# seven_seg_monitor

File: src/rtl/seven_seg_pkg.sv
// Shared constants for the seven-segment scan monitor: segment patterns (active low, g..a),
// anode select codes, decode result codes and the monitor FSM encoding.
package seven_seg_pkg;

    localparam logic [6:0] SEG_0     = 7'b1000000;
    localparam logic [6:0] SEG_1     = 7'b1111001;
    localparam logic [6:0] SEG_2     = 7'b0100100;
    localparam logic [6:0] SEG_3     = 7'b0110000;
    localparam logic [6:0] SEG_4     = 7'b0011001;
    localparam logic [6:0] SEG_5     = 7'b0010010;
    localparam logic [6:0] SEG_6     = 7'b0000010;
    localparam logic [6:0] SEG_7     = 7'b1111000;
    localparam logic [6:0] SEG_8     = 7'b0000000;
    localparam logic [6:0] SEG_9     = 7'b0010000;
    localparam logic [6:0] SEG_BLANK = 7'b1111111;

    localparam logic [3:0] AN_D0   = 4'b1110;
    localparam logic [3:0] AN_D1   = 4'b1101;
    localparam logic [3:0] AN_D2   = 4'b1011;
    localparam logic [3:0] AN_D3   = 4'b0111;
    localparam logic [3:0] AN_NONE = 4'b1111;

    localparam logic [3:0] DIG_BAD   = 4'hE;
    localparam logic [3:0] DIG_BLANK = 4'hF;

    typedef enum logic [1:0] {
        ST_IDLE    = 2'd0,
        ST_COLLECT = 2'd1,
        ST_STALE   = 2'd2
    } mon_state_e;

endpackage

File: src/rtl/seven_seg_monitor_decode.sv
// Combinational segment-pattern to digit decoder; unknown patterns flag bad and return DIG_BAD.
module seg7_pattern_decode
    import seven_seg_pkg::*;
(
    input  logic [6:0] pat,
    output logic [3:0] digit,
    output logic       bad
);

    always_comb begin
        digit = DIG_BAD;
        bad   = 1'b0;
        case (pat)
            SEG_0:     digit = 4'd0;
            SEG_1:     digit = 4'd1;
            SEG_2:     digit = 4'd2;
            SEG_3:     digit = 4'd3;
            SEG_4:     digit = 4'd4;
            SEG_5:     digit = 4'd5;
            SEG_6:     digit = 4'd6;
            SEG_7:     digit = 4'd7;
            SEG_8:     digit = 4'd8;
            SEG_9:     digit = 4'd9;
            SEG_BLANK: digit = DIG_BLANK;
            default:   bad   = 1'b1;
        endcase
    end

endmodule

File: src/rtl/seven_seg_monitor.sv
// Reconstructs the 4-digit value shown on a multiplexed seven-segment display by
// observing its segment and anode lines, with scan-error and stale-scan detection.
module seven_seg_monitor
    import seven_seg_pkg::*;
#(
    parameter int TIMEOUT_CYCLES = 1024
) (
    input  logic        clk,
    input  logic        rst,
    input  logic [7:0]  seg,
    input  logic [3:0]  an,
    output logic [15:0] cntr,
    output logic [3:0]  dp_pos,
    output logic        valid,
    output logic        err_seg,
    output logic        err_an,
    output logic        timeout
);

    localparam int               CNT_W     = $clog2(TIMEOUT_CYCLES) + 1;
    localparam logic [CNT_W-1:0] CNT_LIMIT = CNT_W'(TIMEOUT_CYCLES);

    logic [7:0]       seg_p0;
    logic [3:0]       an_p0;
    logic [3:0]       digit;
    logic             bad;
    logic             active;
    logic             multi;
    logic [1:0]       idx;
    logic [3:0]       sel;
    mon_state_e       state_q;
    mon_state_e       state_d;
    logic [3:0]       mask_p1;
    logic [3:0]       mask_set;
    logic             complete;
    logic             stale_hit;
    logic [CNT_W-1:0] idle_cnt;
    logic [3:0]       dig_sh [4];
    logic [3:0]       dp_sh;
    logic [15:0]      frame_val;
    logic [3:0]       frame_dp;
    logic [15:0]      cntr_p1;
    logic [3:0]       dp_p1;
    logic             vld_p1;
    logic             err_seg_p1;
    logic             err_an_p1;

    // Stage p0: input capture
    always_ff @(posedge clk) begin
        if (rst) begin
            seg_p0 <= 8'hFF;
            an_p0  <= AN_NONE;
        end else begin
            seg_p0 <= seg;
            an_p0  <= an;
        end
    end

    seg7_pattern_decode u_decode (
        .pat   (seg_p0[6:0]),
        .digit (digit),
        .bad   (bad)
    );

    always_comb begin
        active = 1'b0;
        multi  = 1'b0;
        idx    = 2'd0;
        case (an_p0)
            AN_D0:   begin active = 1'b1; idx = 2'd0; end
            AN_D1:   begin active = 1'b1; idx = 2'd1; end
            AN_D2:   begin active = 1'b1; idx = 2'd2; end
            AN_D3:   begin active = 1'b1; idx = 2'd3; end
            AN_NONE: ;
            default: multi = 1'b1;
        endcase
        sel = active ? ~an_p0 : 4'b0000;
    end

    // Completing digit bypasses its shadow so it lands in the same published frame.
    always_comb begin
        mask_set  = ((state_q == ST_STALE) ? 4'b0000 : mask_p1) | sel;
        complete  = active && (mask_set == 4'hF);
        stale_hit = !active && (idle_cnt == CNT_LIMIT);
        frame_val = '0;
        frame_dp  = '0;
        for (int i = 0; i < 4; i++) begin
            frame_val[4*i +: 4] = sel[i] ? digit : dig_sh[i];
            frame_dp[i]         = sel[i] ? ~seg_p0[7] : dp_sh[i];
        end
    end

    always_comb begin
        state_d = state_q;
        case (state_q)
            ST_IDLE: begin
                if (active)         state_d = ST_COLLECT;
                else if (stale_hit) state_d = ST_STALE;
            end
            ST_COLLECT: begin
                if (complete)       state_d = ST_IDLE;
                else if (stale_hit) state_d = ST_STALE;
            end
            ST_STALE: begin
                if (active)         state_d = ST_COLLECT;
            end
            default:                state_d = ST_IDLE;
        endcase
    end

    // Stage p1: capture, frame publish and status
    always_ff @(posedge clk) begin
        if (rst) begin
            state_q    <= ST_IDLE;
            mask_p1    <= '0;
            idle_cnt   <= '0;
            dp_sh      <= '0;
            cntr_p1    <= '0;
            dp_p1      <= '0;
            vld_p1     <= 1'b0;
            err_seg_p1 <= 1'b0;
            err_an_p1  <= 1'b0;
            for (int i = 0; i < 4; i++) dig_sh[i] <= '0;
        end else begin
            state_q    <= state_d;
            vld_p1     <= complete;
            err_seg_p1 <= active && bad;
            err_an_p1  <= multi;

            if (active)                      idle_cnt <= '0;
            else if (idle_cnt != CNT_LIMIT)  idle_cnt <= idle_cnt + CNT_W'(1);

            if (complete || state_d == ST_STALE) mask_p1 <= '0;
            else                                 mask_p1 <= mask_set;

            if (active) begin
                dig_sh[idx] <= digit;
                dp_sh[idx]  <= ~seg_p0[7];
            end
            if (complete) begin
                cntr_p1 <= frame_val;
                dp_p1   <= frame_dp;
            end
        end
    end

    assign cntr    = cntr_p1;
    assign dp_pos  = dp_p1;
    assign valid   = vld_p1;
    assign err_seg = err_seg_p1;
    assign err_an  = err_an_p1;
    assign timeout = (state_q == ST_STALE);

endmodule
File: config.mk
export PLATFORM = sky130hd
export DESIGN_NAME = seven_seg_monitor
export DESIGN_NICKNAME = d
export VERILOG_FILES = /design/src/rtl/seven_seg_pkg.sv /design/src/rtl/seven_seg_monitor_decode.sv /design/src/rtl/seven_seg_monitor.sv
export SDC_FILE = /design/constraint.sdc
export NUM_CORES = 1
export LEC_CHECK = 0
export CELL_PAD_IN_SITES_DETAIL_PLACEMENT = 0
export CELL_PAD_IN_SITES_GLOBAL_PLACEMENT = 2
export CORE_MARGIN = 2
export CORE_UTILIZATION = 39
export CTS_BUF_LIST = sky130_fd_sc_hd__clkbuf_4
export DETAILED_ROUTE_END_ITERATION = 7
export GPL_ROUTABILITY_DRIVEN = 0
export PLACE_DENSITY_LB_ADDON = 0.25
export SLEW_MARGIN = 15
export SYNTH_ARGS = -nofsm -noshare
export SYNTH_HDL_FRONTEND = slang
export SYNTH_SLANG_ARGS = --single-unit
export TNS_END_PERCENT = 30
File: constraint.sdc
create_clock -name clk -period 4.3 [get_ports clk]
set_clock_uncertainty 0.1 [all_clocks]
set_input_delay 0.43 -clock clk [delete_from_list [all_inputs] [get_ports clk]]
set_output_delay 0.43 -clock clk [all_outputs]
set_load 0.02 [all_outputs]
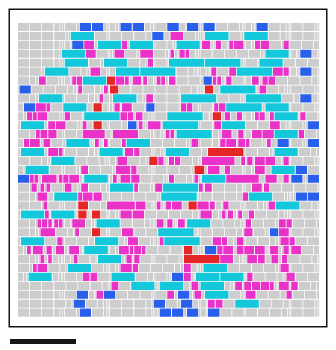
*Placed cells, one color a class, seven_seg_monitor*
The bar under the picture is 20 µm long. Fill, decap, tap and diode cells in gray.
legend:
  cyan:
    class: registers
    cells: 72
    share_of_their_area: 43%
  red:
    class: clock drivers and dummy loads
    cells: 16
    share_of_their_area: 4.5%
  magenta:
    class: remaining logic cells
    cells: 242
    share_of_their_area: 42%
  blue:
    class: remaining buffers and delay cells
    cells: 41
    share_of_their_area: 11%

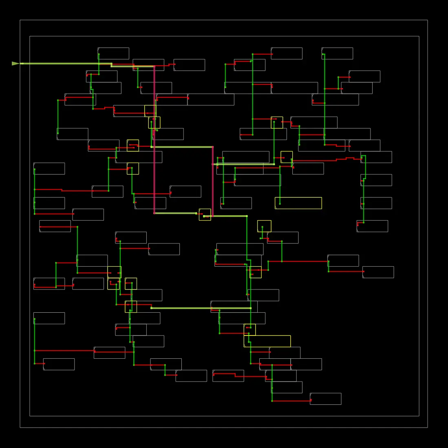
*Clock wiring as the flow saved it, seven_seg_monitor*
CTS Sinks: 72
power drawn by the clock network: 0.493 mW
FF+latch count: 72
count of clock buffers in the final design: 10

==> flow_summary.html <==
<h3>Flow metrics</h3>
<table>
<tr><th>Metric</th><th>Value</th></tr>
<tr><th colspan="2">Critical path</th></tr>
<tr><td>Crit path launch</td><td>an_p0[2]</td></tr>
<tr><td>Top delay family on crit path</td><td>simple AND/OR/NAND/NOR gates</td></tr>
<tr><td>CP Depth</td><td>5</td></tr>
<tr><td>Standard cell with the maximum stage delay on the critical path</td><td>sky130_fd_sc_hd__or4_1</td></tr>
<tr><td>Critical path fanouts, max</td><td>16</td></tr>
<tr><td>Worst Setup End Kind</td><td>register</td></tr>
<tr><td>R2R Path End</td><td>cntr[3]</td></tr>
<tr><td>Capture point of the critical path</td><td>cntr[3]</td></tr>
<tr><th colspan="2">Clock network</th></tr>
<tr><td>Clock-pin slew on the worst setup and hold paths</td><td>0.12 ns</td></tr>
<tr><td>Num CTS Buffers</td><td>9</td></tr>
<tr><th colspan="2">Timing</th></tr>
<tr><td>Number of endpoints with negative hold slack in the final report</td><td>0</td></tr>
<tr><td>Post-layout min period</td><td>2.95 ns</td></tr>
<tr><td>Relative slew margins</td><td>42.6%</td></tr>
<tr><td>Post-route worst hold slack</td><td>0.376 ns</td></tr>
<tr><td>Setup violators final</td><td>0</td></tr>
<tr><td>Count of final max-slew check failures</td><td>0</td></tr>
<tr><th colspan="2">Finish</th></tr>
<tr><td>Storage element area</td><td>1600 µm²</td></tr>
<tr><td>Layout net count</td><td>382</td></tr>
<tr><td>Largest area class, layout</td><td>flip-flops and latches</td></tr>
<tr><td>Count of placed standard cells in the final layout, fillers left out</td><td>476</td></tr>
<tr><td>Repair and plain buffers</td><td>41</td></tr>
<tr><td>Share of post-route cells with drive strength above 1</td><td>11.9%</td></tr>
<tr><td>Signed area change from the synthesized netlist to the final layout</td><td>16.7%</td></tr>
<tr><td>Most used logic cell in the final layout</td><td>sky130_fd_sc_hd__dfxtp_1</td></tr>
<tr><td>Register share of the cell area</td><td>41.3%</td></tr>
<tr><th colspan="2">GRT</th></tr>
<tr><td>Global Route met3 Usage</td><td>4.93%</td></tr>
<tr><td>Number of global-route vias before repair</td><td>approximately 2,500</td></tr>
<tr><td>First-pass GRT wire length</td><td>12,700 µm</td></tr>
<tr><td>Grt total ovfl</td><td>0</td></tr>
<tr><th colspan="2">Job</th></tr>
<tr><td>Tally of OpenROAD warnings</td><td>27</td></tr>
<tr><th colspan="2">Power</th></tr>
<tr><td>Logic pwr share</td><td>9.8%</td></tr>
<tr><td>Sw Share</td><td>25.8%</td></tr>
<tr><td>Leakage</td><td>1.39 nW</td></tr>
<tr><td>Total power</td><td>1.36 mW</td></tr>
<tr><td>Part of the total power dissipated in sequential elements</td><td>approximately 54%</td></tr>
<tr><td>Worst voltage drop across the vdd grid</td><td>between 0.15 and 0.2 mV</td></tr>
<tr><td>Sequential-cell power consumption</td><td>0.735 mW</td></tr>
<tr><th colspan="2">Logic synthesis</th></tr>
<tr><td>Mapped Cells</td><td>342</td></tr>
<tr><td>Simple Share, Synth</td><td>24.2%</td></tr>
<tr><td>Cell area leaders</td><td>sky130_fd_sc_hd__dfxtp_1 (34%), sky130_fd_sc_hd__edfxtp_1 (14%), sky130_fd_sc_hd__a21oi_1 (3.8%)</td></tr>
<tr><td>Xor/xnor cell area share of the yosys netlist</td><td>2.90%</td></tr>
<tr><td>Library cells used by synthesis</td><td>59</td></tr>
<tr><td>Fraction of the yosys area taken by sequential cells</td><td>between 40 and 50%</td></tr>
<tr><td>Yosys cell count</td><td>roughly 340</td></tr>
<tr><td>Summed instance area of the synthesized netlist</td><td>between 3000 and 4000 µm²</td></tr>
<tr><td>Library cell occupying the most area in the post-synthesis netlist</td><td>sky130_fd_sc_hd__dfxtp_1</td></tr>
<tr><th colspan="2">Drt</th></tr>
<tr><td>Average via count per standard cell</td><td>5.50</td></tr>
<tr><td>Aggregate routed wire length</td><td>about 7800 µm</td></tr>
<tr><td>Routed Antenna Nets</td><td>0</td></tr>
<tr><td>WL met2</td><td>3850 µm</td></tr>
<tr><td>Vias</td><td>2,616</td></tr>
<tr><th colspan="2">Outcome</th></tr>
<tr><td>Outcome</td><td>finished, final reports clean</td></tr>
<tr><th colspan="2">Floorplanning</th></tr>
<tr><td>Vertical die dimension</td><td>96.3 µm</td></tr>
<tr><td>Die Footprint</td><td>9280 µm²</td></tr>
<tr><td>Row cnt</td><td>33</td></tr>
<tr><td>Num ports</td><td>38</td></tr>
<tr><th colspan="2">Hold path</th></tr>
<tr><td>Hold Path Sink</td><td>state_q[0]</td></tr>
<tr><td>Startpoint of the tightest hold check path</td><td>state_q[0]</td></tr>
<tr><th colspan="2">Placed design</th></tr>
<tr><td>Number of cells after detailed placement</td><td>460</td></tr>
<tr><td># port buffers</td><td>37</td></tr>
</table>

# ula_arbiter

### Selected gate families, ula_arbiter

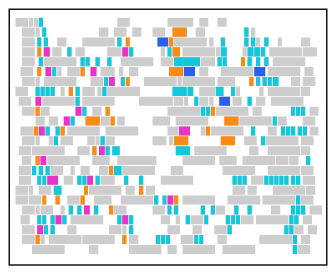
===== src/rtl/ula_arbiter.sv =====
// Two-requester round-robin sequencer for the shared combinational ULA.
// Each operation takes three cycles: grant/register operands, capture results, complete.
module ula_arbiter #(
    parameter int unsigned WIDTH = 8
) (
    input  logic             Clock,
    input  logic             Reset_n,
    input  logic             req0,
    input  logic             req1,
    input  logic [WIDTH-1:0] a0,
    input  logic [WIDTH-1:0] b0,
    input  logic [WIDTH-1:0] a1,
    input  logic [WIDTH-1:0] b1,
    input  logic [1:0]       op0,
    input  logic [1:0]       op1,
    output logic             gnt0,
    output logic             gnt1,
    output logic             done0,
    output logic             done1,
    output logic [WIDTH-1:0] result1,
    output logic [WIDTH-1:0] result2,
    output logic             err,
    output logic             busy,
    output logic [7:0]       ops_count,
    output logic [WIDTH-1:0] ula_a,
    output logic [WIDTH-1:0] ula_b,
    output logic [1:0]       ula_op,
    input  logic [WIDTH-1:0] ula_result1,
    input  logic [WIDTH-1:0] ula_result2
);

    localparam logic [1:0] IDLE = 2'd0;
    localparam logic [1:0] EXEC = 2'd1;
    localparam logic [1:0] DONE = 2'd2;
    localparam logic [1:0] OP_DIV = 2'd3;

    logic [1:0] state;
    logic       ptr;
    logic       sel;
    logic       any_req;
    logic       winner;

    // Contention goes to the pointer; otherwise the lone requester wins.
    always_comb begin
        any_req = req0 | req1;
        winner  = (req0 && req1) ? ptr : req1;
    end

    assign busy = (state != IDLE);

    always_ff @(posedge Clock or negedge Reset_n) begin
        if (!Reset_n) begin
            state     <= IDLE;
            ptr       <= 1'b0;
            sel       <= 1'b0;
            gnt0      <= 1'b0;
            gnt1      <= 1'b0;
            done0     <= 1'b0;
            done1     <= 1'b0;
            result1   <= '0;
            result2   <= '0;
            err       <= 1'b0;
            ops_count <= 8'd0;
            ula_a     <= '0;
            ula_b     <= '0;
            ula_op    <= 2'd0;
        end else begin
            gnt0  <= 1'b0;
            gnt1  <= 1'b0;
            done0 <= 1'b0;
            done1 <= 1'b0;
            case (state)
                IDLE: begin
                    if (any_req) begin
                        ula_a  <= winner ? a1 : a0;
                        ula_b  <= winner ? b1 : b0;
                        ula_op <= winner ? op1 : op0;
                        sel    <= winner;
                        gnt0   <= ~winner;
                        gnt1   <= winner;
                        ptr    <= ~ptr;
                        state  <= EXEC;
                    end
                end
                EXEC: begin
                    // ULA has had the whole cycle to settle on the registered operands.
                    result1 <= ula_result1;
                    result2 <= ula_result2;
                    err     <= (ula_op == OP_DIV) && (ula_b == '0);
                    state   <= DONE;
                end
                DONE: begin
                    done0     <= ~sel;
                    done1     <= sel;
                    ops_count <= ops_count + 8'd1;
                    state     <= IDLE;
                end
                default: state <= IDLE;
            endcase
        end
    end

endmodule


===== config.mk =====
export PLATFORM = sky130hd
export DESIGN_NAME = ula_arbiter
export DESIGN_NICKNAME = d
export VERILOG_FILES = /design/src/rtl/ula_arbiter.sv
export SDC_FILE = /design/constraint.sdc
export NUM_CORES = 1
export LEC_CHECK = 0
export ABC_AREA = 1
export CAP_MARGIN = 20
export CORE_ASPECT_RATIO = 0.8
export CORE_MARGIN = 1
export CORE_UTILIZATION = 40
export DETAILED_ROUTE_END_ITERATION = 7
export GPL_TIMING_DRIVEN = 0
export PLACE_DENSITY = 0.77
export REMOVE_ABC_BUFFERS = 1
export SKIP_LAST_GASP = 1
export SLEW_MARGIN = 20
export SYNTH_ARGS = -nofsm -noshare
export SYNTH_HDL_FRONTEND = slang
export SYNTH_SLANG_ARGS = --single-unit

===== constraint.sdc =====
create_clock -name Clock -period 1.19 [get_ports Clock]
set_input_delay 0.119 -clock Clock [delete_from_list [all_inputs] [get_ports Clock]]
set_output_delay 0.119 -clock Clock [all_outputs]
set_load 0.1 [all_outputs]

==> flow_summary.html <==
<h3>Flow metrics</h3>
<table>
<tr><th>Metric</th><th>Value</th></tr>
<tr><th colspan="2">Hold path</th></tr>
<tr><td>Startpoint of the tightest hold check path</td><td>ula_result2[4]</td></tr>
<tr><td>Hold Path Sink</td><td>result2[4]</td></tr>
<tr><th colspan="2">Floorplanning</th></tr>
<tr><td>Row cnt</td><td>24</td></tr>
<tr><td>Init Core Util</td><td>41.9%</td></tr>
<tr><th colspan="2">Logic synthesis</th></tr>
<tr><td>Count leader, synth</td><td>sky130_fd_sc_hd__nand2_1</td></tr>
<tr><td>Xor/xnor cell area share of the yosys netlist</td><td>between 1.5 and 2%</td></tr>
<tr><td>Fraction of the yosys area taken by sequential cells</td><td>55.2%</td></tr>
<tr><th colspan="2">Drt</th></tr>
<tr><td>Number of DRC markers in iteration 0</td><td>69</td></tr>
<tr><td>Top layer used by detailed routing</td><td>met4</td></tr>
<tr><th colspan="2">Critical path</th></tr>
<tr><td>Peak per-stage delay on the critical path</td><td>0.46 ns</td></tr>
<tr><td>Worst-case register-to-register setup slack</td><td>-0.08 ns</td></tr>
<tr><th colspan="2">Timing</th></tr>
<tr><td>Setup violators final</td><td>22</td></tr>
<tr><td>Fin Setup TNS</td><td>-1.38 ns</td></tr>
<tr><td>Slack of the critical path</td><td>-0.0825 ns</td></tr>
<tr><th colspan="2">Finish</th></tr>
<tr><td>Signed area change from the synthesized netlist to the final layout</td><td>52.9%</td></tr>
<tr><th colspan="2">GRT</th></tr>
<tr><td>Global Route met3 Usage</td><td>6.97%</td></tr>
<tr><th colspan="2">Outcome</th></tr>
<tr><td>Violations in the final reports</td><td>setup timing</td></tr>
<tr><td>Outcome</td><td>complete, but fails checks</td></tr>
</table>
About 'Selected gate families' of ula_arbiter:
legend:
  blue:
    family: xor and xnor cells
    cells: 4
    most_used: xor2_1
  orange:
    family: nor cells
    cells: 35
    most_used: nor2_1
  cyan:
    family: nand cells
    cells: 134
    most_used: nand2_1
    where: spread over the die
  magenta:
    family: aoi and oai cells
    cells: 19
    most_used: o21ai_1


# spi_slave_fl_flat

--- src/rtl/spi_slave_fl_if.sv ---
// SPI pins plus the decoded-frame backend bus of the flash-style SPI responder.
interface spi_slave_fl_if #(
    parameter int DATA_W = 32,
    parameter int ADDR_W = 24
);
    logic              sclk;
    logic              ss;
    logic              mosi;
    logic              miso;
    logic [7:0]        cmd;
    logic [ADDR_W-1:0] addr;
    logic [DATA_W-1:0] wdata;
    logic [2:0]        frame_type;
    logic              frame_valid;
    logic              frame_err;
    logic              rd_req;
    logic [DATA_W-1:0] rd_data;
    logic [DATA_W-1:0] status;
    logic              busy;

    modport slave (
        input  sclk, ss, mosi, rd_data, status,
        output miso, cmd, addr, wdata, frame_type, frame_valid, frame_err, rd_req, busy
    );

    modport master (
        output sclk, ss, mosi, rd_data, status,
        input  miso, cmd, addr, wdata, frame_type, frame_valid, frame_err, rd_req, busy
    );
endinterface

--- src/rtl/spi_slave_fl.sv ---
// SPI mode-0 flash-style responder: oversamples the SPI pins in the clk domain,
// decodes command/address/data frames and answers RDSR/READ on miso (LSB first).
module spi_slave_fl #(
    parameter int         DATA_W   = 32,
    parameter int         ADDR_W   = 24,
    parameter logic [7:0] CMD_WRSR = 8'h01,
    parameter logic [7:0] CMD_PP   = 8'h02,
    parameter logic [7:0] CMD_READ = 8'h03,
    parameter logic [7:0] CMD_RDSR = 8'h05
) (
    input logic           clk,
    input logic           rst,
    spi_slave_fl_if.slave bus
);
    typedef enum logic [2:0] {WAIT_SS, IDLE, CMD, ADDR, DIN, DOUT, SINK} state_t;

    localparam logic [5:0] CMD_LAST  = 6'd7;
    localparam logic [5:0] ADDR_LAST = 6'(ADDR_W - 1);
    localparam logic [5:0] DATA_LAST = 6'(DATA_W - 1);
    localparam logic [5:0] DATA_FULL = 6'(DATA_W);
    localparam logic [2:0] T_SINK = 3'd0, T_RDSR = 3'd1, T_READ = 3'd2, T_WRSR = 3'd3, T_PP = 3'd4;

    logic [2:0] sclk_pipe_reg, ss_pipe_reg;
    logic [1:0] mosi_pipe_reg, settle_reg;
    logic       sclk_sync, ss_sync, mosi_sync, rise, fall, ss_fall, ss_rise;

    state_t            state_reg, state_next;
    logic [5:0]        bitcnt_reg, bitcnt_next;
    logic [DATA_W-1:0] shift_reg, shift_next, shifted;
    logic [7:0]        cmd_pend_reg, cmd_pend_next, cmd_reg, cmd_next;
    logic [ADDR_W-1:0] addr_pend_reg, addr_pend_next, addr_reg, addr_next;
    logic [DATA_W-1:0] wdata_pend_reg, wdata_pend_next, wdata_reg, wdata_next;
    logic [2:0]        type_pend_reg, type_pend_next, frame_type_reg, frame_type_next;
    logic              frame_valid_reg, frame_valid_next, frame_err_reg, frame_err_next;
    logic              rd_req_reg, rd_req_next, rd_pend_reg;
    logic              in_frame, frame_ok;

    assign sclk_sync = sclk_pipe_reg[1];
    assign ss_sync   = ss_pipe_reg[1];
    assign mosi_sync = mosi_pipe_reg[1];
    assign rise      = sclk_sync & ~sclk_pipe_reg[2];
    assign fall      = ~sclk_sync & sclk_pipe_reg[2];
    assign ss_fall   = ~ss_sync & ss_pipe_reg[2];
    assign ss_rise   = ss_sync & ~ss_pipe_reg[2];
    assign in_frame  = (state_reg != WAIT_SS) && (state_reg != IDLE);
    assign shifted   = {shift_reg[DATA_W-2:0], mosi_sync};

    always_ff @(posedge clk or posedge rst) begin
        if (rst) begin
            sclk_pipe_reg   <= '0;
            ss_pipe_reg     <= '1;
            mosi_pipe_reg   <= '0;
            settle_reg      <= '0;
            state_reg       <= WAIT_SS;
            bitcnt_reg      <= '0;
            shift_reg       <= '0;
            cmd_pend_reg    <= '0;
            addr_pend_reg   <= '0;
            wdata_pend_reg  <= '0;
            type_pend_reg   <= '0;
            cmd_reg         <= '0;
            addr_reg        <= '0;
            wdata_reg       <= '0;
            frame_type_reg  <= '0;
            frame_valid_reg <= 1'b0;
            frame_err_reg   <= 1'b0;
            rd_req_reg      <= 1'b0;
            rd_pend_reg     <= 1'b0;
        end else begin
            sclk_pipe_reg   <= {sclk_pipe_reg[1:0], bus.sclk};
            ss_pipe_reg     <= {ss_pipe_reg[1:0], bus.ss};
            mosi_pipe_reg   <= {mosi_pipe_reg[0], bus.mosi};
            settle_reg      <= {settle_reg[0], 1'b1};
            state_reg       <= state_next;
            bitcnt_reg      <= bitcnt_next;
            shift_reg       <= shift_next;
            cmd_pend_reg    <= cmd_pend_next;
            addr_pend_reg   <= addr_pend_next;
            wdata_pend_reg  <= wdata_pend_next;
            type_pend_reg   <= type_pend_next;
            cmd_reg         <= cmd_next;
            addr_reg        <= addr_next;
            wdata_reg       <= wdata_next;
            frame_type_reg  <= frame_type_next;
            frame_valid_reg <= frame_valid_next;
            frame_err_reg   <= frame_err_next;
            rd_req_reg      <= rd_req_next;
            rd_pend_reg     <= rd_req_reg;
        end
    end

    always_comb begin
        state_next       = state_reg;
        bitcnt_next      = bitcnt_reg;
        shift_next       = shift_reg;
        cmd_pend_next    = cmd_pend_reg;
        addr_pend_next   = addr_pend_reg;
        wdata_pend_next  = wdata_pend_reg;
        type_pend_next   = type_pend_reg;
        cmd_next         = cmd_reg;
        addr_next        = addr_reg;
        wdata_next       = wdata_reg;
        frame_type_next  = frame_type_reg;
        frame_valid_next = 1'b0;
        frame_err_next   = 1'b0;
        rd_req_next      = 1'b0;
        frame_ok         = 1'b0;

        if (ss_rise && in_frame) begin
            // Decoded fields are only published for a well-formed frame.
            state_next  = IDLE;
            bitcnt_next = '0;
            frame_ok    = (state_reg == SINK) || (state_reg == DOUT) ||
                          ((state_reg == DIN) && (bitcnt_reg >= DATA_FULL));
            frame_valid_next = frame_ok;
            frame_err_next   = ~frame_ok;
            if (frame_ok) begin
                cmd_next        = cmd_pend_reg;
                frame_type_next = type_pend_reg;
                if (type_pend_reg == T_READ || type_pend_reg == T_PP)
                    addr_next = addr_pend_reg;
                if (type_pend_reg == T_WRSR || type_pend_reg == T_PP)
                    wdata_next = wdata_pend_reg;
            end
        end else begin
            case (state_reg)
                // The settle delay keeps the reset value of the ss chain from
                // being mistaken for a deasserted select after reset.
                WAIT_SS: if (ss_sync && settle_reg[1]) state_next = IDLE;
                IDLE: if (ss_fall) begin
                    state_next  = CMD;
                    bitcnt_next = '0;
                end
                CMD: if (rise) begin
                    shift_next  = shifted;
                    bitcnt_next = bitcnt_reg + 6'd1;
                    if (bitcnt_reg == CMD_LAST) begin
                        cmd_pend_next = shifted[7:0];
                        bitcnt_next   = '0;
                        if (shifted[7:0] == CMD_READ) begin
                            state_next = ADDR; type_pend_next = T_READ;
                        end else if (shifted[7:0] == CMD_PP) begin
                            state_next = ADDR; type_pend_next = T_PP;
                        end else if (shifted[7:0] == CMD_WRSR) begin
                            state_next = DIN;  type_pend_next = T_WRSR;
                        end else if (shifted[7:0] == CMD_RDSR) begin
                            state_next = DOUT; type_pend_next = T_RDSR;
                            shift_next = bus.status;
                        end else begin
                            state_next = SINK; type_pend_next = T_SINK;
                        end
                    end
                end
                ADDR: if (rise) begin
                    shift_next  = shifted;
                    bitcnt_next = bitcnt_reg + 6'd1;
                    if (bitcnt_reg == ADDR_LAST) begin
                        addr_pend_next = shifted[ADDR_W-1:0];
                        bitcnt_next    = '0;
                        if (type_pend_reg == T_PP) begin
                            state_next = DIN;
                        end else begin
                            state_next  = DOUT;
                            rd_req_next = 1'b1;
                        end
                    end
                end
                DIN: if (rise && bitcnt_reg < DATA_FULL) begin
                    shift_next  = shifted;
                    bitcnt_next = bitcnt_reg + 6'd1;
                    if (bitcnt_reg == DATA_LAST) wdata_pend_next = shifted;
                end
                DOUT: begin
                    // bitcnt counts response rises; the fall closing the last
                    // input bit must not consume response bit 0.
                    if (rise && bitcnt_reg < DATA_FULL) bitcnt_next = bitcnt_reg + 6'd1;
                    if (fall && bitcnt_reg != 6'd0)     shift_next  = {1'b0, shift_reg[DATA_W-1:1]};
                end
                SINK: if (rise && bitcnt_reg < DATA_FULL) bitcnt_next = bitcnt_reg + 6'd1;
                default: state_next = WAIT_SS;
            endcase
            if (rd_pend_reg) shift_next = bus.rd_data;
        end
    end

    assign bus.miso        = (state_reg == DOUT && !ss_sync) ? shift_reg[0] : 1'b0;
    assign bus.busy        = in_frame;
    assign bus.cmd         = cmd_reg;
    assign bus.addr        = addr_reg;
    assign bus.wdata       = wdata_reg;
    assign bus.frame_type  = frame_type_reg;
    assign bus.frame_valid = frame_valid_reg;
    assign bus.frame_err   = frame_err_reg;
    assign bus.rd_req      = rd_req_reg;
endmodule

--- src/flat_wrapper.sv ---
// flat-port wrapper written by rule: the top's interface ports become plain ports
module spi_slave_fl_flat 
#(
    parameter int         DATA_W   = 32,
    parameter int         ADDR_W   = 24,
    parameter logic [7:0] CMD_WRSR = 8'h01,
    parameter logic [7:0] CMD_PP   = 8'h02,
    parameter logic [7:0] CMD_READ = 8'h03,
    parameter logic [7:0] CMD_RDSR = 8'h05
)
  (clk, rst, bus_sclk, bus_ss, bus_mosi, bus_rd_data, bus_status, bus_miso, bus_cmd, bus_addr, bus_wdata, bus_frame_type, bus_frame_valid, bus_frame_err, bus_rd_req, bus_busy);
  spi_slave_fl_if #(.DATA_W(DATA_W), .ADDR_W(ADDR_W)) bus_i ();
  input logic clk;
  input logic rst;
  input wire logic [$bits(bus_i.sclk)-1:0] bus_sclk;
  input wire logic [$bits(bus_i.ss)-1:0] bus_ss;
  input wire logic [$bits(bus_i.mosi)-1:0] bus_mosi;
  input wire logic [$bits(bus_i.rd_data)-1:0] bus_rd_data;
  input wire logic [$bits(bus_i.status)-1:0] bus_status;
  output wire logic [$bits(bus_i.miso)-1:0] bus_miso;
  output wire logic [$bits(bus_i.cmd)-1:0] bus_cmd;
  output wire logic [$bits(bus_i.addr)-1:0] bus_addr;
  output wire logic [$bits(bus_i.wdata)-1:0] bus_wdata;
  output wire logic [$bits(bus_i.frame_type)-1:0] bus_frame_type;
  output wire logic [$bits(bus_i.frame_valid)-1:0] bus_frame_valid;
  output wire logic [$bits(bus_i.frame_err)-1:0] bus_frame_err;
  output wire logic [$bits(bus_i.rd_req)-1:0] bus_rd_req;
  output wire logic [$bits(bus_i.busy)-1:0] bus_busy;
  assign bus_i.sclk = bus_sclk;
  assign bus_i.ss = bus_ss;
  assign bus_i.mosi = bus_mosi;
  assign bus_i.rd_data = bus_rd_data;
  assign bus_i.status = bus_status;
  assign bus_miso = bus_i.miso;
  assign bus_cmd = bus_i.cmd;
  assign bus_addr = bus_i.addr;
  assign bus_wdata = bus_i.wdata;
  assign bus_frame_type = bus_i.frame_type;
  assign bus_frame_valid = bus_i.frame_valid;
  assign bus_frame_err = bus_i.frame_err;
  assign bus_rd_req = bus_i.rd_req;
  assign bus_busy = bus_i.busy;
  spi_slave_fl #(.DATA_W(DATA_W), .ADDR_W(ADDR_W), .CMD_WRSR(CMD_WRSR), .CMD_PP(CMD_PP), .CMD_READ(CMD_READ), .CMD_RDSR(CMD_RDSR)) u_core (.clk(clk), .rst(rst), .bus(bus_i));
endmodule
--- config.mk ---
export PLATFORM = sky130hd
export DESIGN_NAME = spi_slave_fl_flat
export DESIGN_NICKNAME = d
export VERILOG_FILES = /design/src/rtl/spi_slave_fl_if.sv /design/src/rtl/spi_slave_fl.sv /design/src/flat_wrapper.sv
export SDC_FILE = /design/constraint.sdc
export NUM_CORES = 1
export LEC_CHECK = 0
export ABC_AREA = 1
export CORE_UTILIZATION = 40
export CTS_CLUSTER_SIZE = 16
export DETAILED_ROUTE_END_ITERATION = 8
export GPL_ROUTABILITY_DRIVEN = 1
export SLEW_MARGIN = 20
export SYNTH_ARGS = -nofsm -noshare
export SYNTH_HDL_FRONTEND = slang
export SYNTH_SLANG_ARGS = --single-unit
--- constraint.sdc ---
create_clock -name clk -period 8.1 [get_ports clk]
set_input_delay 1.215 -clock clk [delete_from_list [all_inputs] [get_ports clk]]
set_output_delay 1.215 -clock clk [all_outputs]
set_load 0.005 [all_outputs]
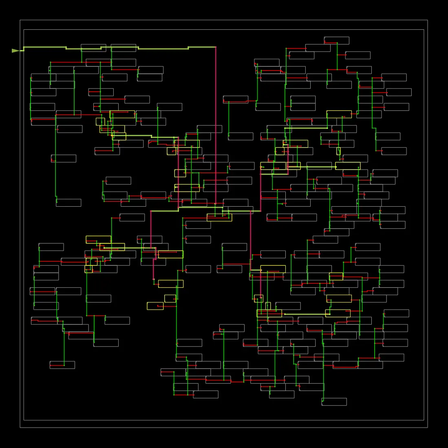
*Clock wiring as the flow saved it, spi_slave_fl_flat*
worst-case clock skew: 0.0119 ns
FF+latch count: 189
count of clock buffers in the final design: 21
power drawn by the clock network: 0.809 mW

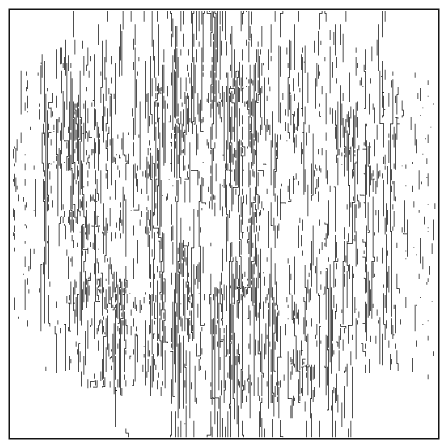
*Metal 2, spi_slave_fl_flat*
main direction: vertical
longest straight run: 59.8 µm
nets with wire on the layer: 955
wire length on this layer: 10,800 µm

==> flow_summary.html <==
<h3>Flow metrics</h3>
<table>
<tr><th>Metric</th><th>Value</th></tr>
<tr><th colspan="2">Floorplanning</th></tr>
<tr><td>Core area</td><td>21,300 µm²</td></tr>
<tr><td>Vertical die dimension</td><td>150 µm</td></tr>
<tr><td>Die Footprint</td><td>22,600 µm²</td></tr>
<tr><td>Init Core Util</td><td>41.4%</td></tr>
<tr><th colspan="2">Drt</th></tr>
<tr><td>Drt wl/cell</td><td>15.8 µm</td></tr>
<tr><th colspan="2">Logic synthesis</th></tr>
<tr><td>Top cell area share</td><td>52.8%</td></tr>
<tr><td>Synthesized net count</td><td>1,143</td></tr>
<tr><td>Syn_area_per_cell</td><td>8.22 µm²</td></tr>
<tr><td>Count leader, synth</td><td>sky130_fd_sc_hd__nand2_1</td></tr>
<tr><td>Xor/xnor cell area share of the yosys netlist</td><td>0%</td></tr>
<tr><td>Share of synthesized area spent on multiplexers</td><td>4.09%</td></tr>
<tr><th colspan="2">Clock network</th></tr>
<tr><td>CTS Sinks</td><td>around 190</td></tr>
<tr><td># resized after CTS</td><td>0</td></tr>
<tr><th colspan="2">Critical path</th></tr>
<tr><td>Worst-case register-to-register setup slack</td><td>4.68 ns</td></tr>
<tr><td>CP Depth</td><td>10</td></tr>
<tr><td>Count of buffering cells on the critical path with inverters included</td><td>2</td></tr>
<tr><td>Crit path launch</td><td>u_core.shift_reg[2]</td></tr>
<tr><td>Peak per-stage delay on the critical path</td><td>0.88 ns</td></tr>
<tr><td>Worst-path cell chain</td><td>inv_1 -&gt; nand2_1 -&gt; nor2_1 -&gt; nand2_1 -&gt; inv_1 -&gt; nand2_1 -&gt; nor2_1 -&gt; o21bai_1 -&gt; nand2_1 -&gt; nand2_1</td></tr>
<tr><th colspan="2">Finish</th></tr>
<tr><td>Share of post-route cells with drive strength above 1</td><td>roughly 5.9%</td></tr>
<tr><td>Clock tree cell share of total cell area</td><td>5.19%</td></tr>
<tr><td>Storage element area</td><td>roughly 4700 µm²</td></tr>
<tr><td>Area occupied by multi-input gates</td><td>roughly 3600 µm²</td></tr>
<tr><th colspan="2">Timing</th></tr>
<tr><td>Max Freq</td><td>293 MHz</td></tr>
<tr><td>Count of final max-slew check failures</td><td>0</td></tr>
<tr><td>Relative slew margins</td><td>33.6%</td></tr>
<tr><td>Number of endpoints with negative hold slack in the final report</td><td>0</td></tr>
<tr><td>Slack of the critical path</td><td>4.68 ns</td></tr>
<tr><th colspan="2">GRT</th></tr>
<tr><td>First-pass GRT wire length</td><td>around 37,000 µm</td></tr>
<tr><td>Number of global-route vias before repair</td><td>7,097</td></tr>
<tr><td>Global-route track usage on met2</td><td>33.5%</td></tr>
<tr><td>Met1 demand-to-capacity share in global routing</td><td>~30%</td></tr>
<tr><th colspan="2">Outcome</th></tr>
<tr><td>Outcome</td><td>finished, final reports clean</td></tr>
<tr><th colspan="2">Placed design</th></tr>
<tr><td>Gp weighted congestion</td><td>0.826</td></tr>
<tr><td>Number of cells after detailed placement</td><td>1,442</td></tr>
<tr><td>Post-DP HPWL</td><td>15,400 µm</td></tr>
<tr><th colspan="2">Power</th></tr>
<tr><td>Comb group</td><td>between 0.8 and 0.9 mW</td></tr>
</table>

# encoder_8x3_seq

==> config.mk <==
export PLATFORM = sky130hd
export DESIGN_NAME = encoder_8x3_seq
export DESIGN_NICKNAME = d
export VERILOG_FILES = /design/src/rtl/encoder_8x3_seq.sv
export SDC_FILE = /design/constraint.sdc
export NUM_CORES = 1
export LEC_CHECK = 0
export ABC_AREA = 1
export CAP_MARGIN = 20
export CORE_UTILIZATION = 55
export CTS_CLUSTER_DIAMETER = 150
export DETAILED_ROUTE_END_ITERATION = 8
export PLACE_DENSITY = 0.88
export SLEW_MARGIN = 30
export SYNTH_ARGS = -nofsm -noshare
export SYNTH_HDL_FRONTEND = slang
export SYNTH_SLANG_ARGS = --single-unit
==> constraint.sdc <==
create_clock -name clk -period 2.2 [get_ports clk]
set_input_delay 0.44 -clock clk [delete_from_list [all_inputs] [get_ports clk]]
set_output_delay 0.44 -clock clk [all_outputs]
set_load 0.02 [all_outputs]
==> src/rtl/encoder_8x3_seq.sv <==
// Sequential 8-to-3 encoder: emits the index of each set bit of an accepted vector, one per handshake, in priority order.
// The first index is valid the cycle after accept. dout/dout_last hold under stall, and din is only taken in IDLE.
module encoder_8x3_seq #(
    parameter bit LSB_FIRST = 1'b1
) (
    input  logic       clk,
    input  logic       rst,
    input  logic       din_valid,
    input  logic [7:0] din,
    output logic       din_ready,
    output logic [2:0] dout,
    output logic       dout_valid,
    input  logic       dout_ready,
    output logic       dout_last,
    output logic       err_empty,
    output logic       busy
);

    typedef enum logic {
        ST_IDLE,
        ST_EMIT
    } state_t;

    state_t     r_state;
    state_t     w_state_nxt;
    logic [7:0] r_pending;
    logic [7:0] w_pending_nxt;
    logic [2:0] r_dout;
    logic [2:0] w_dout_nxt;
    logic       r_last;
    logic       w_last_nxt;
    logic       r_err;
    logic       w_err_nxt;
    logic [7:0] w_remain;
    logic       w_accept;
    logic       w_handshake;

    // Later loop iterations overwrite earlier ones, so the scan order decides which bit wins.
    function automatic logic [2:0] f_sel(input logic [7:0] v);
        logic [2:0] idx;
        idx = 3'd0;
        for (int i = 0; i < 8; i++) begin
            if (LSB_FIRST) begin
                if (v[7-i]) idx = 3'(7 - i);
            end else begin
                if (v[i]) idx = 3'(i);
            end
        end
        return idx;
    endfunction

    function automatic logic f_single(input logic [7:0] v);
        return (v != 8'h00) && ((v & (v - 8'd1)) == 8'h00);
    endfunction

    assign din_ready   = (r_state == ST_IDLE);
    assign dout_valid  = (r_state == ST_EMIT);
    assign busy        = (r_state == ST_EMIT);
    assign dout        = r_dout;
    assign dout_last   = r_last;
    assign err_empty   = r_err;

    assign w_accept    = din_valid && din_ready;
    assign w_handshake = dout_valid && dout_ready;
    // r_dout always names the selected bit of r_pending, so it doubles as the clear mask.
    assign w_remain    = r_pending & ~(8'h01 << r_dout);

    always_ff @(posedge clk or posedge rst) begin
        if (rst) begin
            r_state   <= ST_IDLE;
            r_pending <= 8'h00;
            r_dout    <= 3'd0;
            r_last    <= 1'b0;
            r_err     <= 1'b0;
        end else begin
            r_state   <= w_state_nxt;
            r_pending <= w_pending_nxt;
            r_dout    <= w_dout_nxt;
            r_last    <= w_last_nxt;
            r_err     <= w_err_nxt;
        end
    end

    always_comb begin
        w_state_nxt   = r_state;
        w_pending_nxt = r_pending;
        w_dout_nxt    = r_dout;
        w_last_nxt    = r_last;
        w_err_nxt     = 1'b0;
        case (r_state)
            ST_IDLE: begin
                if (w_accept) begin
                    if (din != 8'h00) begin
                        w_state_nxt   = ST_EMIT;
                        w_pending_nxt = din;
                        w_dout_nxt    = f_sel(din);
                        w_last_nxt    = f_single(din);
                    end else begin
                        w_err_nxt = 1'b1;
                    end
                end
            end
            ST_EMIT: begin
                if (w_handshake) begin
                    if (r_last) begin
                        w_state_nxt   = ST_IDLE;
                        w_pending_nxt = 8'h00;
                        w_dout_nxt    = 3'd0;
                        w_last_nxt    = 1'b0;
                    end else begin
                        w_pending_nxt = w_remain;
                        w_dout_nxt    = f_sel(w_remain);
                        w_last_nxt    = f_single(w_remain);
                    end
                end
            end
            default: begin
                w_state_nxt   = ST_IDLE;
                w_pending_nxt = 8'h00;
                w_dout_nxt    = 3'd0;
                w_last_nxt    = 1'b0;
            end
        endcase
    end

endmodule

==> flow_summary.html <==
<h3>Flow metrics</h3>
<table>
<tr><th>Metric</th><th>Value</th></tr>
<tr><th colspan="2">Logic synthesis</th></tr>
<tr><td>Fraction of registers with async set/reset</td><td>100%</td></tr>
<tr><td>Syn_area_per_cell</td><td>about 6.3 µm²</td></tr>
<tr><td>FF+latch count, synth</td><td>14</td></tr>
<tr><td>Fraction of the yosys area taken by sequential cells</td><td>32.7%</td></tr>
<tr><td>Commonest cells in the netlist</td><td>sky130_fd_sc_hd__nand2_1 (66), sky130_fd_sc_hd__inv_1 (21), sky130_fd_sc_hd__nor2_1 (16)</td></tr>
<tr><td>Library cells used by synthesis</td><td>25</td></tr>
<tr><td>Cell area leaders</td><td>sky130_fd_sc_hd__dfrtp_1 (33%), sky130_fd_sc_hd__nand2_1 (23%), sky130_fd_sc_hd__inv_1 (7.4%)</td></tr>
<tr><td>Synthesized net count</td><td>183</td></tr>
<tr><th colspan="2">Finish</th></tr>
<tr><td>Logic share of the area</td><td>46.3%</td></tr>
<tr><td>Fillers</td><td>151</td></tr>
<tr><td>Register name with the most flops</td><td>r_pending</td></tr>
<tr><td>Final instance area</td><td>1300 µm²</td></tr>
<tr><td>Inserted Diodes</td><td>0</td></tr>
<tr><td>Area occupied by multi-input gates</td><td>601 µm²</td></tr>
<tr><td>Top cells excl fill/tap</td><td>sky130_fd_sc_hd__nand2_1 (66), sky130_fd_sc_hd__inv_1 (21), sky130_fd_sc_hd__clkdlybuf4s50_1 (19), sky130_fd_sc_hd__nor2_1 (16), sky130_fd_sc_hd__dfrtp_1 (14)</td></tr>
<tr><th colspan="2">Drt</th></tr>
<tr><td>Met1 Routed Length</td><td>1170 µm</td></tr>
<tr><td>Routed Antenna Nets</td><td>0</td></tr>
<tr><td>Met3 layer wire length in the routed design</td><td>between 150 and 200 µm</td></tr>
<tr><td>WL met2</td><td>1170 µm</td></tr>
<tr><th colspan="2">Clock network</th></tr>
<tr><td>CTS Root Cell</td><td>sky130_fd_sc_hd__clkbuf_4</td></tr>
<tr><td>Hold Buf Count CTS</td><td>0</td></tr>
<tr><td># resized after CTS</td><td>0</td></tr>
<tr><td>Number of buffers on the longest clock path</td><td>2</td></tr>
<tr><th colspan="2">Timing</th></tr>
<tr><td>Number of endpoints with negative hold slack in the final report</td><td>0</td></tr>
<tr><td>Transition time at the pin with the least slew margin</td><td>0.516 ns</td></tr>
<tr><td>Max Freq</td><td>475 MHz</td></tr>
<tr><td>Unrepaired setup endpoints after global routing</td><td>false</td></tr>
<tr><th colspan="2">Critical path</th></tr>
<tr><td>CP startpoint kind</td><td>register</td></tr>
<tr><td>Worst-case register-to-register setup slack</td><td>0.40 ns</td></tr>
<tr><td>Worst Setup End Kind</td><td>output port</td></tr>
<tr><td>Worst-path cell chain</td><td>inv_2 -&gt; clkdlybuf4s50_1</td></tr>
<tr><td>Count of buffering cells on the critical path with inverters included</td><td>2</td></tr>
<tr><td>Worst EP required</td><td>1.76 ns</td></tr>
<tr><td>Critical path fanouts, max</td><td>13</td></tr>
<tr><td>Number of cells on the worst reg-to-reg path</td><td>8</td></tr>
<tr><td>Crit path launch</td><td>busy</td></tr>
<tr><td>Peak per-stage delay on the critical path</td><td>0.64 ns</td></tr>
<tr><th colspan="2">Placed design</th></tr>
<tr><td>Gp weighted congestion</td><td>0.915</td></tr>
<tr><td>Number of cells after detailed placement</td><td>210</td></tr>
<tr><td># port buffers</td><td>19</td></tr>
<tr><th colspan="2">GRT</th></tr>
<tr><td>Met1 demand-to-capacity share in global routing</td><td>between 30% and 40%</td></tr>
<tr><td>Grt total ovfl</td><td>0</td></tr>
<tr><td>Initial antenna violation count</td><td>0</td></tr>
<tr><td>Maximum number of pins on one net before global-route repair</td><td>15</td></tr>
<tr><td>First-pass GRT wire length</td><td>3950 µm</td></tr>
<tr><th colspan="2">Power</th></tr>
<tr><td>Logic pwr share</td><td>60.0%</td></tr>
<tr><td>Worst voltage drop across the vdd grid</td><td>0.865 mV</td></tr>
<tr><td>Power drawn by the clock network</td><td>0.182 mW</td></tr>
<tr><td>Switching power summed over all nets</td><td>0.807 mW</td></tr>
<tr><td>Comb group</td><td>0.970 mW</td></tr>
<tr><td>Leakage</td><td>between 0.6 and 0.7 nW</td></tr>
<tr><th colspan="2">Floorplanning</th></tr>
<tr><td>Init Core Util</td><td>60.0%</td></tr>
<tr><td>Num ports</td><td>20</td></tr>
<tr><td>Row cnt</td><td>15</td></tr>
<tr><td>Die width</td><td>46.1 µm</td></tr>
<tr><th colspan="2">Hold path</th></tr>
<tr><td>HP Class</td><td>in2async</td></tr>
<tr><th colspan="2">Outcome</th></tr>
<tr><td>Outcome</td><td>finished, final reports clean</td></tr>
</table>
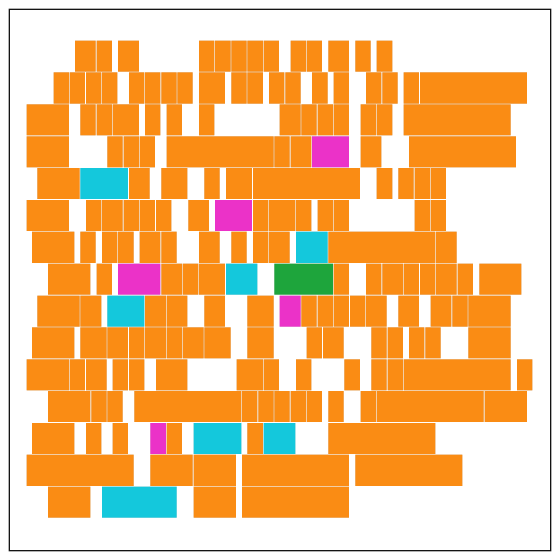
*Cell sizes after repair, encoder_8x3_seq*
legend:
  orange:
    size: x1 and smaller
    cells: 176
    share: 93%
    most_used: nand2_1
  green:
    size: x6 and larger
    cells: 1
    share: 0.53%
    most_used: clkbuf_8
  magenta:
    size: x2
    cells: 5
    share: 2.6%
    most_used: a21oi_2
  cyan:
    size: x3 and x4
    cells: 7
    share: 3.7%
    most_used: clkbuf_4

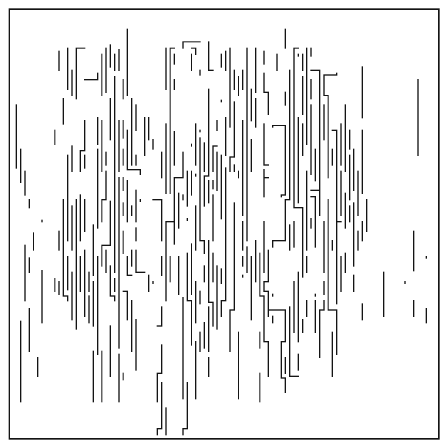
*Metal 2, encoder_8x3_seq*
nets with wire on the layer: 160
longest straight run: 21.1 µm
main direction: vertical

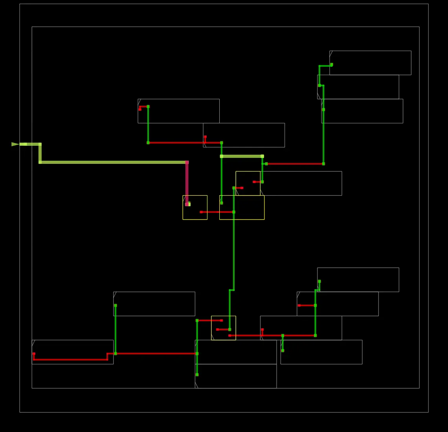
*Clock wiring as the flow saved it, encoder_8x3_seq*
count of clock buffers in the final design: 4
worst-case clock skew: 0.00255 ns
Num CTS Buffers: 3
CTS Sinks: 14
worst-skew pair later-pin latency: 0.27 ns


# alu

[src/rtl/alu_pkg.sv]
// ---------------------------------------------------------------------------
// alu_pkg
// Shared constants for the execute-stage ALU: default datapath width and the
// 4-bit function-select codes driven by the upstream control decode.
// Build option: ALU_OVERFLOW_EN (consumed by alu.sv, not by this package).
// ---------------------------------------------------------------------------
package alu_pkg;

    localparam int WIDTH_DEFAULT = 32;

    localparam logic [3:0] ALU_AND  = 4'b0000;
    localparam logic [3:0] ALU_OR   = 4'b0001;
    localparam logic [3:0] ALU_ADD  = 4'b0010;
    localparam logic [3:0] ALU_LUI  = 4'b0101;
    localparam logic [3:0] ALU_XOR  = 4'b0100;
    localparam logic [3:0] ALU_ADDU = 4'b0110;
    localparam logic [3:0] ALU_SUB  = 4'b1010;
    localparam logic [3:0] ALU_SLT  = 4'b1011;
    localparam logic [3:0] ALU_SUBU = 4'b1110;
    localparam logic [3:0] ALU_SLTU = 4'b1111;

    // Ops that run the shared adder in subtract mode.
    function automatic logic is_sub_op(input logic [3:0] func);
        return (func == ALU_SUB) || (func == ALU_SUBU) ||
               (func == ALU_SLT) || (func == ALU_SLTU);
    endfunction

endpackage

[src/rtl/alu_addsub.sv]
// ---------------------------------------------------------------------------
// alu_addsub
// Single shared adder: sum = a + (sub ? ~b : b) + sub.
// Ports:
//   a, b   in   WIDTH  operands
//   sub    in   1      1 = subtract (two's complement of b)
//   sum    out  WIDTH  result, wraps modulo 2^WIDTH
//   carry  out  1      carry-out; in subtract mode its inverse is the borrow
//   ovf    out  1      signed overflow of the operation actually performed
// ---------------------------------------------------------------------------
module alu_addsub #(
    parameter int WIDTH = 32
) (
    input  logic [WIDTH-1:0] a,
    input  logic [WIDTH-1:0] b,
    input  logic             sub,
    output logic [WIDTH-1:0] sum,
    output logic             carry,
    output logic             ovf
);

    logic [WIDTH-1:0] b_eff;
    logic [WIDTH:0]   full;

    assign b_eff = sub ? ~b : b;
    assign full  = {1'b0, a} + {1'b0, b_eff} + {{WIDTH{1'b0}}, sub};
    assign sum   = full[WIDTH-1:0];
    assign carry = full[WIDTH];

    // Overflow: both addends share a sign and the sum's sign differs from it.
    assign ovf = (a[WIDTH-1] == b_eff[WIDTH-1]) && (sum[WIDTH-1] != a[WIDTH-1]);

endmodule

[src/rtl/alu.sv]
// ---------------------------------------------------------------------------
// alu
// 32-bit integer ALU for the MIPS execute stage. Result and zero flag are
// registered one clock after the operands are sampled; a new op is accepted
// every cycle.
// Ports:
//   clk     in   1      rising-edge clock
//   rst     in   1      asynchronous active-high reset
//   In1     in   WIDTH  operand A (rs)
//   In2     in   WIDTH  operand B (rt or extended immediate)
//   Func    in   4      operation select (codes in alu_pkg)
//   ALUout  out  WIDTH  registered result
//   zero    out  1      registered, 1 when ALUout is all zeros
//   ovf     out  1      registered signed overflow of add/sub
//                       (present only when ALU_OVERFLOW_EN is defined)
// Build option: ALU_OVERFLOW_EN adds the ovf port and register.
// ---------------------------------------------------------------------------
module alu
    import alu_pkg::*;
#(
    parameter int WIDTH = WIDTH_DEFAULT
) (
    input  logic             clk,
    input  logic             rst,
    input  logic [WIDTH-1:0] In1,
    input  logic [WIDTH-1:0] In2,
    input  logic [3:0]       Func,
    output logic [WIDTH-1:0] ALUout,
    output logic             zero
`ifdef ALU_OVERFLOW_EN
    ,
    output logic             ovf
`endif
);

    logic             sub_mode;
    logic [WIDTH-1:0] as_sum;
    logic             as_carry;
    logic             as_ovf;
    logic             slt_bit;
    logic             sltu_bit;
    logic [WIDTH-1:0] result_next;

    assign sub_mode = is_sub_op(Func);

    alu_addsub #(
        .WIDTH (WIDTH)
    ) u_addsub (
        .a     (In1),
        .b     (In2),
        .sub   (sub_mode),
        .sum   (as_sum),
        .carry (as_carry),
        .ovf   (as_ovf)
    );

    // Signed less-than is N xor V so it stays correct when In1 - In2 overflows.
    assign slt_bit  = as_sum[WIDTH-1] ^ as_ovf;
    // Unsigned less-than is the borrow, i.e. no carry out of In1 + ~In2 + 1.
    assign sltu_bit = ~as_carry;

    always_comb begin
        result_next = '0;
        case (Func)
            ALU_AND:  result_next = In1 & In2;
            ALU_OR:   result_next = In1 | In2;
            ALU_XOR:  result_next = In1 ^ In2;
            ALU_ADD,
            ALU_ADDU,
            ALU_SUB,
            ALU_SUBU: result_next = as_sum;
            ALU_LUI:  result_next = In2 << (WIDTH / 2);
            ALU_SLT:  result_next = {{(WIDTH-1){1'b0}}, slt_bit};
            ALU_SLTU: result_next = {{(WIDTH-1){1'b0}}, sltu_bit};
            default:  result_next = '0;
        endcase
    end

    always_ff @(posedge clk or posedge rst) begin
        if (rst) begin
            ALUout <= '0;
            zero   <= 1'b1;
        end else begin
            ALUout <= result_next;
            zero   <= (result_next == '0);
        end
    end

`ifdef ALU_OVERFLOW_EN
    // Only the trapping-style opcodes report overflow; addu/subu never do.
    always_ff @(posedge clk or posedge rst) begin
        if (rst) begin
            ovf <= 1'b0;
        end else begin
            ovf <= ((Func == ALU_ADD) || (Func == ALU_SUB)) && as_ovf;
        end
    end
`endif

endmodule

[config.mk]
export PLATFORM = sky130hd
export DESIGN_NAME = alu
export DESIGN_NICKNAME = d
export VERILOG_FILES = /design/src/rtl/alu_pkg.sv /design/src/rtl/alu_addsub.sv /design/src/rtl/alu.sv
export SDC_FILE = /design/constraint.sdc
export NUM_CORES = 1
export LEC_CHECK = 0
export CORE_MARGIN = 2
export CORE_UTILIZATION = 40
export CTS_BUF_LIST = sky130_fd_sc_hd__clkbuf_16
export DETAILED_ROUTE_END_ITERATION = 10
export PLACE_DENSITY = 0.75
export SYNTH_ARGS = -nofsm -noshare
export SYNTH_HDL_FRONTEND = slang
export SYNTH_HIERARCHICAL = 1
export SYNTH_SLANG_ARGS = --single-unit
[constraint.sdc]
create_clock -name clk -period 1.2 [get_ports clk]
set_input_delay 0.3 -clock clk [delete_from_list [all_inputs] [get_ports clk]]
set_output_delay 0.3 -clock clk [all_outputs]
set_load 0.005 [all_outputs]
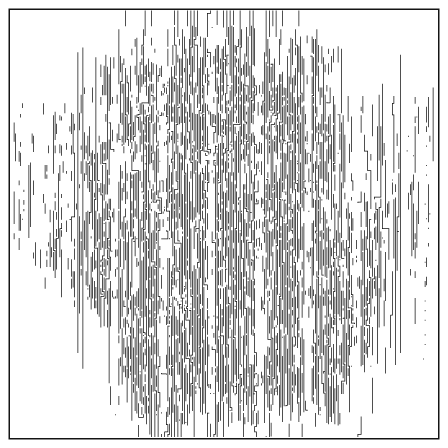
*Metal 2, alu*
longest straight run: 90.1 µm
share of all routed wire: 46%
main direction: vertical
nets with wire on the layer: 1,051

==> flow_summary.html <==
<h3>Flow metrics</h3>
<table>
<tr><th>Metric</th><th>Value</th></tr>
<tr><th colspan="2">Critical path</th></tr>
<tr><td>Critical path fanouts, max</td><td>8</td></tr>
<tr><td>Critical Setup Path Class</td><td>in2reg</td></tr>
<tr><td>CP startpoint kind</td><td>input port</td></tr>
<tr><th colspan="2">Power</th></tr>
<tr><td>Cell internal power dissipation</td><td>~5.0 mW</td></tr>
<tr><td>Sw Share</td><td>41.2%</td></tr>
<tr><td>Logic pwr share</td><td>70.8%</td></tr>
<tr><td>Switching power summed over all nets</td><td>3.53 mW</td></tr>
<tr><th colspan="2">Timing</th></tr>
<tr><td>Slack of the critical path</td><td>-2.80 ns</td></tr>
<tr><td>Transition time at the pin with the least slew margin</td><td>just over 0.8 ns</td></tr>
<tr><td>Unrepaired setup endpoints after global routing</td><td>true</td></tr>
<tr><td>Setup violators final</td><td>33</td></tr>
<tr><th colspan="2">Logic synthesis</th></tr>
<tr><td>Count leader, synth</td><td>sky130_fd_sc_hd__ha_1</td></tr>
<tr><td>Mapped Cells</td><td>672</td></tr>
<tr><td>Commonest cells in the netlist</td><td>sky130_fd_sc_hd__ha_1 (95), sky130_fd_sc_hd__inv_1 (78), sky130_fd_sc_hd__a21oi_1 (46)</td></tr>
<tr><td>Dominant Register Cell</td><td>sky130_fd_sc_hd__dfrtp_1</td></tr>
<tr><td>Library cells used by synthesis</td><td>between 60 and 70</td></tr>
<tr><td>Cell area leaders</td><td>sky130_fd_sc_hd__ha_1 (22%), sky130_fd_sc_hd__dfrtp_1 (15%), sky130_fd_sc_hd__xor2_1 (7.0%)</td></tr>
<tr><th colspan="2">Drt</th></tr>
<tr><td>Aggregate routed wire length</td><td>25,700 µm</td></tr>
<tr><td>Met1 Routed Length</td><td>9180 µm</td></tr>
<tr><td>Vias</td><td>slightly above 7,000</td></tr>
<tr><td>Drt wl/cell</td><td>21.6 µm</td></tr>
<tr><th colspan="2">Finish</th></tr>
<tr><td>Layout net count</td><td>about 1,200</td></tr>
<tr><td>Logic share of the area</td><td>51.3%</td></tr>
<tr><td>Inserted Diodes</td><td>0</td></tr>
<tr><td>Final instance area</td><td>9570 µm²</td></tr>
<tr><td>Comb_multi_in</td><td>~530</td></tr>
<tr><td>Fillers</td><td>867</td></tr>
<tr><th colspan="2">Floorplanning</th></tr>
<tr><td>TAP cells</td><td>about 180</td></tr>
<tr><td>Init Core Util</td><td>40.8%</td></tr>
<tr><th colspan="2">Clock network</th></tr>
<tr><td>Clock-pin slew on the worst setup and hold paths</td><td>0.05 ns</td></tr>
<tr><th colspan="2">Outcome</th></tr>
<tr><td>Outcome</td><td>complete, but fails checks</td></tr>
<tr><td>Violations in the final reports</td><td>setup timing</td></tr>
<tr><th colspan="2">GRT</th></tr>
<tr><td>First-pass GRT wire length</td><td>about 33,000 µm</td></tr>
<tr><td>Number of global-route vias before repair</td><td>6,408</td></tr>
<tr><td>Global-route track usage on met2</td><td>48.7%</td></tr>
</table>
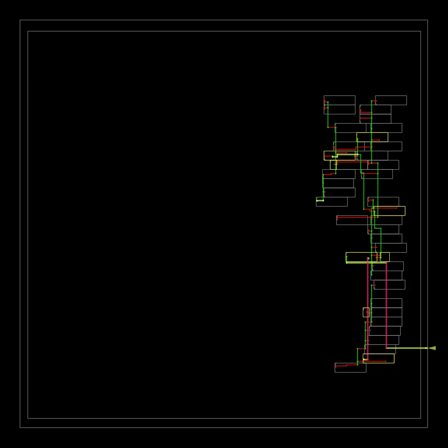
*Clock wiring as the flow saved it, alu*
Num CTS Buffers: 5
CTS Sinks: 33
power drawn by the clock network: 1.20 mW
count of clock buffers in the final design: 5
FF+latch count: 33


# zube_fifo_mailbox_flat

### Placed cells, one color a class, zube_fifo_mailbox_flat

The bar under the picture is 50 µm long. Fill, decap, tap and diode cells in gray.
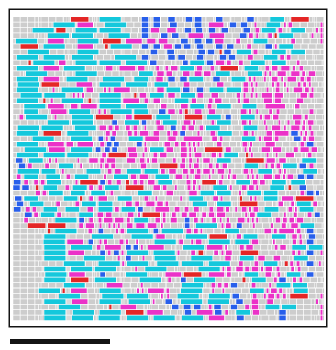
File: config.mk
export PLATFORM = sky130hd
export DESIGN_NAME = zube_fifo_mailbox_flat
export DESIGN_NICKNAME = d
export VERILOG_FILES = /design/src/rtl/zube_fifo_mailbox_if.sv /design/src/rtl/zube_fifo_mailbox.sv /design/src/flat_wrapper.sv
export SDC_FILE = /design/constraint.sdc
export NUM_CORES = 1
export LEC_CHECK = 0
export CELL_PAD_IN_SITES_DETAIL_PLACEMENT = 1
export CELL_PAD_IN_SITES_GLOBAL_PLACEMENT = 1
export CORE_UTILIZATION = 45
export CTS_CLUSTER_DIAMETER = 120
export DETAILED_ROUTE_END_ITERATION = 8
export PLACE_DENSITY_LB_ADDON = 0.1
export SETUP_SLACK_MARGIN = 0.5
export SLEW_MARGIN = 20
export SYNTH_ARGS = -nofsm -noshare
export SYNTH_HDL_FRONTEND = slang
export SYNTH_SLANG_ARGS = --single-unit
File: constraint.sdc
create_clock -name clk -period 4.1 [get_ports clk]
set_input_delay 0.82 -clock clk [delete_from_list [all_inputs] [get_ports clk]]
set_output_delay 0.82 -clock clk [all_outputs]
set_load 0.01 [all_outputs]
File: src/rtl/zube_fifo_mailbox_if.sv
// Bus bundle for zube_fifo_mailbox: the Z80 I/O side (through the external
// 8-bit transceiver) and the Caravel Wishbone slave side, plus the SoC IRQ.
//   slave  : modport used by the mailbox itself
//   master : modport used by whatever drives the mailbox (SoC/Z80 model)
// Ports carried:
//   z80_write_strobe_b, z80_read_strobe_b  Z80 I/O strobes, active low, async
//   z80_address_bus[7:0], z80_data_bus_in[7:0]
//   z80_data_bus_out[7:0], z80_bus_dir     transceiver data / direction
//   wb_cyc_in, wb_stb_in, wb_we_in, wb_addr_in[31:0], wb_data_in[31:0]
//   wb_ack_out, wb_stall_out, wb_data_out[31:0]
//   irq_out                                level SoC interrupt
interface zube_fifo_mailbox_if;
  logic        z80_write_strobe_b;
  logic        z80_read_strobe_b;
  logic [7:0]  z80_address_bus;
  logic [7:0]  z80_data_bus_in;
  logic [7:0]  z80_data_bus_out;
  logic        z80_bus_dir;
  logic        wb_cyc_in;
  logic        wb_stb_in;
  logic        wb_we_in;
  logic [31:0] wb_addr_in;
  logic [31:0] wb_data_in;
  logic        wb_ack_out;
  logic        wb_stall_out;
  logic [31:0] wb_data_out;
  logic        irq_out;

  modport slave (
    input  z80_write_strobe_b, z80_read_strobe_b, z80_address_bus, z80_data_bus_in,
    input  wb_cyc_in, wb_stb_in, wb_we_in, wb_addr_in, wb_data_in,
    output z80_data_bus_out, z80_bus_dir,
    output wb_ack_out, wb_stall_out, wb_data_out, irq_out
  );

  modport master (
    output z80_write_strobe_b, z80_read_strobe_b, z80_address_bus, z80_data_bus_in,
    output wb_cyc_in, wb_stb_in, wb_we_in, wb_addr_in, wb_data_in,
    input  z80_data_bus_out, z80_bus_dir,
    input  wb_ack_out, wb_stall_out, wb_data_out, irq_out
  );
endinterface

File: src/rtl/zube_fifo_mailbox.sv
// Z80 <-> SoC mailbox with two byte FIFOs (TX: Z80->SoC, RX: SoC->Z80),
// Z80-visible flags, sticky error bits and maskable level IRQ.
// Ports:
//   clk      Wishbone clock, everything on posedge
//   reset_b  synchronous reset, active low
//   bus      zube_fifo_mailbox_if.slave (Z80 I/O side + Wishbone + irq_out)
// Wishbone map (from BASE_ADDRESS): +0 CFG, +4 DATA, +8 STATUS, +C IRQ.
// Z80 map (from CFG base B): B+0 TX push / RX pop, B+1 flags, B+2 status bytes.
//
// Z80-side state machine:
//   state    | meaning
//   ST_IDLE  | no Z80 access in flight, watching synced strobe falling edges
//   ST_WRITE | write strobe low, base latched, commit on strobe rising edge
//   ST_READ  | read strobe low, transceiver driving, release/pop on rising edge
module zube_fifo_mailbox #(
  parameter logic [31:0] BASE_ADDRESS = 32'h3000_0000,
  parameter int          DEPTH_LOG2   = 3,
  parameter logic [7:0]  Z80_BASE_RST = 8'h80
) (
  input  logic                 clk,
  input  logic                 reset_b,
  zube_fifo_mailbox_if.slave   bus
);

  localparam int DEPTH = 1 << DEPTH_LOG2;
  localparam int PW    = DEPTH_LOG2 + 1;
  localparam int AW    = (DEPTH_LOG2 > 0) ? DEPTH_LOG2 : 1;
  localparam logic [PW-1:0] DEPTH_P = PW'(DEPTH);
  localparam logic [PW-1:0] IDX_MASK = PW'(DEPTH - 1);

  typedef enum logic [1:0] {ST_IDLE, ST_WRITE, ST_READ} z80_state_e;

  function automatic logic [AW-1:0] idx(input logic [PW-1:0] p);
    return AW'(p & IDX_MASK);
  endfunction

  // synchronisers and edge history
  logic [1:0] wr_s_q, wr_s_d, rd_s_q, rd_s_d;
  logic       wr_prev_q, wr_prev_d, rd_prev_q, rd_prev_d;
  logic [7:0] addr_s1_q, addr_s1_d, addr_s2_q, addr_s2_d;
  logic [7:0] din_s1_q, din_s1_d, din_s2_q, din_s2_d;

  // Z80 FSM
  z80_state_e state_q, state_d;
  logic [7:0] base_lat_q, base_lat_d;
  logic       rd_pop_q, rd_pop_d;
  logic       dir_q, dir_d;
  logic [7:0] dout_q, dout_d;

  // registers
  logic [7:0]  z80_base_q, z80_base_d;
  logic [2:0]  en_q, en_d;
  logic [7:0]  status_in_q, status_in_d;
  logic [7:0]  status_out_q, status_out_d;
  logic        pend_status_q, pend_status_d;
  logic        tx_ovf_q, tx_ovf_d, rx_ovf_q, rx_ovf_d, rx_unf_q, rx_unf_d;
  logic        ack_q, ack_d;
  logic [31:0] wb_dat_q, wb_dat_d;
  logic        irq_q, irq_d;

  // FIFOs
  logic [7:0]    tx_mem_q [DEPTH];
  logic [7:0]    rx_mem_q [DEPTH];
  logic [PW-1:0] tx_wr_q, tx_wr_d, tx_rd_q, tx_rd_d;
  logic [PW-1:0] rx_wr_q, rx_wr_d, rx_rd_q, rx_rd_d;
  logic [PW-1:0] tx_count, rx_count;
  logic          tx_empty, tx_full, rx_empty, rx_full;
  logic [7:0]    tx_head, rx_head;
  logic          tx_push, tx_pop, rx_push, rx_pop, tx_push_ok, rx_push_ok;
  logic [7:0]    tx_push_data, rx_push_data;

  logic        wr_rise, wr_fall, rd_rise, rd_fall;
  logic [31:0] wb_off;
  logic        wb_hit;
  logic [1:0]  reg_sel;
  logic [7:0]  rd_off, wr_off;
  logic        err_any;
  logic [7:0]  flags;
  logic        unused_bits;

  assign tx_count = tx_wr_q - tx_rd_q;
  assign rx_count = rx_wr_q - rx_rd_q;
  assign tx_empty = (tx_count == '0);
  assign rx_empty = (rx_count == '0);
  assign tx_full  = (tx_count == DEPTH_P);
  assign rx_full  = (rx_count == DEPTH_P);
  assign tx_head  = tx_mem_q[idx(tx_rd_q)];
  assign rx_head  = rx_mem_q[idx(rx_rd_q)];

  // strobes are active low: "rise" is end of Z80 cycle, "fall" is start
  assign wr_rise = wr_s_q[1] & ~wr_prev_q;
  assign wr_fall = ~wr_s_q[1] & wr_prev_q;
  assign rd_rise = rd_s_q[1] & ~rd_prev_q;
  assign rd_fall = ~rd_s_q[1] & rd_prev_q;

  assign wb_off  = bus.wb_addr_in - BASE_ADDRESS;
  assign wb_hit  = bus.wb_cyc_in & bus.wb_stb_in & (wb_off[31:4] == '0) & (wb_off[1:0] == 2'b00);
  assign reg_sel = wb_off[3:2];

  assign rd_off  = addr_s2_q - z80_base_q;
  assign wr_off  = addr_s2_q - base_lat_q;
  assign err_any = tx_ovf_q | rx_ovf_q | rx_unf_q;
  assign flags   = {4'b0, rx_unf_q, tx_ovf_q, tx_full, ~rx_empty};

  assign unused_bits = ^{bus.wb_data_in[31:11]};

  always_comb begin
    wr_s_d    = {wr_s_q[0], bus.z80_write_strobe_b};
    rd_s_d    = {rd_s_q[0], bus.z80_read_strobe_b};
    wr_prev_d = wr_s_q[1];
    rd_prev_d = rd_s_q[1];
    addr_s1_d = bus.z80_address_bus;
    addr_s2_d = addr_s1_q;
    din_s1_d  = bus.z80_data_bus_in;
    din_s2_d  = din_s1_q;

    state_d       = state_q;
    base_lat_d    = base_lat_q;
    rd_pop_d      = rd_pop_q;
    dir_d         = dir_q;
    dout_d        = dout_q;
    z80_base_d    = z80_base_q;
    en_d          = en_q;
    status_in_d   = status_in_q;
    status_out_d  = status_out_q;
    pend_status_d = pend_status_q;
    tx_ovf_d      = tx_ovf_q;
    rx_ovf_d      = rx_ovf_q;
    rx_unf_d      = rx_unf_q;
    ack_d         = 1'b0;
    wb_dat_d      = wb_dat_q;
    tx_push       = 1'b0;
    tx_push_data  = '0;
    tx_pop        = 1'b0;
    rx_push       = 1'b0;
    rx_push_data  = '0;
    rx_pop        = 1'b0;

    // Wishbone side first so that same-clock Z80/FIFO error sets win over W1C
    if (wb_hit) begin
      ack_d    = 1'b1;
      wb_dat_d = '0;
      case (reg_sel)
        2'd0: begin
          if (bus.wb_we_in) begin
            z80_base_d = bus.wb_data_in[7:0];
            en_d       = bus.wb_data_in[10:8];
          end else begin
            wb_dat_d = {21'b0, en_q, z80_base_q};
          end
        end
        2'd1: begin
          if (bus.wb_we_in) begin
            rx_push      = 1'b1;
            rx_push_data = bus.wb_data_in[7:0];
          end else if (!tx_empty) begin
            tx_pop   = 1'b1;
            wb_dat_d = {23'b0, 1'b1, tx_head};
          end
        end
        2'd2: begin
          if (bus.wb_we_in) begin
            status_in_d = bus.wb_data_in[7:0];
          end else begin
            wb_dat_d      = {8'b0, 8'(tx_count), 8'(rx_count), status_out_q};
            pend_status_d = 1'b0;
          end
        end
        default: begin
          if (bus.wb_we_in) begin
            if (bus.wb_data_in[1]) pend_status_d = 1'b0;
            if (bus.wb_data_in[2]) begin
              tx_ovf_d = 1'b0;
              rx_ovf_d = 1'b0;
              rx_unf_d = 1'b0;
            end
          end else begin
            wb_dat_d = {29'b0, err_any, pend_status_q, ~tx_empty};
          end
        end
      endcase
    end

    case (state_q)
      ST_IDLE: begin
        if (wr_fall) begin
          state_d    = ST_WRITE;
          base_lat_d = z80_base_q;
        end else if (rd_fall && (rd_off <= 8'd2)) begin
          state_d  = ST_READ;
          dir_d    = 1'b1;
          rd_pop_d = 1'b0;
          case (rd_off)
            8'd0: begin
              if (rx_empty) begin
                dout_d   = 8'hFF;
                rx_unf_d = 1'b1;
              end else begin
                dout_d   = rx_head;
                rd_pop_d = 1'b1;
              end
            end
            8'd1:    dout_d = flags;
            default: dout_d = status_in_q;
          endcase
        end
      end
      ST_WRITE: begin
        if (wr_rise) begin
          state_d = ST_IDLE;
          if (wr_off == 8'd0) begin
            tx_push      = 1'b1;
            tx_push_data = din_s2_q;
          end else if (wr_off == 8'd2) begin
            status_out_d  = din_s2_q;
            pend_status_d = 1'b1;
          end
        end
      end
      ST_READ: begin
        if (rd_rise) begin
          state_d  = ST_IDLE;
          dir_d    = 1'b0;
          rx_pop   = rd_pop_q;
          rd_pop_d = 1'b0;
        end
      end
      default: state_d = ST_IDLE;
    endcase

    // a pop in the same clock frees the slot for a push into a full FIFO
    tx_push_ok = tx_push & (~tx_full | tx_pop);
    rx_push_ok = rx_push & (~rx_full | rx_pop);
    if (tx_push && !tx_push_ok) tx_ovf_d = 1'b1;
    if (rx_push && !rx_push_ok) rx_ovf_d = 1'b1;

    tx_wr_d = tx_wr_q + PW'(tx_push_ok);
    tx_rd_d = tx_rd_q + PW'(tx_pop);
    rx_wr_d = rx_wr_q + PW'(rx_push_ok);
    rx_rd_d = rx_rd_q + PW'(rx_pop);

    irq_d = |({err_any, pend_status_q, ~tx_empty} & en_q);
  end

  always_ff @(posedge clk) begin
    if (!reset_b) begin
      wr_s_q        <= 2'b11;
      rd_s_q        <= 2'b11;
      wr_prev_q     <= 1'b1;
      rd_prev_q     <= 1'b1;
      addr_s1_q     <= '0;
      addr_s2_q     <= '0;
      din_s1_q      <= '0;
      din_s2_q      <= '0;
      state_q       <= ST_IDLE;
      base_lat_q    <= Z80_BASE_RST;
      rd_pop_q      <= 1'b0;
      dir_q         <= 1'b0;
      dout_q        <= '0;
      z80_base_q    <= Z80_BASE_RST;
      en_q          <= '0;
      status_in_q   <= '0;
      status_out_q  <= '0;
      pend_status_q <= 1'b0;
      tx_ovf_q      <= 1'b0;
      rx_ovf_q      <= 1'b0;
      rx_unf_q      <= 1'b0;
      ack_q         <= 1'b0;
      wb_dat_q      <= '0;
      irq_q         <= 1'b0;
      tx_wr_q       <= '0;
      tx_rd_q       <= '0;
      rx_wr_q       <= '0;
      rx_rd_q       <= '0;
    end else begin
      wr_s_q        <= wr_s_d;
      rd_s_q        <= rd_s_d;
      wr_prev_q     <= wr_prev_d;
      rd_prev_q     <= rd_prev_d;
      addr_s1_q     <= addr_s1_d;
      addr_s2_q     <= addr_s2_d;
      din_s1_q      <= din_s1_d;
      din_s2_q      <= din_s2_d;
      state_q       <= state_d;
      base_lat_q    <= base_lat_d;
      rd_pop_q      <= rd_pop_d;
      dir_q         <= dir_d;
      dout_q        <= dout_d;
      z80_base_q    <= z80_base_d;
      en_q          <= en_d;
      status_in_q   <= status_in_d;
      status_out_q  <= status_out_d;
      pend_status_q <= pend_status_d;
      tx_ovf_q      <= tx_ovf_d;
      rx_ovf_q      <= rx_ovf_d;
      rx_unf_q      <= rx_unf_d;
      ack_q         <= ack_d;
      wb_dat_q      <= wb_dat_d;
      irq_q         <= irq_d;
      tx_wr_q       <= tx_wr_d;
      tx_rd_q       <= tx_rd_d;
      rx_wr_q       <= rx_wr_d;
      rx_rd_q       <= rx_rd_d;
    end
  end

  // storage needs no reset: emptiness is carried by the pointers
  always_ff @(posedge clk) begin
    if (tx_push_ok) tx_mem_q[idx(tx_wr_q)] <= tx_push_data;
    if (rx_push_ok) rx_mem_q[idx(rx_wr_q)] <= rx_push_data;
  end

  assign bus.z80_data_bus_out = dout_q;
  assign bus.z80_bus_dir      = dir_q;
  assign bus.wb_ack_out       = ack_q;
  assign bus.wb_stall_out     = 1'b0;
  assign bus.wb_data_out      = wb_dat_q;
  assign bus.irq_out          = irq_q;

endmodule

File: src/flat_wrapper.sv
// flat-port wrapper written by rule: the top's interface ports become plain ports
module zube_fifo_mailbox_flat 
#(
  parameter logic [31:0] BASE_ADDRESS = 32'h3000_0000,
  parameter int          DEPTH_LOG2   = 3,
  parameter logic [7:0]  Z80_BASE_RST = 8'h80
)
  (clk, reset_b, bus_z80_write_strobe_b, bus_z80_read_strobe_b, bus_z80_address_bus, bus_z80_data_bus_in, bus_wb_cyc_in, bus_wb_stb_in, bus_wb_we_in, bus_wb_addr_in, bus_wb_data_in, bus_z80_data_bus_out, bus_z80_bus_dir, bus_wb_ack_out, bus_wb_stall_out, bus_wb_data_out, bus_irq_out);
  zube_fifo_mailbox_if bus_i ();
  input  logic clk;
  input  logic reset_b;
  input wire logic [$bits(bus_i.z80_write_strobe_b)-1:0] bus_z80_write_strobe_b;
  input wire logic [$bits(bus_i.z80_read_strobe_b)-1:0] bus_z80_read_strobe_b;
  input wire logic [$bits(bus_i.z80_address_bus)-1:0] bus_z80_address_bus;
  input wire logic [$bits(bus_i.z80_data_bus_in)-1:0] bus_z80_data_bus_in;
  input wire logic [$bits(bus_i.wb_cyc_in)-1:0] bus_wb_cyc_in;
  input wire logic [$bits(bus_i.wb_stb_in)-1:0] bus_wb_stb_in;
  input wire logic [$bits(bus_i.wb_we_in)-1:0] bus_wb_we_in;
  input wire logic [$bits(bus_i.wb_addr_in)-1:0] bus_wb_addr_in;
  input wire logic [$bits(bus_i.wb_data_in)-1:0] bus_wb_data_in;
  output wire logic [$bits(bus_i.z80_data_bus_out)-1:0] bus_z80_data_bus_out;
  output wire logic [$bits(bus_i.z80_bus_dir)-1:0] bus_z80_bus_dir;
  output wire logic [$bits(bus_i.wb_ack_out)-1:0] bus_wb_ack_out;
  output wire logic [$bits(bus_i.wb_stall_out)-1:0] bus_wb_stall_out;
  output wire logic [$bits(bus_i.wb_data_out)-1:0] bus_wb_data_out;
  output wire logic [$bits(bus_i.irq_out)-1:0] bus_irq_out;
  assign bus_i.z80_write_strobe_b = bus_z80_write_strobe_b;
  assign bus_i.z80_read_strobe_b = bus_z80_read_strobe_b;
  assign bus_i.z80_address_bus = bus_z80_address_bus;
  assign bus_i.z80_data_bus_in = bus_z80_data_bus_in;
  assign bus_i.wb_cyc_in = bus_wb_cyc_in;
  assign bus_i.wb_stb_in = bus_wb_stb_in;
  assign bus_i.wb_we_in = bus_wb_we_in;
  assign bus_i.wb_addr_in = bus_wb_addr_in;
  assign bus_i.wb_data_in = bus_wb_data_in;
  assign bus_z80_data_bus_out = bus_i.z80_data_bus_out;
  assign bus_z80_bus_dir = bus_i.z80_bus_dir;
  assign bus_wb_ack_out = bus_i.wb_ack_out;
  assign bus_wb_stall_out = bus_i.wb_stall_out;
  assign bus_wb_data_out = bus_i.wb_data_out;
  assign bus_irq_out = bus_i.irq_out;
  zube_fifo_mailbox #(.BASE_ADDRESS(BASE_ADDRESS), .DEPTH_LOG2(DEPTH_LOG2), .Z80_BASE_RST(Z80_BASE_RST)) u_core (.clk(clk), .reset_b(reset_b), .bus(bus_i));
endmodule
==> flow_summary.html <==
<h3>Flow metrics</h3>
<table>
<tr><th>Metric</th><th>Value</th></tr>
<tr><th colspan="2">Outcome</th></tr>
<tr><td>Outcome</td><td>finished, final reports clean</td></tr>
<tr><th colspan="2">Logic synthesis</th></tr>
<tr><td>Share of synthesized area spent on multiplexers</td><td>10.1%</td></tr>
<tr><td>Fraction of registers with async set/reset</td><td>0%</td></tr>
<tr><td>Mapped Cells</td><td>roughly 870</td></tr>
<tr><td>Top cell area share</td><td>34.9%</td></tr>
<tr><td>Library cell occupying the most area in the post-synthesis netlist</td><td>sky130_fd_sc_hd__edfxtp_1</td></tr>
<tr><td>Yosys cell count</td><td>870</td></tr>
<tr><td>Synth Area in Compound Gates</td><td>7.62%</td></tr>
<tr><td>Count leader, synth</td><td>sky130_fd_sc_hd__edfxtp_1</td></tr>
<tr><td>Simple Share, Synth</td><td>between 15 and 20%</td></tr>
<tr><td>Adder Area Share</td><td>3.93%</td></tr>
<tr><td>Dominant Register Cell</td><td>sky130_fd_sc_hd__edfxtp_1</td></tr>
<tr><td>Cell area leaders</td><td>sky130_fd_sc_hd__edfxtp_1 (35%), sky130_fd_sc_hd__dfxtp_1 (22%), sky130_fd_sc_hd__mux4_2 (6.5%)</td></tr>
<tr><th colspan="2">Clock network</th></tr>
<tr><td>H-tree lvl count</td><td>1</td></tr>
<tr><td># resized after CTS</td><td>0</td></tr>
<tr><td>Clock tree from TritonCTS</td><td>done</td></tr>
<tr><td>Number of buffers on the longest clock path</td><td>3</td></tr>
<tr><td>Hold Buf Count CTS</td><td>0</td></tr>
<tr><th colspan="2">Timing</th></tr>
<tr><td>Post-route worst hold slack</td><td>0.411 ns</td></tr>
<tr><td>Transition time at the pin with the least slew margin</td><td>between 1 and 1.5 ns</td></tr>
<tr><td>Fin Setup TNS</td><td>0 ns</td></tr>
<tr><td>Number of endpoints with negative hold slack in the final report</td><td>0</td></tr>
<tr><th colspan="2">Finish</th></tr>
<tr><td>Non-Clock Inverter Count</td><td>43</td></tr>
<tr><td>Comb_multi_in</td><td>534</td></tr>
<tr><td>Most used logic cell in the final layout</td><td>sky130_fd_sc_hd__edfxtp_1</td></tr>
<tr><td>Clock tree cell share of total cell area</td><td>6.08%</td></tr>
<tr><td>Share of post-route cells with drive strength above 1</td><td>approximately 14%</td></tr>
<tr><th colspan="2">Drt</th></tr>
<tr><td>Drt first pass iters</td><td>5</td></tr>
<tr><td>Met1 Routed Length</td><td>11,700 µm</td></tr>
<tr><td>Routed Antenna Nets</td><td>0</td></tr>
<tr><td>Average via count per standard cell</td><td>5.29</td></tr>
<tr><td>WL met2</td><td>~13,000 µm</td></tr>
<tr><td>Met3 layer wire length in the routed design</td><td>1060 µm</td></tr>
<tr><th colspan="2">Critical path</th></tr>
<tr><td>Top delay family on crit path</td><td>AND-OR/OR-AND gates</td></tr>
<tr><td>Standard cell with the maximum stage delay on the critical path</td><td>sky130_fd_sc_hd__o2111ai_2</td></tr>
<tr><td>Peak per-stage delay on the critical path</td><td>~0.81 ns</td></tr>
<tr><td>Worst Setup End Kind</td><td>register</td></tr>
<tr><td>Critical Setup Path Class</td><td>reg2reg</td></tr>
<tr><td>Critical path fanouts, max</td><td>18</td></tr>
<tr><td>Crit path launch</td><td>u_core.addr_s2_q[1]</td></tr>
<tr><td>Worst-case register-to-register setup slack</td><td>just over 0.8 ns</td></tr>
<tr><td>Number of cells on the worst reg-to-reg path</td><td>11</td></tr>
<tr><td>Count of buffering cells on the critical path with inverters included</td><td>0</td></tr>
<tr><td>CP Depth</td><td>11</td></tr>
<tr><td>R2R Path End</td><td>u_core.tx_wr_q[2]</td></tr>
<tr><td>CP startpoint kind</td><td>register</td></tr>
<tr><th colspan="2">Power</th></tr>
<tr><td>Power density over the cells</td><td>~390 nW/µm²</td></tr>
<tr><td>Clock power frac</td><td>43.4%</td></tr>
<tr><td>Power drawn by the clock network</td><td>about 2.2 mW</td></tr>
<tr><td>Cell internal power dissipation</td><td>3.99 mW</td></tr>
<tr><td>Total power</td><td>5.07 mW</td></tr>
<tr><td>Leakage</td><td>4.74 nW</td></tr>
<tr><td>Switching power summed over all nets</td><td>between 1 and 1.5 mW</td></tr>
<tr><td>Part of the total power dissipated in sequential elements</td><td>52.1%</td></tr>
<tr><th colspan="2">Hold path</th></tr>
<tr><td>HP Class</td><td>reg2reg</td></tr>
<tr><td>Hold Path Sink</td><td>u_core.wr_s_q[1]</td></tr>
<tr><th colspan="2">Job</th></tr>
<tr><td>Max cap viols</td><td>0</td></tr>
<tr><td>Tally of OpenROAD warnings</td><td>48</td></tr>
<tr><th colspan="2">Placed design</th></tr>
<tr><td>Post-DP HPWL</td><td>19,600 µm</td></tr>
<tr><td>Number of cells after detailed placement</td><td>approximately 1,300</td></tr>
<tr><td># port buffers</td><td>92</td></tr>
<tr><th colspan="2">GRT</th></tr>
<tr><td>Met1 demand-to-capacity share in global routing</td><td>between 20% and 30%</td></tr>
<tr><td>Number of global-route vias before repair</td><td>7,362</td></tr>
<tr><td>Initial antenna violation count</td><td>0</td></tr>
<tr><th colspan="2">Floorplanning</th></tr>
<tr><td>TAP cells</td><td>319</td></tr>
<tr><td>Die width</td><td>158 µm</td></tr>
</table>
Notes on 'Placed cells, one color a class' of zube_fifo_mailbox_flat above:
legend:
  cyan:
    class: registers
    cells: 251
    share_of_their_area: 50%
  magenta:
    class: remaining logic cells
    cells: 577
    share_of_their_area: 35%
  blue:
    class: remaining buffers and delay cells
    cells: 123
    share_of_their_area: 9.0%
  red:
    class: clock drivers and dummy loads
    cells: 49
    share_of_their_area: 6.3%


# ex_operand_stage

### Selected gate families, ex_operand_stage

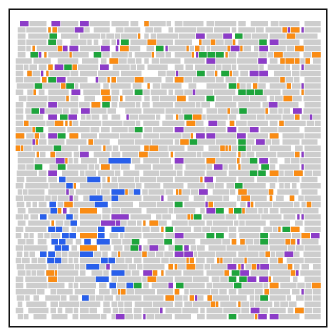
### Clock wiring as the flow saved it, ex_operand_stage

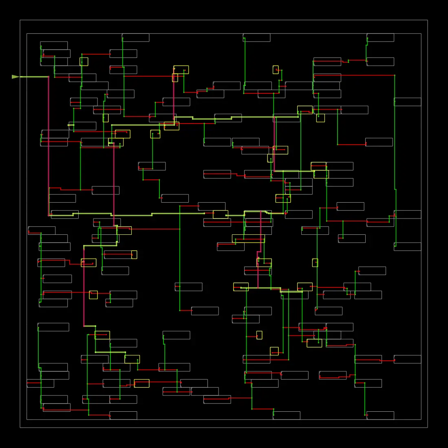
### Metal 2, ex_operand_stage

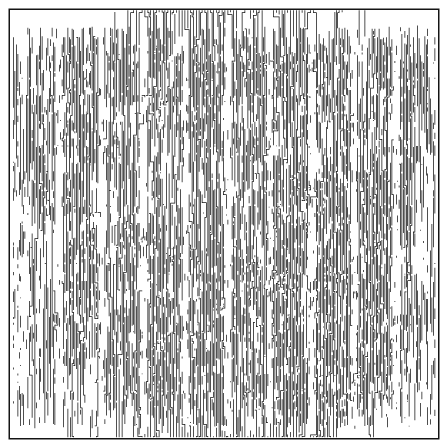
## src/rtl/cpu_pkg.sv

```systemverilog
// Shared definitions for the five-stage CPU pipeline.
// Holds the datapath defaults, the ALU op codes and the forwarding-select encoding.
package cpu_pkg;

   localparam int CPU_DW = 32;
   localparam int CPU_RW = 5;

   localparam logic [3:0] ALU_AND = 4'd0;
   localparam logic [3:0] ALU_OR  = 4'd1;
   localparam logic [3:0] ALU_ADD = 4'd2;
   localparam logic [3:0] ALU_MUL = 4'd3;
   localparam logic [3:0] ALU_SUB = 4'd6;
   localparam logic [3:0] ALU_SLT = 4'd7;
   localparam logic [3:0] ALU_NOR = 4'd12;

   typedef enum logic [1:0] {
      FWD_REG = 2'd0,
      FWD_MEM = 2'd1,
      FWD_WB  = 2'd2
   } fwd_sel_e;

endpackage

```

## src/rtl/ex_operand_stage_fwd_mux.sv

```systemverilog
// One EX-stage operand forwarding mux: picks the newest value of a source register
// from EX/MEM, then MEM/WB, falling back to the value captured in ID/EX.
module fwd_mux
   import cpu_pkg::*;
#(
   parameter int DW = CPU_DW,
   parameter int RW = CPU_RW
) (
   input  logic [RW-1:0] idx_i,
   input  logic [DW-1:0] reg_val_i,
   input  logic          mem_regwrite_i,
   input  logic [RW-1:0] mem_rd_i,
   input  logic [DW-1:0] mem_result_i,
   input  logic          wb_regwrite_i,
   input  logic [RW-1:0] wb_rd_i,
   input  logic [DW-1:0] wb_result_i,
   output logic [DW-1:0] val_o
);

   fwd_sel_e sel;
   logic     mem_hit;
   logic     wb_hit;

   // Register 0 is hardwired to zero, so a write to it never forwards.
   assign mem_hit = mem_regwrite_i && (mem_rd_i != '0) && (mem_rd_i == idx_i);
   assign wb_hit  = wb_regwrite_i  && (wb_rd_i  != '0) && (wb_rd_i  == idx_i);

   always_comb begin
      sel = FWD_REG;
      if (mem_hit) begin
         sel = FWD_MEM;
      end else if (wb_hit) begin
         sel = FWD_WB;
      end
   end

   always_comb begin
      val_o = reg_val_i;
      case (sel)
         FWD_MEM: val_o = mem_result_i;
         FWD_WB:  val_o = wb_result_i;
         default: val_o = reg_val_i;
      endcase
   end

endmodule

```

## src/rtl/ex_operand_stage.sv

```systemverilog
// ID/EX pipeline register with WB write-through, EX operand forwarding and
// load-use stall detection; drives the EX-stage ALU operands directly.
module ex_operand_stage
   import cpu_pkg::*;
#(
   parameter int DW = CPU_DW,
   parameter int RW = CPU_RW
) (
   input  logic          clk_i,
   input  logic          rst_i,
   input  logic          id_valid_i,
   input  logic [RW-1:0] id_rs_i,
   input  logic [RW-1:0] id_rt_i,
   input  logic [RW-1:0] id_rd_i,
   input  logic [DW-1:0] id_rs_data_i,
   input  logic [DW-1:0] id_rt_data_i,
   input  logic [DW-1:0] id_imm_i,
   input  logic [3:0]    id_alu_ctrl_i,
   input  logic          id_alusrc_i,
   input  logic          id_regwrite_i,
   input  logic          id_memread_i,
   input  logic          id_memwrite_i,
   input  logic          id_memtoreg_i,
   input  logic          flush_i,
   input  logic          mem_regwrite_i,
   input  logic [RW-1:0] mem_rd_i,
   input  logic [DW-1:0] mem_result_i,
   input  logic          wb_regwrite_i,
   input  logic [RW-1:0] wb_rd_i,
   input  logic [DW-1:0] wb_result_i,
   output logic [DW-1:0] src1_o,
   output logic [DW-1:0] src2_o,
   output logic [3:0]    alu_ctrl_o,
   output logic [DW-1:0] store_data_o,
   output logic [RW-1:0] ex_rd_o,
   output logic          ex_valid_o,
   output logic          ex_regwrite_o,
   output logic          ex_memread_o,
   output logic          ex_memwrite_o,
   output logic          ex_memtoreg_o,
   output logic          stall_o
);

   logic          valid_q,    valid_d;
   logic [RW-1:0] rs_q,       rs_d;
   logic [RW-1:0] rt_q,       rt_d;
   logic [RW-1:0] rd_q,       rd_d;
   logic [DW-1:0] rs_data_q,  rs_data_d;
   logic [DW-1:0] rt_data_q,  rt_data_d;
   logic [DW-1:0] imm_q,      imm_d;
   logic [3:0]    alu_ctrl_q, alu_ctrl_d;
   logic          alusrc_q,   alusrc_d;
   logic          regwrite_q, regwrite_d;
   logic          memread_q,  memread_d;
   logic          memwrite_q, memwrite_d;
   logic          memtoreg_q, memtoreg_d;

   logic          load_use;
   logic          wt_rs;
   logic          wt_rt;
   logic [DW-1:0] fwd_a;
   logic [DW-1:0] fwd_b;

   // rt is compared even for I-type instructions; a spurious stall only costs a cycle.
   assign load_use = valid_q && memread_q && (rd_q != '0)
                     && ((rd_q == id_rs_i) || (rd_q == id_rt_i)) && id_valid_i;
   assign stall_o  = load_use;

   // The register file is read in ID before WB writes it, so bypass that write here.
   assign wt_rs = wb_regwrite_i && (wb_rd_i != '0) && (wb_rd_i == id_rs_i);
   assign wt_rt = wb_regwrite_i && (wb_rd_i != '0) && (wb_rd_i == id_rt_i);

   always_comb begin
      valid_d    = 1'b0;
      rs_d       = '0;
      rt_d       = '0;
      rd_d       = '0;
      rs_data_d  = '0;
      rt_data_d  = '0;
      imm_d      = '0;
      alu_ctrl_d = '0;
      alusrc_d   = 1'b0;
      regwrite_d = 1'b0;
      memread_d  = 1'b0;
      memwrite_d = 1'b0;
      memtoreg_d = 1'b0;
      if (!flush_i && !load_use) begin
         valid_d    = id_valid_i;
         rs_d       = id_rs_i;
         rt_d       = id_rt_i;
         rd_d       = id_rd_i;
         rs_data_d  = wt_rs ? wb_result_i : id_rs_data_i;
         rt_data_d  = wt_rt ? wb_result_i : id_rt_data_i;
         imm_d      = id_imm_i;
         alu_ctrl_d = id_alu_ctrl_i;
         alusrc_d   = id_alusrc_i;
         regwrite_d = id_regwrite_i;
         memread_d  = id_memread_i;
         memwrite_d = id_memwrite_i;
         memtoreg_d = id_memtoreg_i;
      end
   end

   always_ff @(posedge clk_i or negedge rst_i) begin
      if (!rst_i) begin
         valid_q    <= 1'b0;
         rs_q       <= '0;
         rt_q       <= '0;
         rd_q       <= '0;
         rs_data_q  <= '0;
         rt_data_q  <= '0;
         imm_q      <= '0;
         alu_ctrl_q <= '0;
         alusrc_q   <= 1'b0;
         regwrite_q <= 1'b0;
         memread_q  <= 1'b0;
         memwrite_q <= 1'b0;
         memtoreg_q <= 1'b0;
      end else begin
         valid_q    <= valid_d;
         rs_q       <= rs_d;
         rt_q       <= rt_d;
         rd_q       <= rd_d;
         rs_data_q  <= rs_data_d;
         rt_data_q  <= rt_data_d;
         imm_q      <= imm_d;
         alu_ctrl_q <= alu_ctrl_d;
         alusrc_q   <= alusrc_d;
         regwrite_q <= regwrite_d;
         memread_q  <= memread_d;
         memwrite_q <= memwrite_d;
         memtoreg_q <= memtoreg_d;
      end
   end

   fwd_mux #(.DW(DW), .RW(RW)) u_fwd_a (
      .idx_i          (rs_q),
      .reg_val_i      (rs_data_q),
      .mem_regwrite_i (mem_regwrite_i),
      .mem_rd_i       (mem_rd_i),
      .mem_result_i   (mem_result_i),
      .wb_regwrite_i  (wb_regwrite_i),
      .wb_rd_i        (wb_rd_i),
      .wb_result_i    (wb_result_i),
      .val_o          (fwd_a)
   );

   fwd_mux #(.DW(DW), .RW(RW)) u_fwd_b (
      .idx_i          (rt_q),
      .reg_val_i      (rt_data_q),
      .mem_regwrite_i (mem_regwrite_i),
      .mem_rd_i       (mem_rd_i),
      .mem_result_i   (mem_result_i),
      .wb_regwrite_i  (wb_regwrite_i),
      .wb_rd_i        (wb_rd_i),
      .wb_result_i    (wb_result_i),
      .val_o          (fwd_b)
   );

   assign src1_o        = fwd_a;
   assign src2_o        = alusrc_q ? imm_q : fwd_b;
   assign store_data_o  = fwd_b;
   assign alu_ctrl_o    = alu_ctrl_q;
   assign ex_rd_o       = rd_q;
   assign ex_valid_o    = valid_q;
   assign ex_regwrite_o = regwrite_q;
   assign ex_memread_o  = memread_q;
   assign ex_memwrite_o = memwrite_q;
   assign ex_memtoreg_o = memtoreg_q;

endmodule

```

## config.mk

```make
export PLATFORM = sky130hd
export DESIGN_NAME = ex_operand_stage
export DESIGN_NICKNAME = d
export VERILOG_FILES = /design/src/rtl/cpu_pkg.sv /design/src/rtl/ex_operand_stage_fwd_mux.sv /design/src/rtl/ex_operand_stage.sv
export SDC_FILE = /design/constraint.sdc
export NUM_CORES = 1
export LEC_CHECK = 0
export CORE_MARGIN = 2
export CORE_UTILIZATION = 39
export CTS_BUF_LIST = sky130_fd_sc_hd__clkbuf_4 sky130_fd_sc_hd__clkbuf_8
export CTS_CLUSTER_SIZE = 10
export DETAILED_ROUTE_END_ITERATION = 12
export PLACE_DENSITY = 0.79
export SLEW_MARGIN = 20
export SYNTH_ARGS = -nofsm -noshare
export SYNTH_HDL_FRONTEND = slang
export SYNTH_SLANG_ARGS = --single-unit
```

## constraint.sdc

```tcl
create_clock -name clk_i -period 2.1 [get_ports clk_i]
set_input_delay 0.315 -clock clk_i [delete_from_list [all_inputs] [get_ports clk_i]]
set_output_delay 0.315 -clock clk_i [all_outputs]
set_load 0.1 [all_outputs]
```

==> flow_summary.html <==
<h3>Flow metrics</h3>
<table>
<tr><th>Metric</th><th>Value</th></tr>
<tr><th colspan="2">Critical path</th></tr>
<tr><td>Standard cell with the maximum stage delay on the critical path</td><td>sky130_fd_sc_hd__and3_1</td></tr>
<tr><td>CP startpoint kind</td><td>register</td></tr>
<tr><td>Capture point of the critical path</td><td>store_data_o[9]</td></tr>
<tr><td>Peak per-stage delay on the critical path</td><td>0.48 ns</td></tr>
<tr><td>CP Depth</td><td>7</td></tr>
<tr><td>Critical Setup Path Class</td><td>reg2out</td></tr>
<tr><th colspan="2">Floorplanning</th></tr>
<tr><td>Init Core Util</td><td>40.1%</td></tr>
<tr><td>Vertical die dimension</td><td>138 µm</td></tr>
<tr><td>TAP cells</td><td>225</td></tr>
<tr><th colspan="2">Clock network</th></tr>
<tr><td>CTS Sinks</td><td>121</td></tr>
<tr><td>CTS Root Cell</td><td>sky130_fd_sc_hd__clkbuf_8</td></tr>
<tr><td>Clock tree from TritonCTS</td><td>done</td></tr>
<tr><td>Number of buffers on the longest clock path</td><td>2</td></tr>
<tr><td># resized after CTS</td><td>between 200 and 250</td></tr>
<tr><th colspan="2">Logic synthesis</th></tr>
<tr><td>Number of enable-type register cells in the synthesized netlist</td><td>0</td></tr>
<tr><td>Fraction of registers with async set/reset</td><td>100%</td></tr>
<tr><td>Top cell area share</td><td>43.3%</td></tr>
<tr><td>Fraction of the yosys area taken by sequential cells</td><td>43.3%</td></tr>
<tr><td>Main logic family after synthesis</td><td>simple AND/OR/NAND/NOR gates</td></tr>
<tr><td>Xor/xnor cell area share of the yosys netlist</td><td>5.01%</td></tr>
<tr><td>Adder Area Share</td><td>0%</td></tr>
<tr><td>Synthesized chip area reported by yosys</td><td>6990 µm²</td></tr>
<tr><td>Number of warnings printed during yosys synthesis</td><td>0</td></tr>
<tr><th colspan="2">Finish</th></tr>
<tr><td>Register share of the cell area</td><td>a little under a fifth</td></tr>
<tr><td>Final instance area</td><td>16,300 µm²</td></tr>
<tr><td>Inserted Diodes</td><td>7</td></tr>
<tr><td>Fillers</td><td>535</td></tr>
<tr><td>Most used logic cell in the final layout</td><td>sky130_fd_sc_hd__clkdlybuf4s50_1</td></tr>
<tr><td>Area occupied by multi-input gates</td><td>6060 µm²</td></tr>
<tr><th colspan="2">Timing</th></tr>
<tr><td>Setup violators final</td><td>slightly below 100</td></tr>
<tr><td>Number of endpoints with negative hold slack in the final report</td><td>0</td></tr>
<tr><td>Share of the cycle needed by the critical path after routing</td><td>152%</td></tr>
<tr><td>Unrepaired setup endpoints after global routing</td><td>true</td></tr>
<tr><td>Slack of the critical path</td><td>-1.08 ns</td></tr>
<tr><th colspan="2">Drt</th></tr>
<tr><td>Average via count per standard cell</td><td>roughly 6.4</td></tr>
<tr><td>Top layer used by detailed routing</td><td>met5</td></tr>
<tr><td>Vias</td><td>a little over 9,000</td></tr>
<tr><td>WL met2</td><td>~21,000 µm</td></tr>
<tr><td>DRC violations left</td><td>0</td></tr>
<tr><td>Routed Antenna Nets</td><td>0</td></tr>
<tr><th colspan="2">Power</th></tr>
<tr><td>Power drawn by the clock network</td><td>~2.1 mW</td></tr>
<tr><td>Clock power frac</td><td>24.0%</td></tr>
<tr><td>Part of the total power dissipated in sequential elements</td><td>slightly below 30%</td></tr>
<tr><td>Leakage</td><td>6.75 nW</td></tr>
<tr><td>Comb group</td><td>4.12 mW</td></tr>
<tr><td>Pwr top</td><td>combinational cells</td></tr>
<tr><th colspan="2">GRT</th></tr>
<tr><td>Most congested layer reported by global routing</td><td>met2</td></tr>
<tr><td>Global routing usage summed across all routing layers</td><td>around 39%</td></tr>
<tr><th colspan="2">Outcome</th></tr>
<tr><td>Violations in the final reports</td><td>setup timing</td></tr>
<tr><td>Outcome</td><td>complete, but fails checks</td></tr>
<tr><th colspan="2">Job</th></tr>
<tr><td>Tally of OpenROAD warnings</td><td>30</td></tr>
</table>
Notes on 'Selected gate families' of ex_operand_stage above:
legend:
  purple:
    family: nand cells
    cells: 102
    most_used: nand2_4
    where: spread over the die
  orange:
    family: nor cells
    cells: 171
    most_used: nor2_1
    where: spread over the die
  green:
    family: mux cells
    cells: 64
    most_used: mux2i_1
    where: spread over the die
  blue:
    family: xor and xnor cells
    cells: 40
    most_used: xor2_1

Notes on 'Clock wiring as the flow saved it' of ex_operand_stage above:
Num CTS Buffers: 17
worst-skew pair later-pin latency: 0.47 ns
worst-case clock skew: 0.0165 ns

Notes on 'Metal 2' of ex_operand_stage above:
share of all routed wire: 45%
main direction: vertical
nets with wire on the layer: 1,370
wire length on this layer: 21.5 mm
longest straight run: 61.0 µm


# dag_steal_arb

### Placed cells, one color a class, dag_steal_arb

The bar under the picture is 20 µm long. Fill, decap, tap and diode cells in gray.
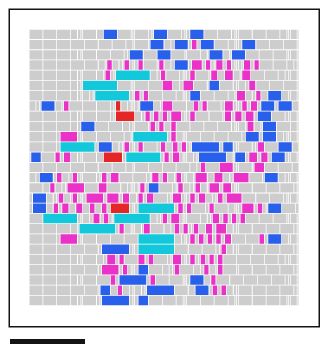
### Metal 2, dag_steal_arb

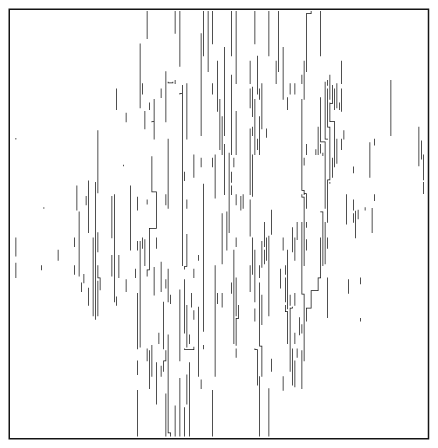
File: config.mk
export PLATFORM = sky130hd
export DESIGN_NAME = dag_steal_arb
export DESIGN_NICKNAME = d
export VERILOG_FILES = /design/src/rtl/dag_steal_arb.sv
export SDC_FILE = /design/constraint.sdc
export NUM_CORES = 1
export LEC_CHECK = 0
export ABC_AREA = 1
export CELL_PAD_IN_SITES_DETAIL_PLACEMENT = 1
export CELL_PAD_IN_SITES_GLOBAL_PLACEMENT = 2
export CORE_AREA = 5 5 77 79
export DETAILED_ROUTE_END_ITERATION = 8
export DIE_AREA = 0 0 82 84
export GPL_ROUTABILITY_DRIVEN = 1
export PLACE_DENSITY = 0.84
export SYNTH_ARGS = -nofsm -noshare
export SYNTH_HDL_FRONTEND = slang
export SYNTH_SLANG_ARGS = --single-unit
File: constraint.sdc
create_clock -name DSPCLK -period 2.38 [get_ports DSPCLK]
set_clock_uncertainty 0.1 [all_clocks]
set_input_delay 0.595 -clock DSPCLK [delete_from_list [all_inputs] [get_ports DSPCLK]]
set_output_delay 0.595 -clock DSPCLK [all_outputs]
set_load 0.05 [all_outputs]
File: src/rtl/dag_steal_arb.sv
// DAG1/DMA cycle-steal arbiter: round-robin over SPORT autobuffer channels.
// Optional BDMA requester enabled by defining DAG_STEAL_BDMA_EN.
module dag_steal_arb (
   input  logic       DSPCLK,
   input  logic       T_RST,
   input  logic       T0req,
   input  logic       T1req,
   input  logic       R0req,
   input  logic       R1req,
   input  logic       BDreq,
   input  logic [2:0] T0IREG,
   input  logic [2:0] T1IREG,
   input  logic [2:0] R0IREG,
   input  logic [2:0] R1IREG,
   input  logic [1:0] T0MREG,
   input  logic [1:0] T1MREG,
   input  logic [1:0] R0MREG,
   input  logic [1:0] R1MREG,
   input  logic       GO_C,
   input  logic       STBY,
   input  logic       redoM_h,
   output logic       STEAL,
   output logic [2:0] STEALI_R,
   output logic [1:0] STEALM_R,
   output logic [2:0] GNT_ID,
   output logic       T0sack,
   output logic       T1sack,
   output logic       R0sack,
   output logic       R1sack,
   output logic       BDsack
);

   typedef enum logic [1:0] {
      IDLE  = 2'd0,
      GRANT = 2'd1,
      EXEC  = 2'd2,
      ACK   = 2'd3
   } state_t;

   localparam logic [2:0] GNT_BD   = 3'd4;
   localparam logic [2:0] GNT_NONE = 3'd7;

   state_t     state_q, state_d;
   logic [2:0] gnt_q, gnt_d;
   logic [2:0] ii_q, ii_d;
   logic [1:0] mm_q, mm_d;
   logic [1:0] ptr_q, ptr_d;

   logic [3:0] sp_req;
   logic       bd_req;
   logic       rr_hit;
   logic [1:0] rr_win;
   logic [1:0] cand;
   logic [2:0] win_i;
   logic [1:0] win_m;
   logic       in_ack;

   // Channel order on the round-robin ring: R0, T0, R1, T1
   assign sp_req = {T1req, R1req, T0req, R0req};

`ifdef DAG_STEAL_BDMA_EN
   assign bd_req = BDreq;
`else
   logic unused_bd;
   assign unused_bd = BDreq;
   assign bd_req    = 1'b0;
`endif

   // Scan from the slot after the last SPORT winner; nearest hit wins
   always_comb begin
      rr_hit = 1'b0;
      rr_win = ptr_q;
      cand   = ptr_q;
      for (int k = 4; k >= 1; k--) begin
         cand = ptr_q + 2'(k);
         if (sp_req[cand]) begin
            rr_hit = 1'b1;
            rr_win = cand;
         end
      end
   end

   always_comb begin
      win_i = 3'd0;
      win_m = 2'd0;
      unique case (rr_win)
         2'd0: begin win_i = R0IREG; win_m = R0MREG; end
         2'd1: begin win_i = T0IREG; win_m = T0MREG; end
         2'd2: begin win_i = R1IREG; win_m = R1MREG; end
         2'd3: begin win_i = T1IREG; win_m = T1MREG; end
      endcase
   end

   always_comb begin
      state_d = state_q;
      gnt_d   = gnt_q;
      ii_d    = ii_q;
      mm_d    = mm_q;
      ptr_d   = ptr_q;
      unique case (state_q)
         IDLE: begin
            if (GO_C && !STBY && (rr_hit || bd_req)) begin
               state_d = GRANT;
               if (rr_hit) begin
                  gnt_d = {1'b0, rr_win};
                  ii_d  = win_i;
                  mm_d  = win_m;
               end else begin
                  gnt_d = GNT_BD;
                  ii_d  = 3'd0;
                  mm_d  = 2'd0;
               end
            end
         end
         GRANT: state_d = EXEC;
         EXEC: begin
            if (!redoM_h) state_d = ACK;
         end
         ACK: begin
            state_d = IDLE;
            // BDMA wins leave the SPORT ring position untouched
            if (!gnt_q[2]) ptr_d = gnt_q[1:0];
            gnt_d = GNT_NONE;
            ii_d  = 3'd0;
            mm_d  = 2'd0;
         end
      endcase
   end

   always_ff @(posedge DSPCLK or posedge T_RST) begin
      if (T_RST) begin
         state_q <= IDLE;
         gnt_q   <= GNT_NONE;
         ii_q    <= 3'd0;
         mm_q    <= 2'd0;
         ptr_q   <= 2'd3;
      end else begin
         state_q <= state_d;
         gnt_q   <= gnt_d;
         ii_q    <= ii_d;
         mm_q    <= mm_d;
         ptr_q   <= ptr_d;
      end
   end

   assign in_ack   = (state_q == ACK);
   assign STEAL    = (state_q == GRANT) || (state_q == EXEC);
   assign STEALI_R = ii_q;
   assign STEALM_R = mm_q;
   assign GNT_ID   = gnt_q;
   assign R0sack   = in_ack && (gnt_q == 3'd0);
   assign T0sack   = in_ack && (gnt_q == 3'd1);
   assign R1sack   = in_ack && (gnt_q == 3'd2);
   assign T1sack   = in_ack && (gnt_q == 3'd3);

`ifdef DAG_STEAL_BDMA_EN
   assign BDsack = in_ack && (gnt_q == GNT_BD);
`else
   assign BDsack = 1'b0;
`endif

endmodule
==> flow_summary.html <==
<h3>Flow metrics</h3>
<table>
<tr><th>Metric</th><th>Value</th></tr>
<tr><th colspan="2">Timing</th></tr>
<tr><td>Post-route worst hold slack</td><td>slightly below 0.4 ns</td></tr>
<tr><td>Transition time at the pin with the least slew margin</td><td>0.522 ns</td></tr>
<tr><td>Slack of the critical path</td><td>0.142 ns</td></tr>
<tr><th colspan="2">Floorplanning</th></tr>
<tr><td>Die Footprint</td><td>just under 7000 µm²</td></tr>
<tr><td>TAP cells</td><td>72</td></tr>
<tr><th colspan="2">Power</th></tr>
<tr><td>Part of the total power dissipated in sequential elements</td><td>16.9%</td></tr>
<tr><td>Total power</td><td>2.64 mW</td></tr>
<tr><td>Worst voltage drop across the vdd grid</td><td>0.941 mV</td></tr>
<tr><td>Power drawn by the clock network</td><td>0.187 mW</td></tr>
<tr><th colspan="2">Drt</th></tr>
<tr><td>WL met2</td><td>1600 µm</td></tr>
<tr><td>Aggregate routed wire length</td><td>3200 µm</td></tr>
<tr><th colspan="2">Logic synthesis</th></tr>
<tr><td>Xor/xnor cell area share of the yosys netlist</td><td>0%</td></tr>
<tr><td>Summed instance area of the synthesized netlist</td><td>between 1000 and 1500 µm²</td></tr>
<tr><td>Adder Area Share</td><td>4.77%</td></tr>
<tr><td>Main logic family after synthesis</td><td>simple AND/OR/NAND/NOR gates</td></tr>
<tr><td>Yosys cell count</td><td>about 160</td></tr>
<tr><td>Top cell area share</td><td>19.0%</td></tr>
<tr><td>Fraction of registers with async set/reset</td><td>100%</td></tr>
<tr><th colspan="2">Critical path</th></tr>
<tr><td>Worst-case register-to-register setup slack</td><td>between 0.2 and 0.3 ns</td></tr>
<tr><td>Worst EP required</td><td>1.68 ns</td></tr>
<tr><td>Standard cell with the maximum stage delay on the critical path</td><td>sky130_fd_sc_hd__dfrtp_1</td></tr>
<tr><td>Crit path launch</td><td>state_q[1]</td></tr>
<tr><th colspan="2">Finish</th></tr>
<tr><td>Final instance area</td><td>1670 µm²</td></tr>
<tr><th colspan="2">Outcome</th></tr>
<tr><td>Outcome</td><td>finished, final reports clean</td></tr>
</table>
## Picture notes: 'Placed cells, one color a class' of dag_steal_arb
legend:
  blue:
    class: remaining buffers and delay cells
    cells: 48
    share_of_their_area: 33%
  red:
    class: clock drivers and dummy loads
    cells: 4
    share_of_their_area: 2.8%
  magenta:
    class: remaining logic cells
    cells: 143
    share_of_their_area: 45%
  cyan:
    class: registers
    cells: 12
    share_of_their_area: 19%

## Picture notes: 'Metal 2' of dag_steal_arb
wire length on this layer: 1,600 µm
longest straight run: 35.4 µm
share of all routed wire: 50%
nets with wire on the layer: 202


# bcd_scan_driver_flat

`config.mk`:
```
export PLATFORM = sky130hd
export DESIGN_NAME = bcd_scan_driver_flat
export DESIGN_NICKNAME = d
export VERILOG_FILES = /design/src/rtl/bcd_scan_driver_if.sv /design/src/rtl/bcd_scan_driver.sv /design/src/flat_wrapper.sv
export SDC_FILE = /design/constraint.sdc
export NUM_CORES = 1
export LEC_CHECK = 0
export CORE_ASPECT_RATIO = 1.4
export CORE_UTILIZATION = 50
export CTS_CLUSTER_DIAMETER = 30
export CTS_CLUSTER_SIZE = 10
export DETAILED_ROUTE_END_ITERATION = 7
export PLACE_DENSITY = 0.67
export SYNTH_ARGS = -nofsm -noshare
export SYNTH_HDL_FRONTEND = slang
export SYNTH_SLANG_ARGS = --single-unit
```
`constraint.sdc`:
```
create_clock -name clk -period 4.25 [get_ports clk]
set_input_delay 0.425 -clock clk [delete_from_list [all_inputs] [get_ports clk]]
set_output_delay 0.425 -clock clk [all_outputs]
set_load 0.02 [all_outputs]
```
`src/rtl/bcd_scan_driver_if.sv`:
```
// Display-driver bus: binary load request in, multiplexed digit/select out.
// Latency: none, wiring only.
// Backpressure: busy tells the master that load strobes are being dropped.
interface bcd_scan_driver_if #(
  parameter int DIGITS = 4,
  parameter int BIN_W  = 14
);
  logic [BIN_W-1:0]  bin_in;
  logic              load;
  logic              blank_lz;
  logic [DIGITS-1:0] dot_mask;
  logic              busy;
  logic              overflow;
  logic [3:0]        dig;
  logic              dot;
  logic [DIGITS-1:0] sel;

  modport master (
    output bin_in, load, blank_lz, dot_mask,
    input  busy, overflow, dig, dot, sel
  );

  modport slave (
    input  bin_in, load, blank_lz, dot_mask,
    output busy, overflow, dig, dot, sel
  );
endinterface

```
`src/rtl/bcd_scan_driver.sv`:
```
// Binary-to-BCD converter (shift-add-3) feeding a multiplexed common-anode digit scanner.
// Latency: BIN_W+1 cycles from accepted load to new display; scan outputs are combinational.
// Backpressure: none queued; load is dropped while busy is high.
module bcd_scan_driver #(
  parameter int DIGITS   = 4,
  parameter int BIN_W    = 14,
  parameter int SCAN_DIV = 50000
) (
  input logic              clk,
  input logic              rst,
  bcd_scan_driver_if.slave bus
);

  localparam int ACC_W  = 4 * DIGITS;
  localparam int CNT_W  = $clog2(BIN_W + 1);
  localparam int SCNT_W = $clog2(SCAN_DIV);
  localparam int IDX_W  = (DIGITS > 1) ? $clog2(DIGITS) : 1;
  // Largest value that fits in DIGITS decimal digits; BIN_W is wide enough to hold it.
  localparam logic [BIN_W-1:0] MAX_VAL = BIN_W'(10**DIGITS - 1);

  typedef enum logic [1:0] {
    IDLE   = 2'd0,
    SHIFT  = 2'd1,
    COMMIT = 2'd2
  } state_t;

  state_t                 state;
  logic [BIN_W-1:0]       sr;
  logic [ACC_W-1:0]       acc;
  logic [ACC_W-1:0]       adj;
  logic [CNT_W-1:0]       bit_cnt;
  logic                   ovf_pend;
  logic                   busy_r;
  logic                   ovf_r;
  logic [DIGITS-1:0][3:0] disp;
  logic [SCNT_W-1:0]      scan_cnt;
  logic [IDX_W-1:0]       scan_idx;
  logic [DIGITS-1:0]      upper_zero;
  logic [DIGITS-1:0]      sel_n;
  logic [3:0]             cur_dig;
  logic                   cur_dot;
  logic                   cur_blank;

  // Add-3 correction: any BCD nibble >= 5 is bumped so the following shift carries correctly.
  always_comb begin
    adj = acc;
    for (int i = 0; i < DIGITS; i++) begin
      if (acc[4*i +: 4] >= 4'd5) begin
        adj[4*i +: 4] = acc[4*i +: 4] + 4'd3;
      end
    end
  end

  // Conversion FSM: capture, BIN_W shift cycles, then one atomic commit to the display register.
  always_ff @(posedge clk) begin
    if (rst) begin
      state    <= IDLE;
      sr       <= '0;
      acc      <= '0;
      bit_cnt  <= '0;
      ovf_pend <= 1'b0;
      busy_r   <= 1'b0;
      ovf_r    <= 1'b0;
      disp     <= '0;
    end else begin
      case (state)
        IDLE: begin
          if (bus.load) begin
            sr       <= bus.bin_in;
            acc      <= '0;
            ovf_pend <= (bus.bin_in > MAX_VAL);
            bit_cnt  <= CNT_W'(BIN_W);
            busy_r   <= 1'b1;
            state    <= SHIFT;
          end
        end
        SHIFT: begin
          // Nibbles shifted out above DIGITS are lost; only matters on overflow, which blanks anyway.
          {acc, sr} <= {adj[ACC_W-2:0], sr, 1'b0};
          bit_cnt   <= bit_cnt - CNT_W'(1);
          if (bit_cnt == CNT_W'(1)) begin
            state <= COMMIT;
          end
        end
        COMMIT: begin
          disp   <= ovf_pend ? {DIGITS{4'hF}} : acc;
          ovf_r  <= ovf_pend;
          busy_r <= 1'b0;
          state  <= IDLE;
        end
        default: begin
          state  <= IDLE;
          busy_r <= 1'b0;
        end
      endcase
    end
  end

  // Free-running scan: hold each digit SCAN_DIV cycles, then step to the next, wrapping at DIGITS-1.
  always_ff @(posedge clk) begin
    if (rst) begin
      scan_cnt <= '0;
      scan_idx <= '0;
    end else if (scan_cnt == SCNT_W'(SCAN_DIV - 1)) begin
      scan_cnt <= '0;
      if (scan_idx == IDX_W'(DIGITS - 1)) begin
        scan_idx <= '0;
      end else begin
        scan_idx <= scan_idx + IDX_W'(1);
      end
    end else begin
      scan_cnt <= scan_cnt + SCNT_W'(1);
    end
  end

  // upper_zero[i] is set when display digits i..DIGITS-1 are all zero (leading-zero run).
  always_comb begin
    upper_zero = '0;
    upper_zero[DIGITS-1] = (disp[DIGITS-1] == 4'h0);
    for (int i = DIGITS - 2; i >= 0; i--) begin
      upper_zero[i] = upper_zero[i+1] && (disp[i] == 4'h0);
    end
  end

  // Digit mux and select decode, driven only from the registered scan index so sel cannot glitch.
  always_comb begin
    sel_n     = '1;
    cur_dig   = 4'h0;
    cur_dot   = 1'b0;
    cur_blank = 1'b0;
    for (int i = 0; i < DIGITS; i++) begin
      if (scan_idx == IDX_W'(i)) begin
        sel_n[i]  = 1'b0;
        cur_dig   = disp[i];
        cur_dot   = bus.dot_mask[i];
        // The rightmost digit always shows, so a value of zero reads "0".
        cur_blank = (i > 0) && upper_zero[i];
      end
    end
  end

  assign bus.sel      = sel_n;
  assign bus.dig      = (bus.blank_lz && cur_blank) ? 4'hF : cur_dig;
  assign bus.dot      = cur_dot;
  assign bus.busy     = busy_r;
  assign bus.overflow = ovf_r;

endmodule

```
`src/flat_wrapper.sv`:
```
// flat-port wrapper written by rule: the top's interface ports become plain ports
module bcd_scan_driver_flat 
#(
  parameter int DIGITS   = 4,
  parameter int BIN_W    = 14,
  parameter int SCAN_DIV = 50000
)
  (clk, rst, bus_bin_in, bus_load, bus_blank_lz, bus_dot_mask, bus_busy, bus_overflow, bus_dig, bus_dot, bus_sel);
  bcd_scan_driver_if #(.DIGITS(DIGITS), .BIN_W(BIN_W)) bus_i ();
  input logic clk;
  input logic rst;
  input wire logic [$bits(bus_i.bin_in)-1:0] bus_bin_in;
  input wire logic [$bits(bus_i.load)-1:0] bus_load;
  input wire logic [$bits(bus_i.blank_lz)-1:0] bus_blank_lz;
  input wire logic [$bits(bus_i.dot_mask)-1:0] bus_dot_mask;
  output wire logic [$bits(bus_i.busy)-1:0] bus_busy;
  output wire logic [$bits(bus_i.overflow)-1:0] bus_overflow;
  output wire logic [$bits(bus_i.dig)-1:0] bus_dig;
  output wire logic [$bits(bus_i.dot)-1:0] bus_dot;
  output wire logic [$bits(bus_i.sel)-1:0] bus_sel;
  assign bus_i.bin_in = bus_bin_in;
  assign bus_i.load = bus_load;
  assign bus_i.blank_lz = bus_blank_lz;
  assign bus_i.dot_mask = bus_dot_mask;
  assign bus_busy = bus_i.busy;
  assign bus_overflow = bus_i.overflow;
  assign bus_dig = bus_i.dig;
  assign bus_dot = bus_i.dot;
  assign bus_sel = bus_i.sel;
  bcd_scan_driver #(.DIGITS(DIGITS), .BIN_W(BIN_W), .SCAN_DIV(SCAN_DIV)) u_core (.clk(clk), .rst(rst), .bus(bus_i));
endmodule
```
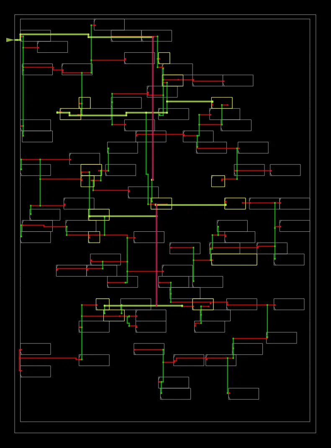
*Clock wiring as the flow saved it, bcd_scan_driver_flat*
count of clock buffers in the final design: 9
power drawn by the clock network: 0.546 mW
FF+latch count: 73

==> flow_summary.html <==
<h3>Flow metrics</h3>
<table>
<tr><th>Metric</th><th>Value</th></tr>
<tr><th colspan="2">Logic synthesis</th></tr>
<tr><td>Number of warnings printed during yosys synthesis</td><td>0</td></tr>
<tr><td>Number of enable-type register cells in the synthesized netlist</td><td>0</td></tr>
<tr><td>Library cell occupying the most area in the post-synthesis netlist</td><td>sky130_fd_sc_hd__dfxtp_1</td></tr>
<tr><td>Yosys cell count</td><td>427</td></tr>
<tr><td>Simple Share, Synth</td><td>20.2%</td></tr>
<tr><td>Share of synthesized area spent on multiplexers</td><td>1.69%</td></tr>
<tr><th colspan="2">Finish</th></tr>
<tr><td>Repair and plain buffers</td><td>33</td></tr>
<tr><td>Most used logic cell in the final layout</td><td>sky130_fd_sc_hd__nor2_1</td></tr>
<tr><td>Fillers</td><td>640</td></tr>
<tr><td>Regs by FF count</td><td>u_core.acc x16, u_core.disp x16, u_core.scan_cnt x16</td></tr>
<tr><td>Logic share of the area</td><td>45.5%</td></tr>
<tr><td>Signed area change from the synthesized netlist to the final layout</td><td>15.6%</td></tr>
<tr><td>Share of post-route cells with drive strength above 1</td><td>6.87%</td></tr>
<tr><th colspan="2">Timing</th></tr>
<tr><td>Setup violators final</td><td>0</td></tr>
<tr><td>Post-layout min period</td><td>2.89 ns</td></tr>
<tr><td>Max Freq</td><td>around 350 MHz</td></tr>
<tr><th colspan="2">Power</th></tr>
<tr><td>Power density over the cells</td><td>347 nW/µm²</td></tr>
<tr><th colspan="2">Placed design</th></tr>
<tr><td>Post-DP HPWL</td><td>5180 µm</td></tr>
<tr><th colspan="2">Clock network</th></tr>
<tr><td>Clock tree from TritonCTS</td><td>done</td></tr>
<tr><td>Number of buffers on the longest clock path</td><td>2</td></tr>
<tr><th colspan="2">Critical path</th></tr>
<tr><td>Worst-case register-to-register setup slack</td><td>1.81 ns</td></tr>
<tr><th colspan="2">Floorplanning</th></tr>
<tr><td>Row cnt</td><td>36</td></tr>
<tr><th colspan="2">Drt</th></tr>
<tr><td>DRC violations left</td><td>0</td></tr>
<tr><th colspan="2">Outcome</th></tr>
<tr><td>Outcome</td><td>finished, final reports clean</td></tr>
</table>
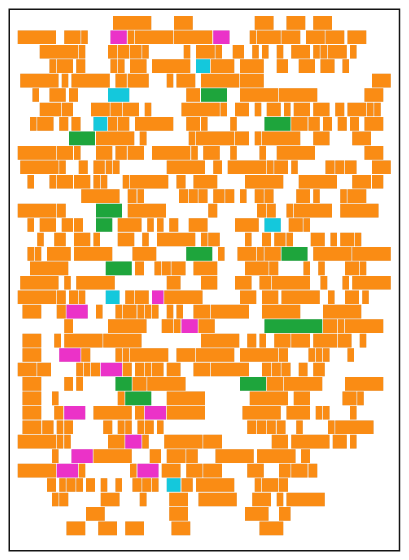
*Cell sizes after repair, bcd_scan_driver_flat*
legend:
  green:
    size: x6 and larger
    cells: 12
    share: 2.7%
    most_used: clkbuf_8
  cyan:
    size: x3 and x4
    cells: 6
    share: 1.3%
    most_used: clkinvlp_4
  orange:
    size: x1 and smaller
    cells: 420
    share: 93%
    most_used: nor2_1
  magenta:
    size: x2
    cells: 13
    share: 2.9%
    most_used: o221a_2



## Gallery

Selected gate families.
shot_01.png
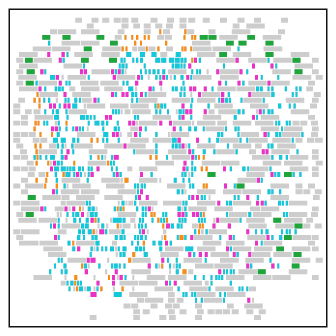
shot_02.png
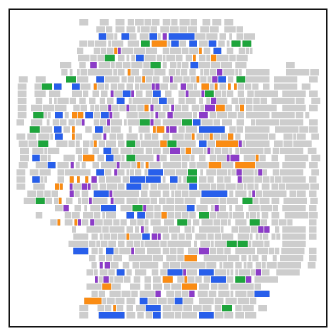
shot_03.png
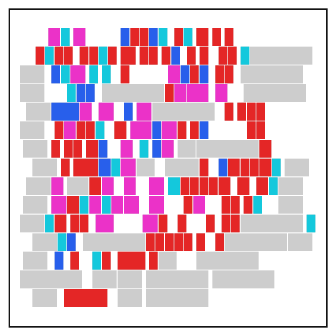
shot_04.png
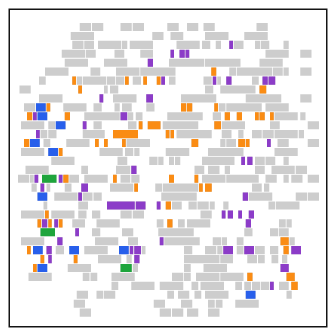
shot_05.png
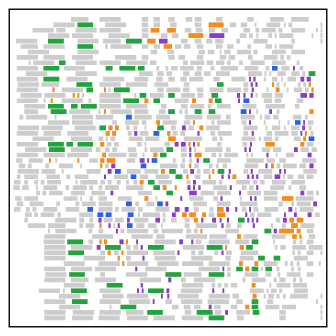
shot_06.png
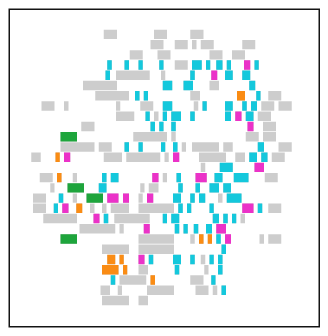
- shot_02.png = alu
- shot_03.png = encoder_8x3_seq
- shot_05.png = zube_fifo_mailbox_flat
- shot_01.png = spi_slave_fl_flat
- shot_04.png = seven_seg_monitor
- shot_06.png = dag_steal_arb


==> notes/layouts.md <==
Pictures saved along the way, in no particular order.

Metal 2.
(a)
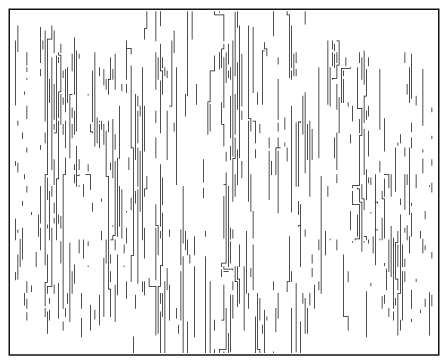
(b)
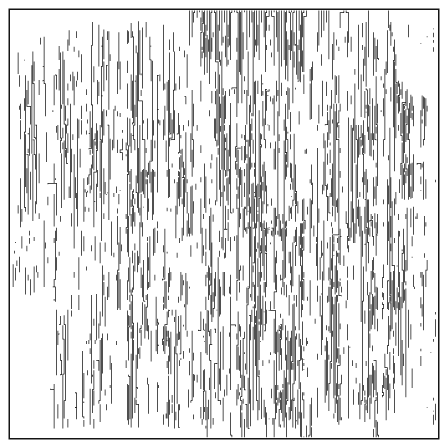
(c)
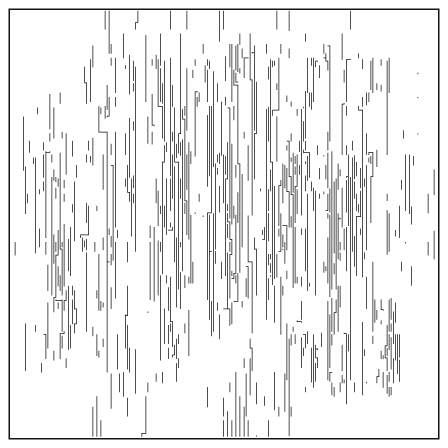
(d)
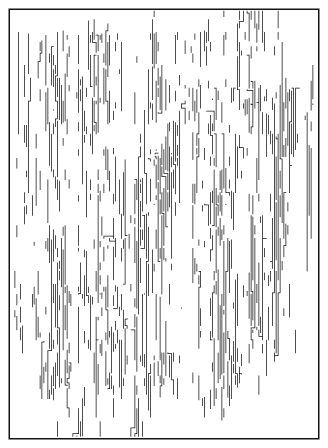
bcd_scan_driver_flat is (d).
zube_fifo_mailbox_flat is (b).
seven_seg_monitor is (c).
ula_arbiter is (a).

Key to (c):
longest straight run: 54.1 µm
nets with wire on the layer: 318

No activity file was given, so power comes from the tool's default toggle rates.
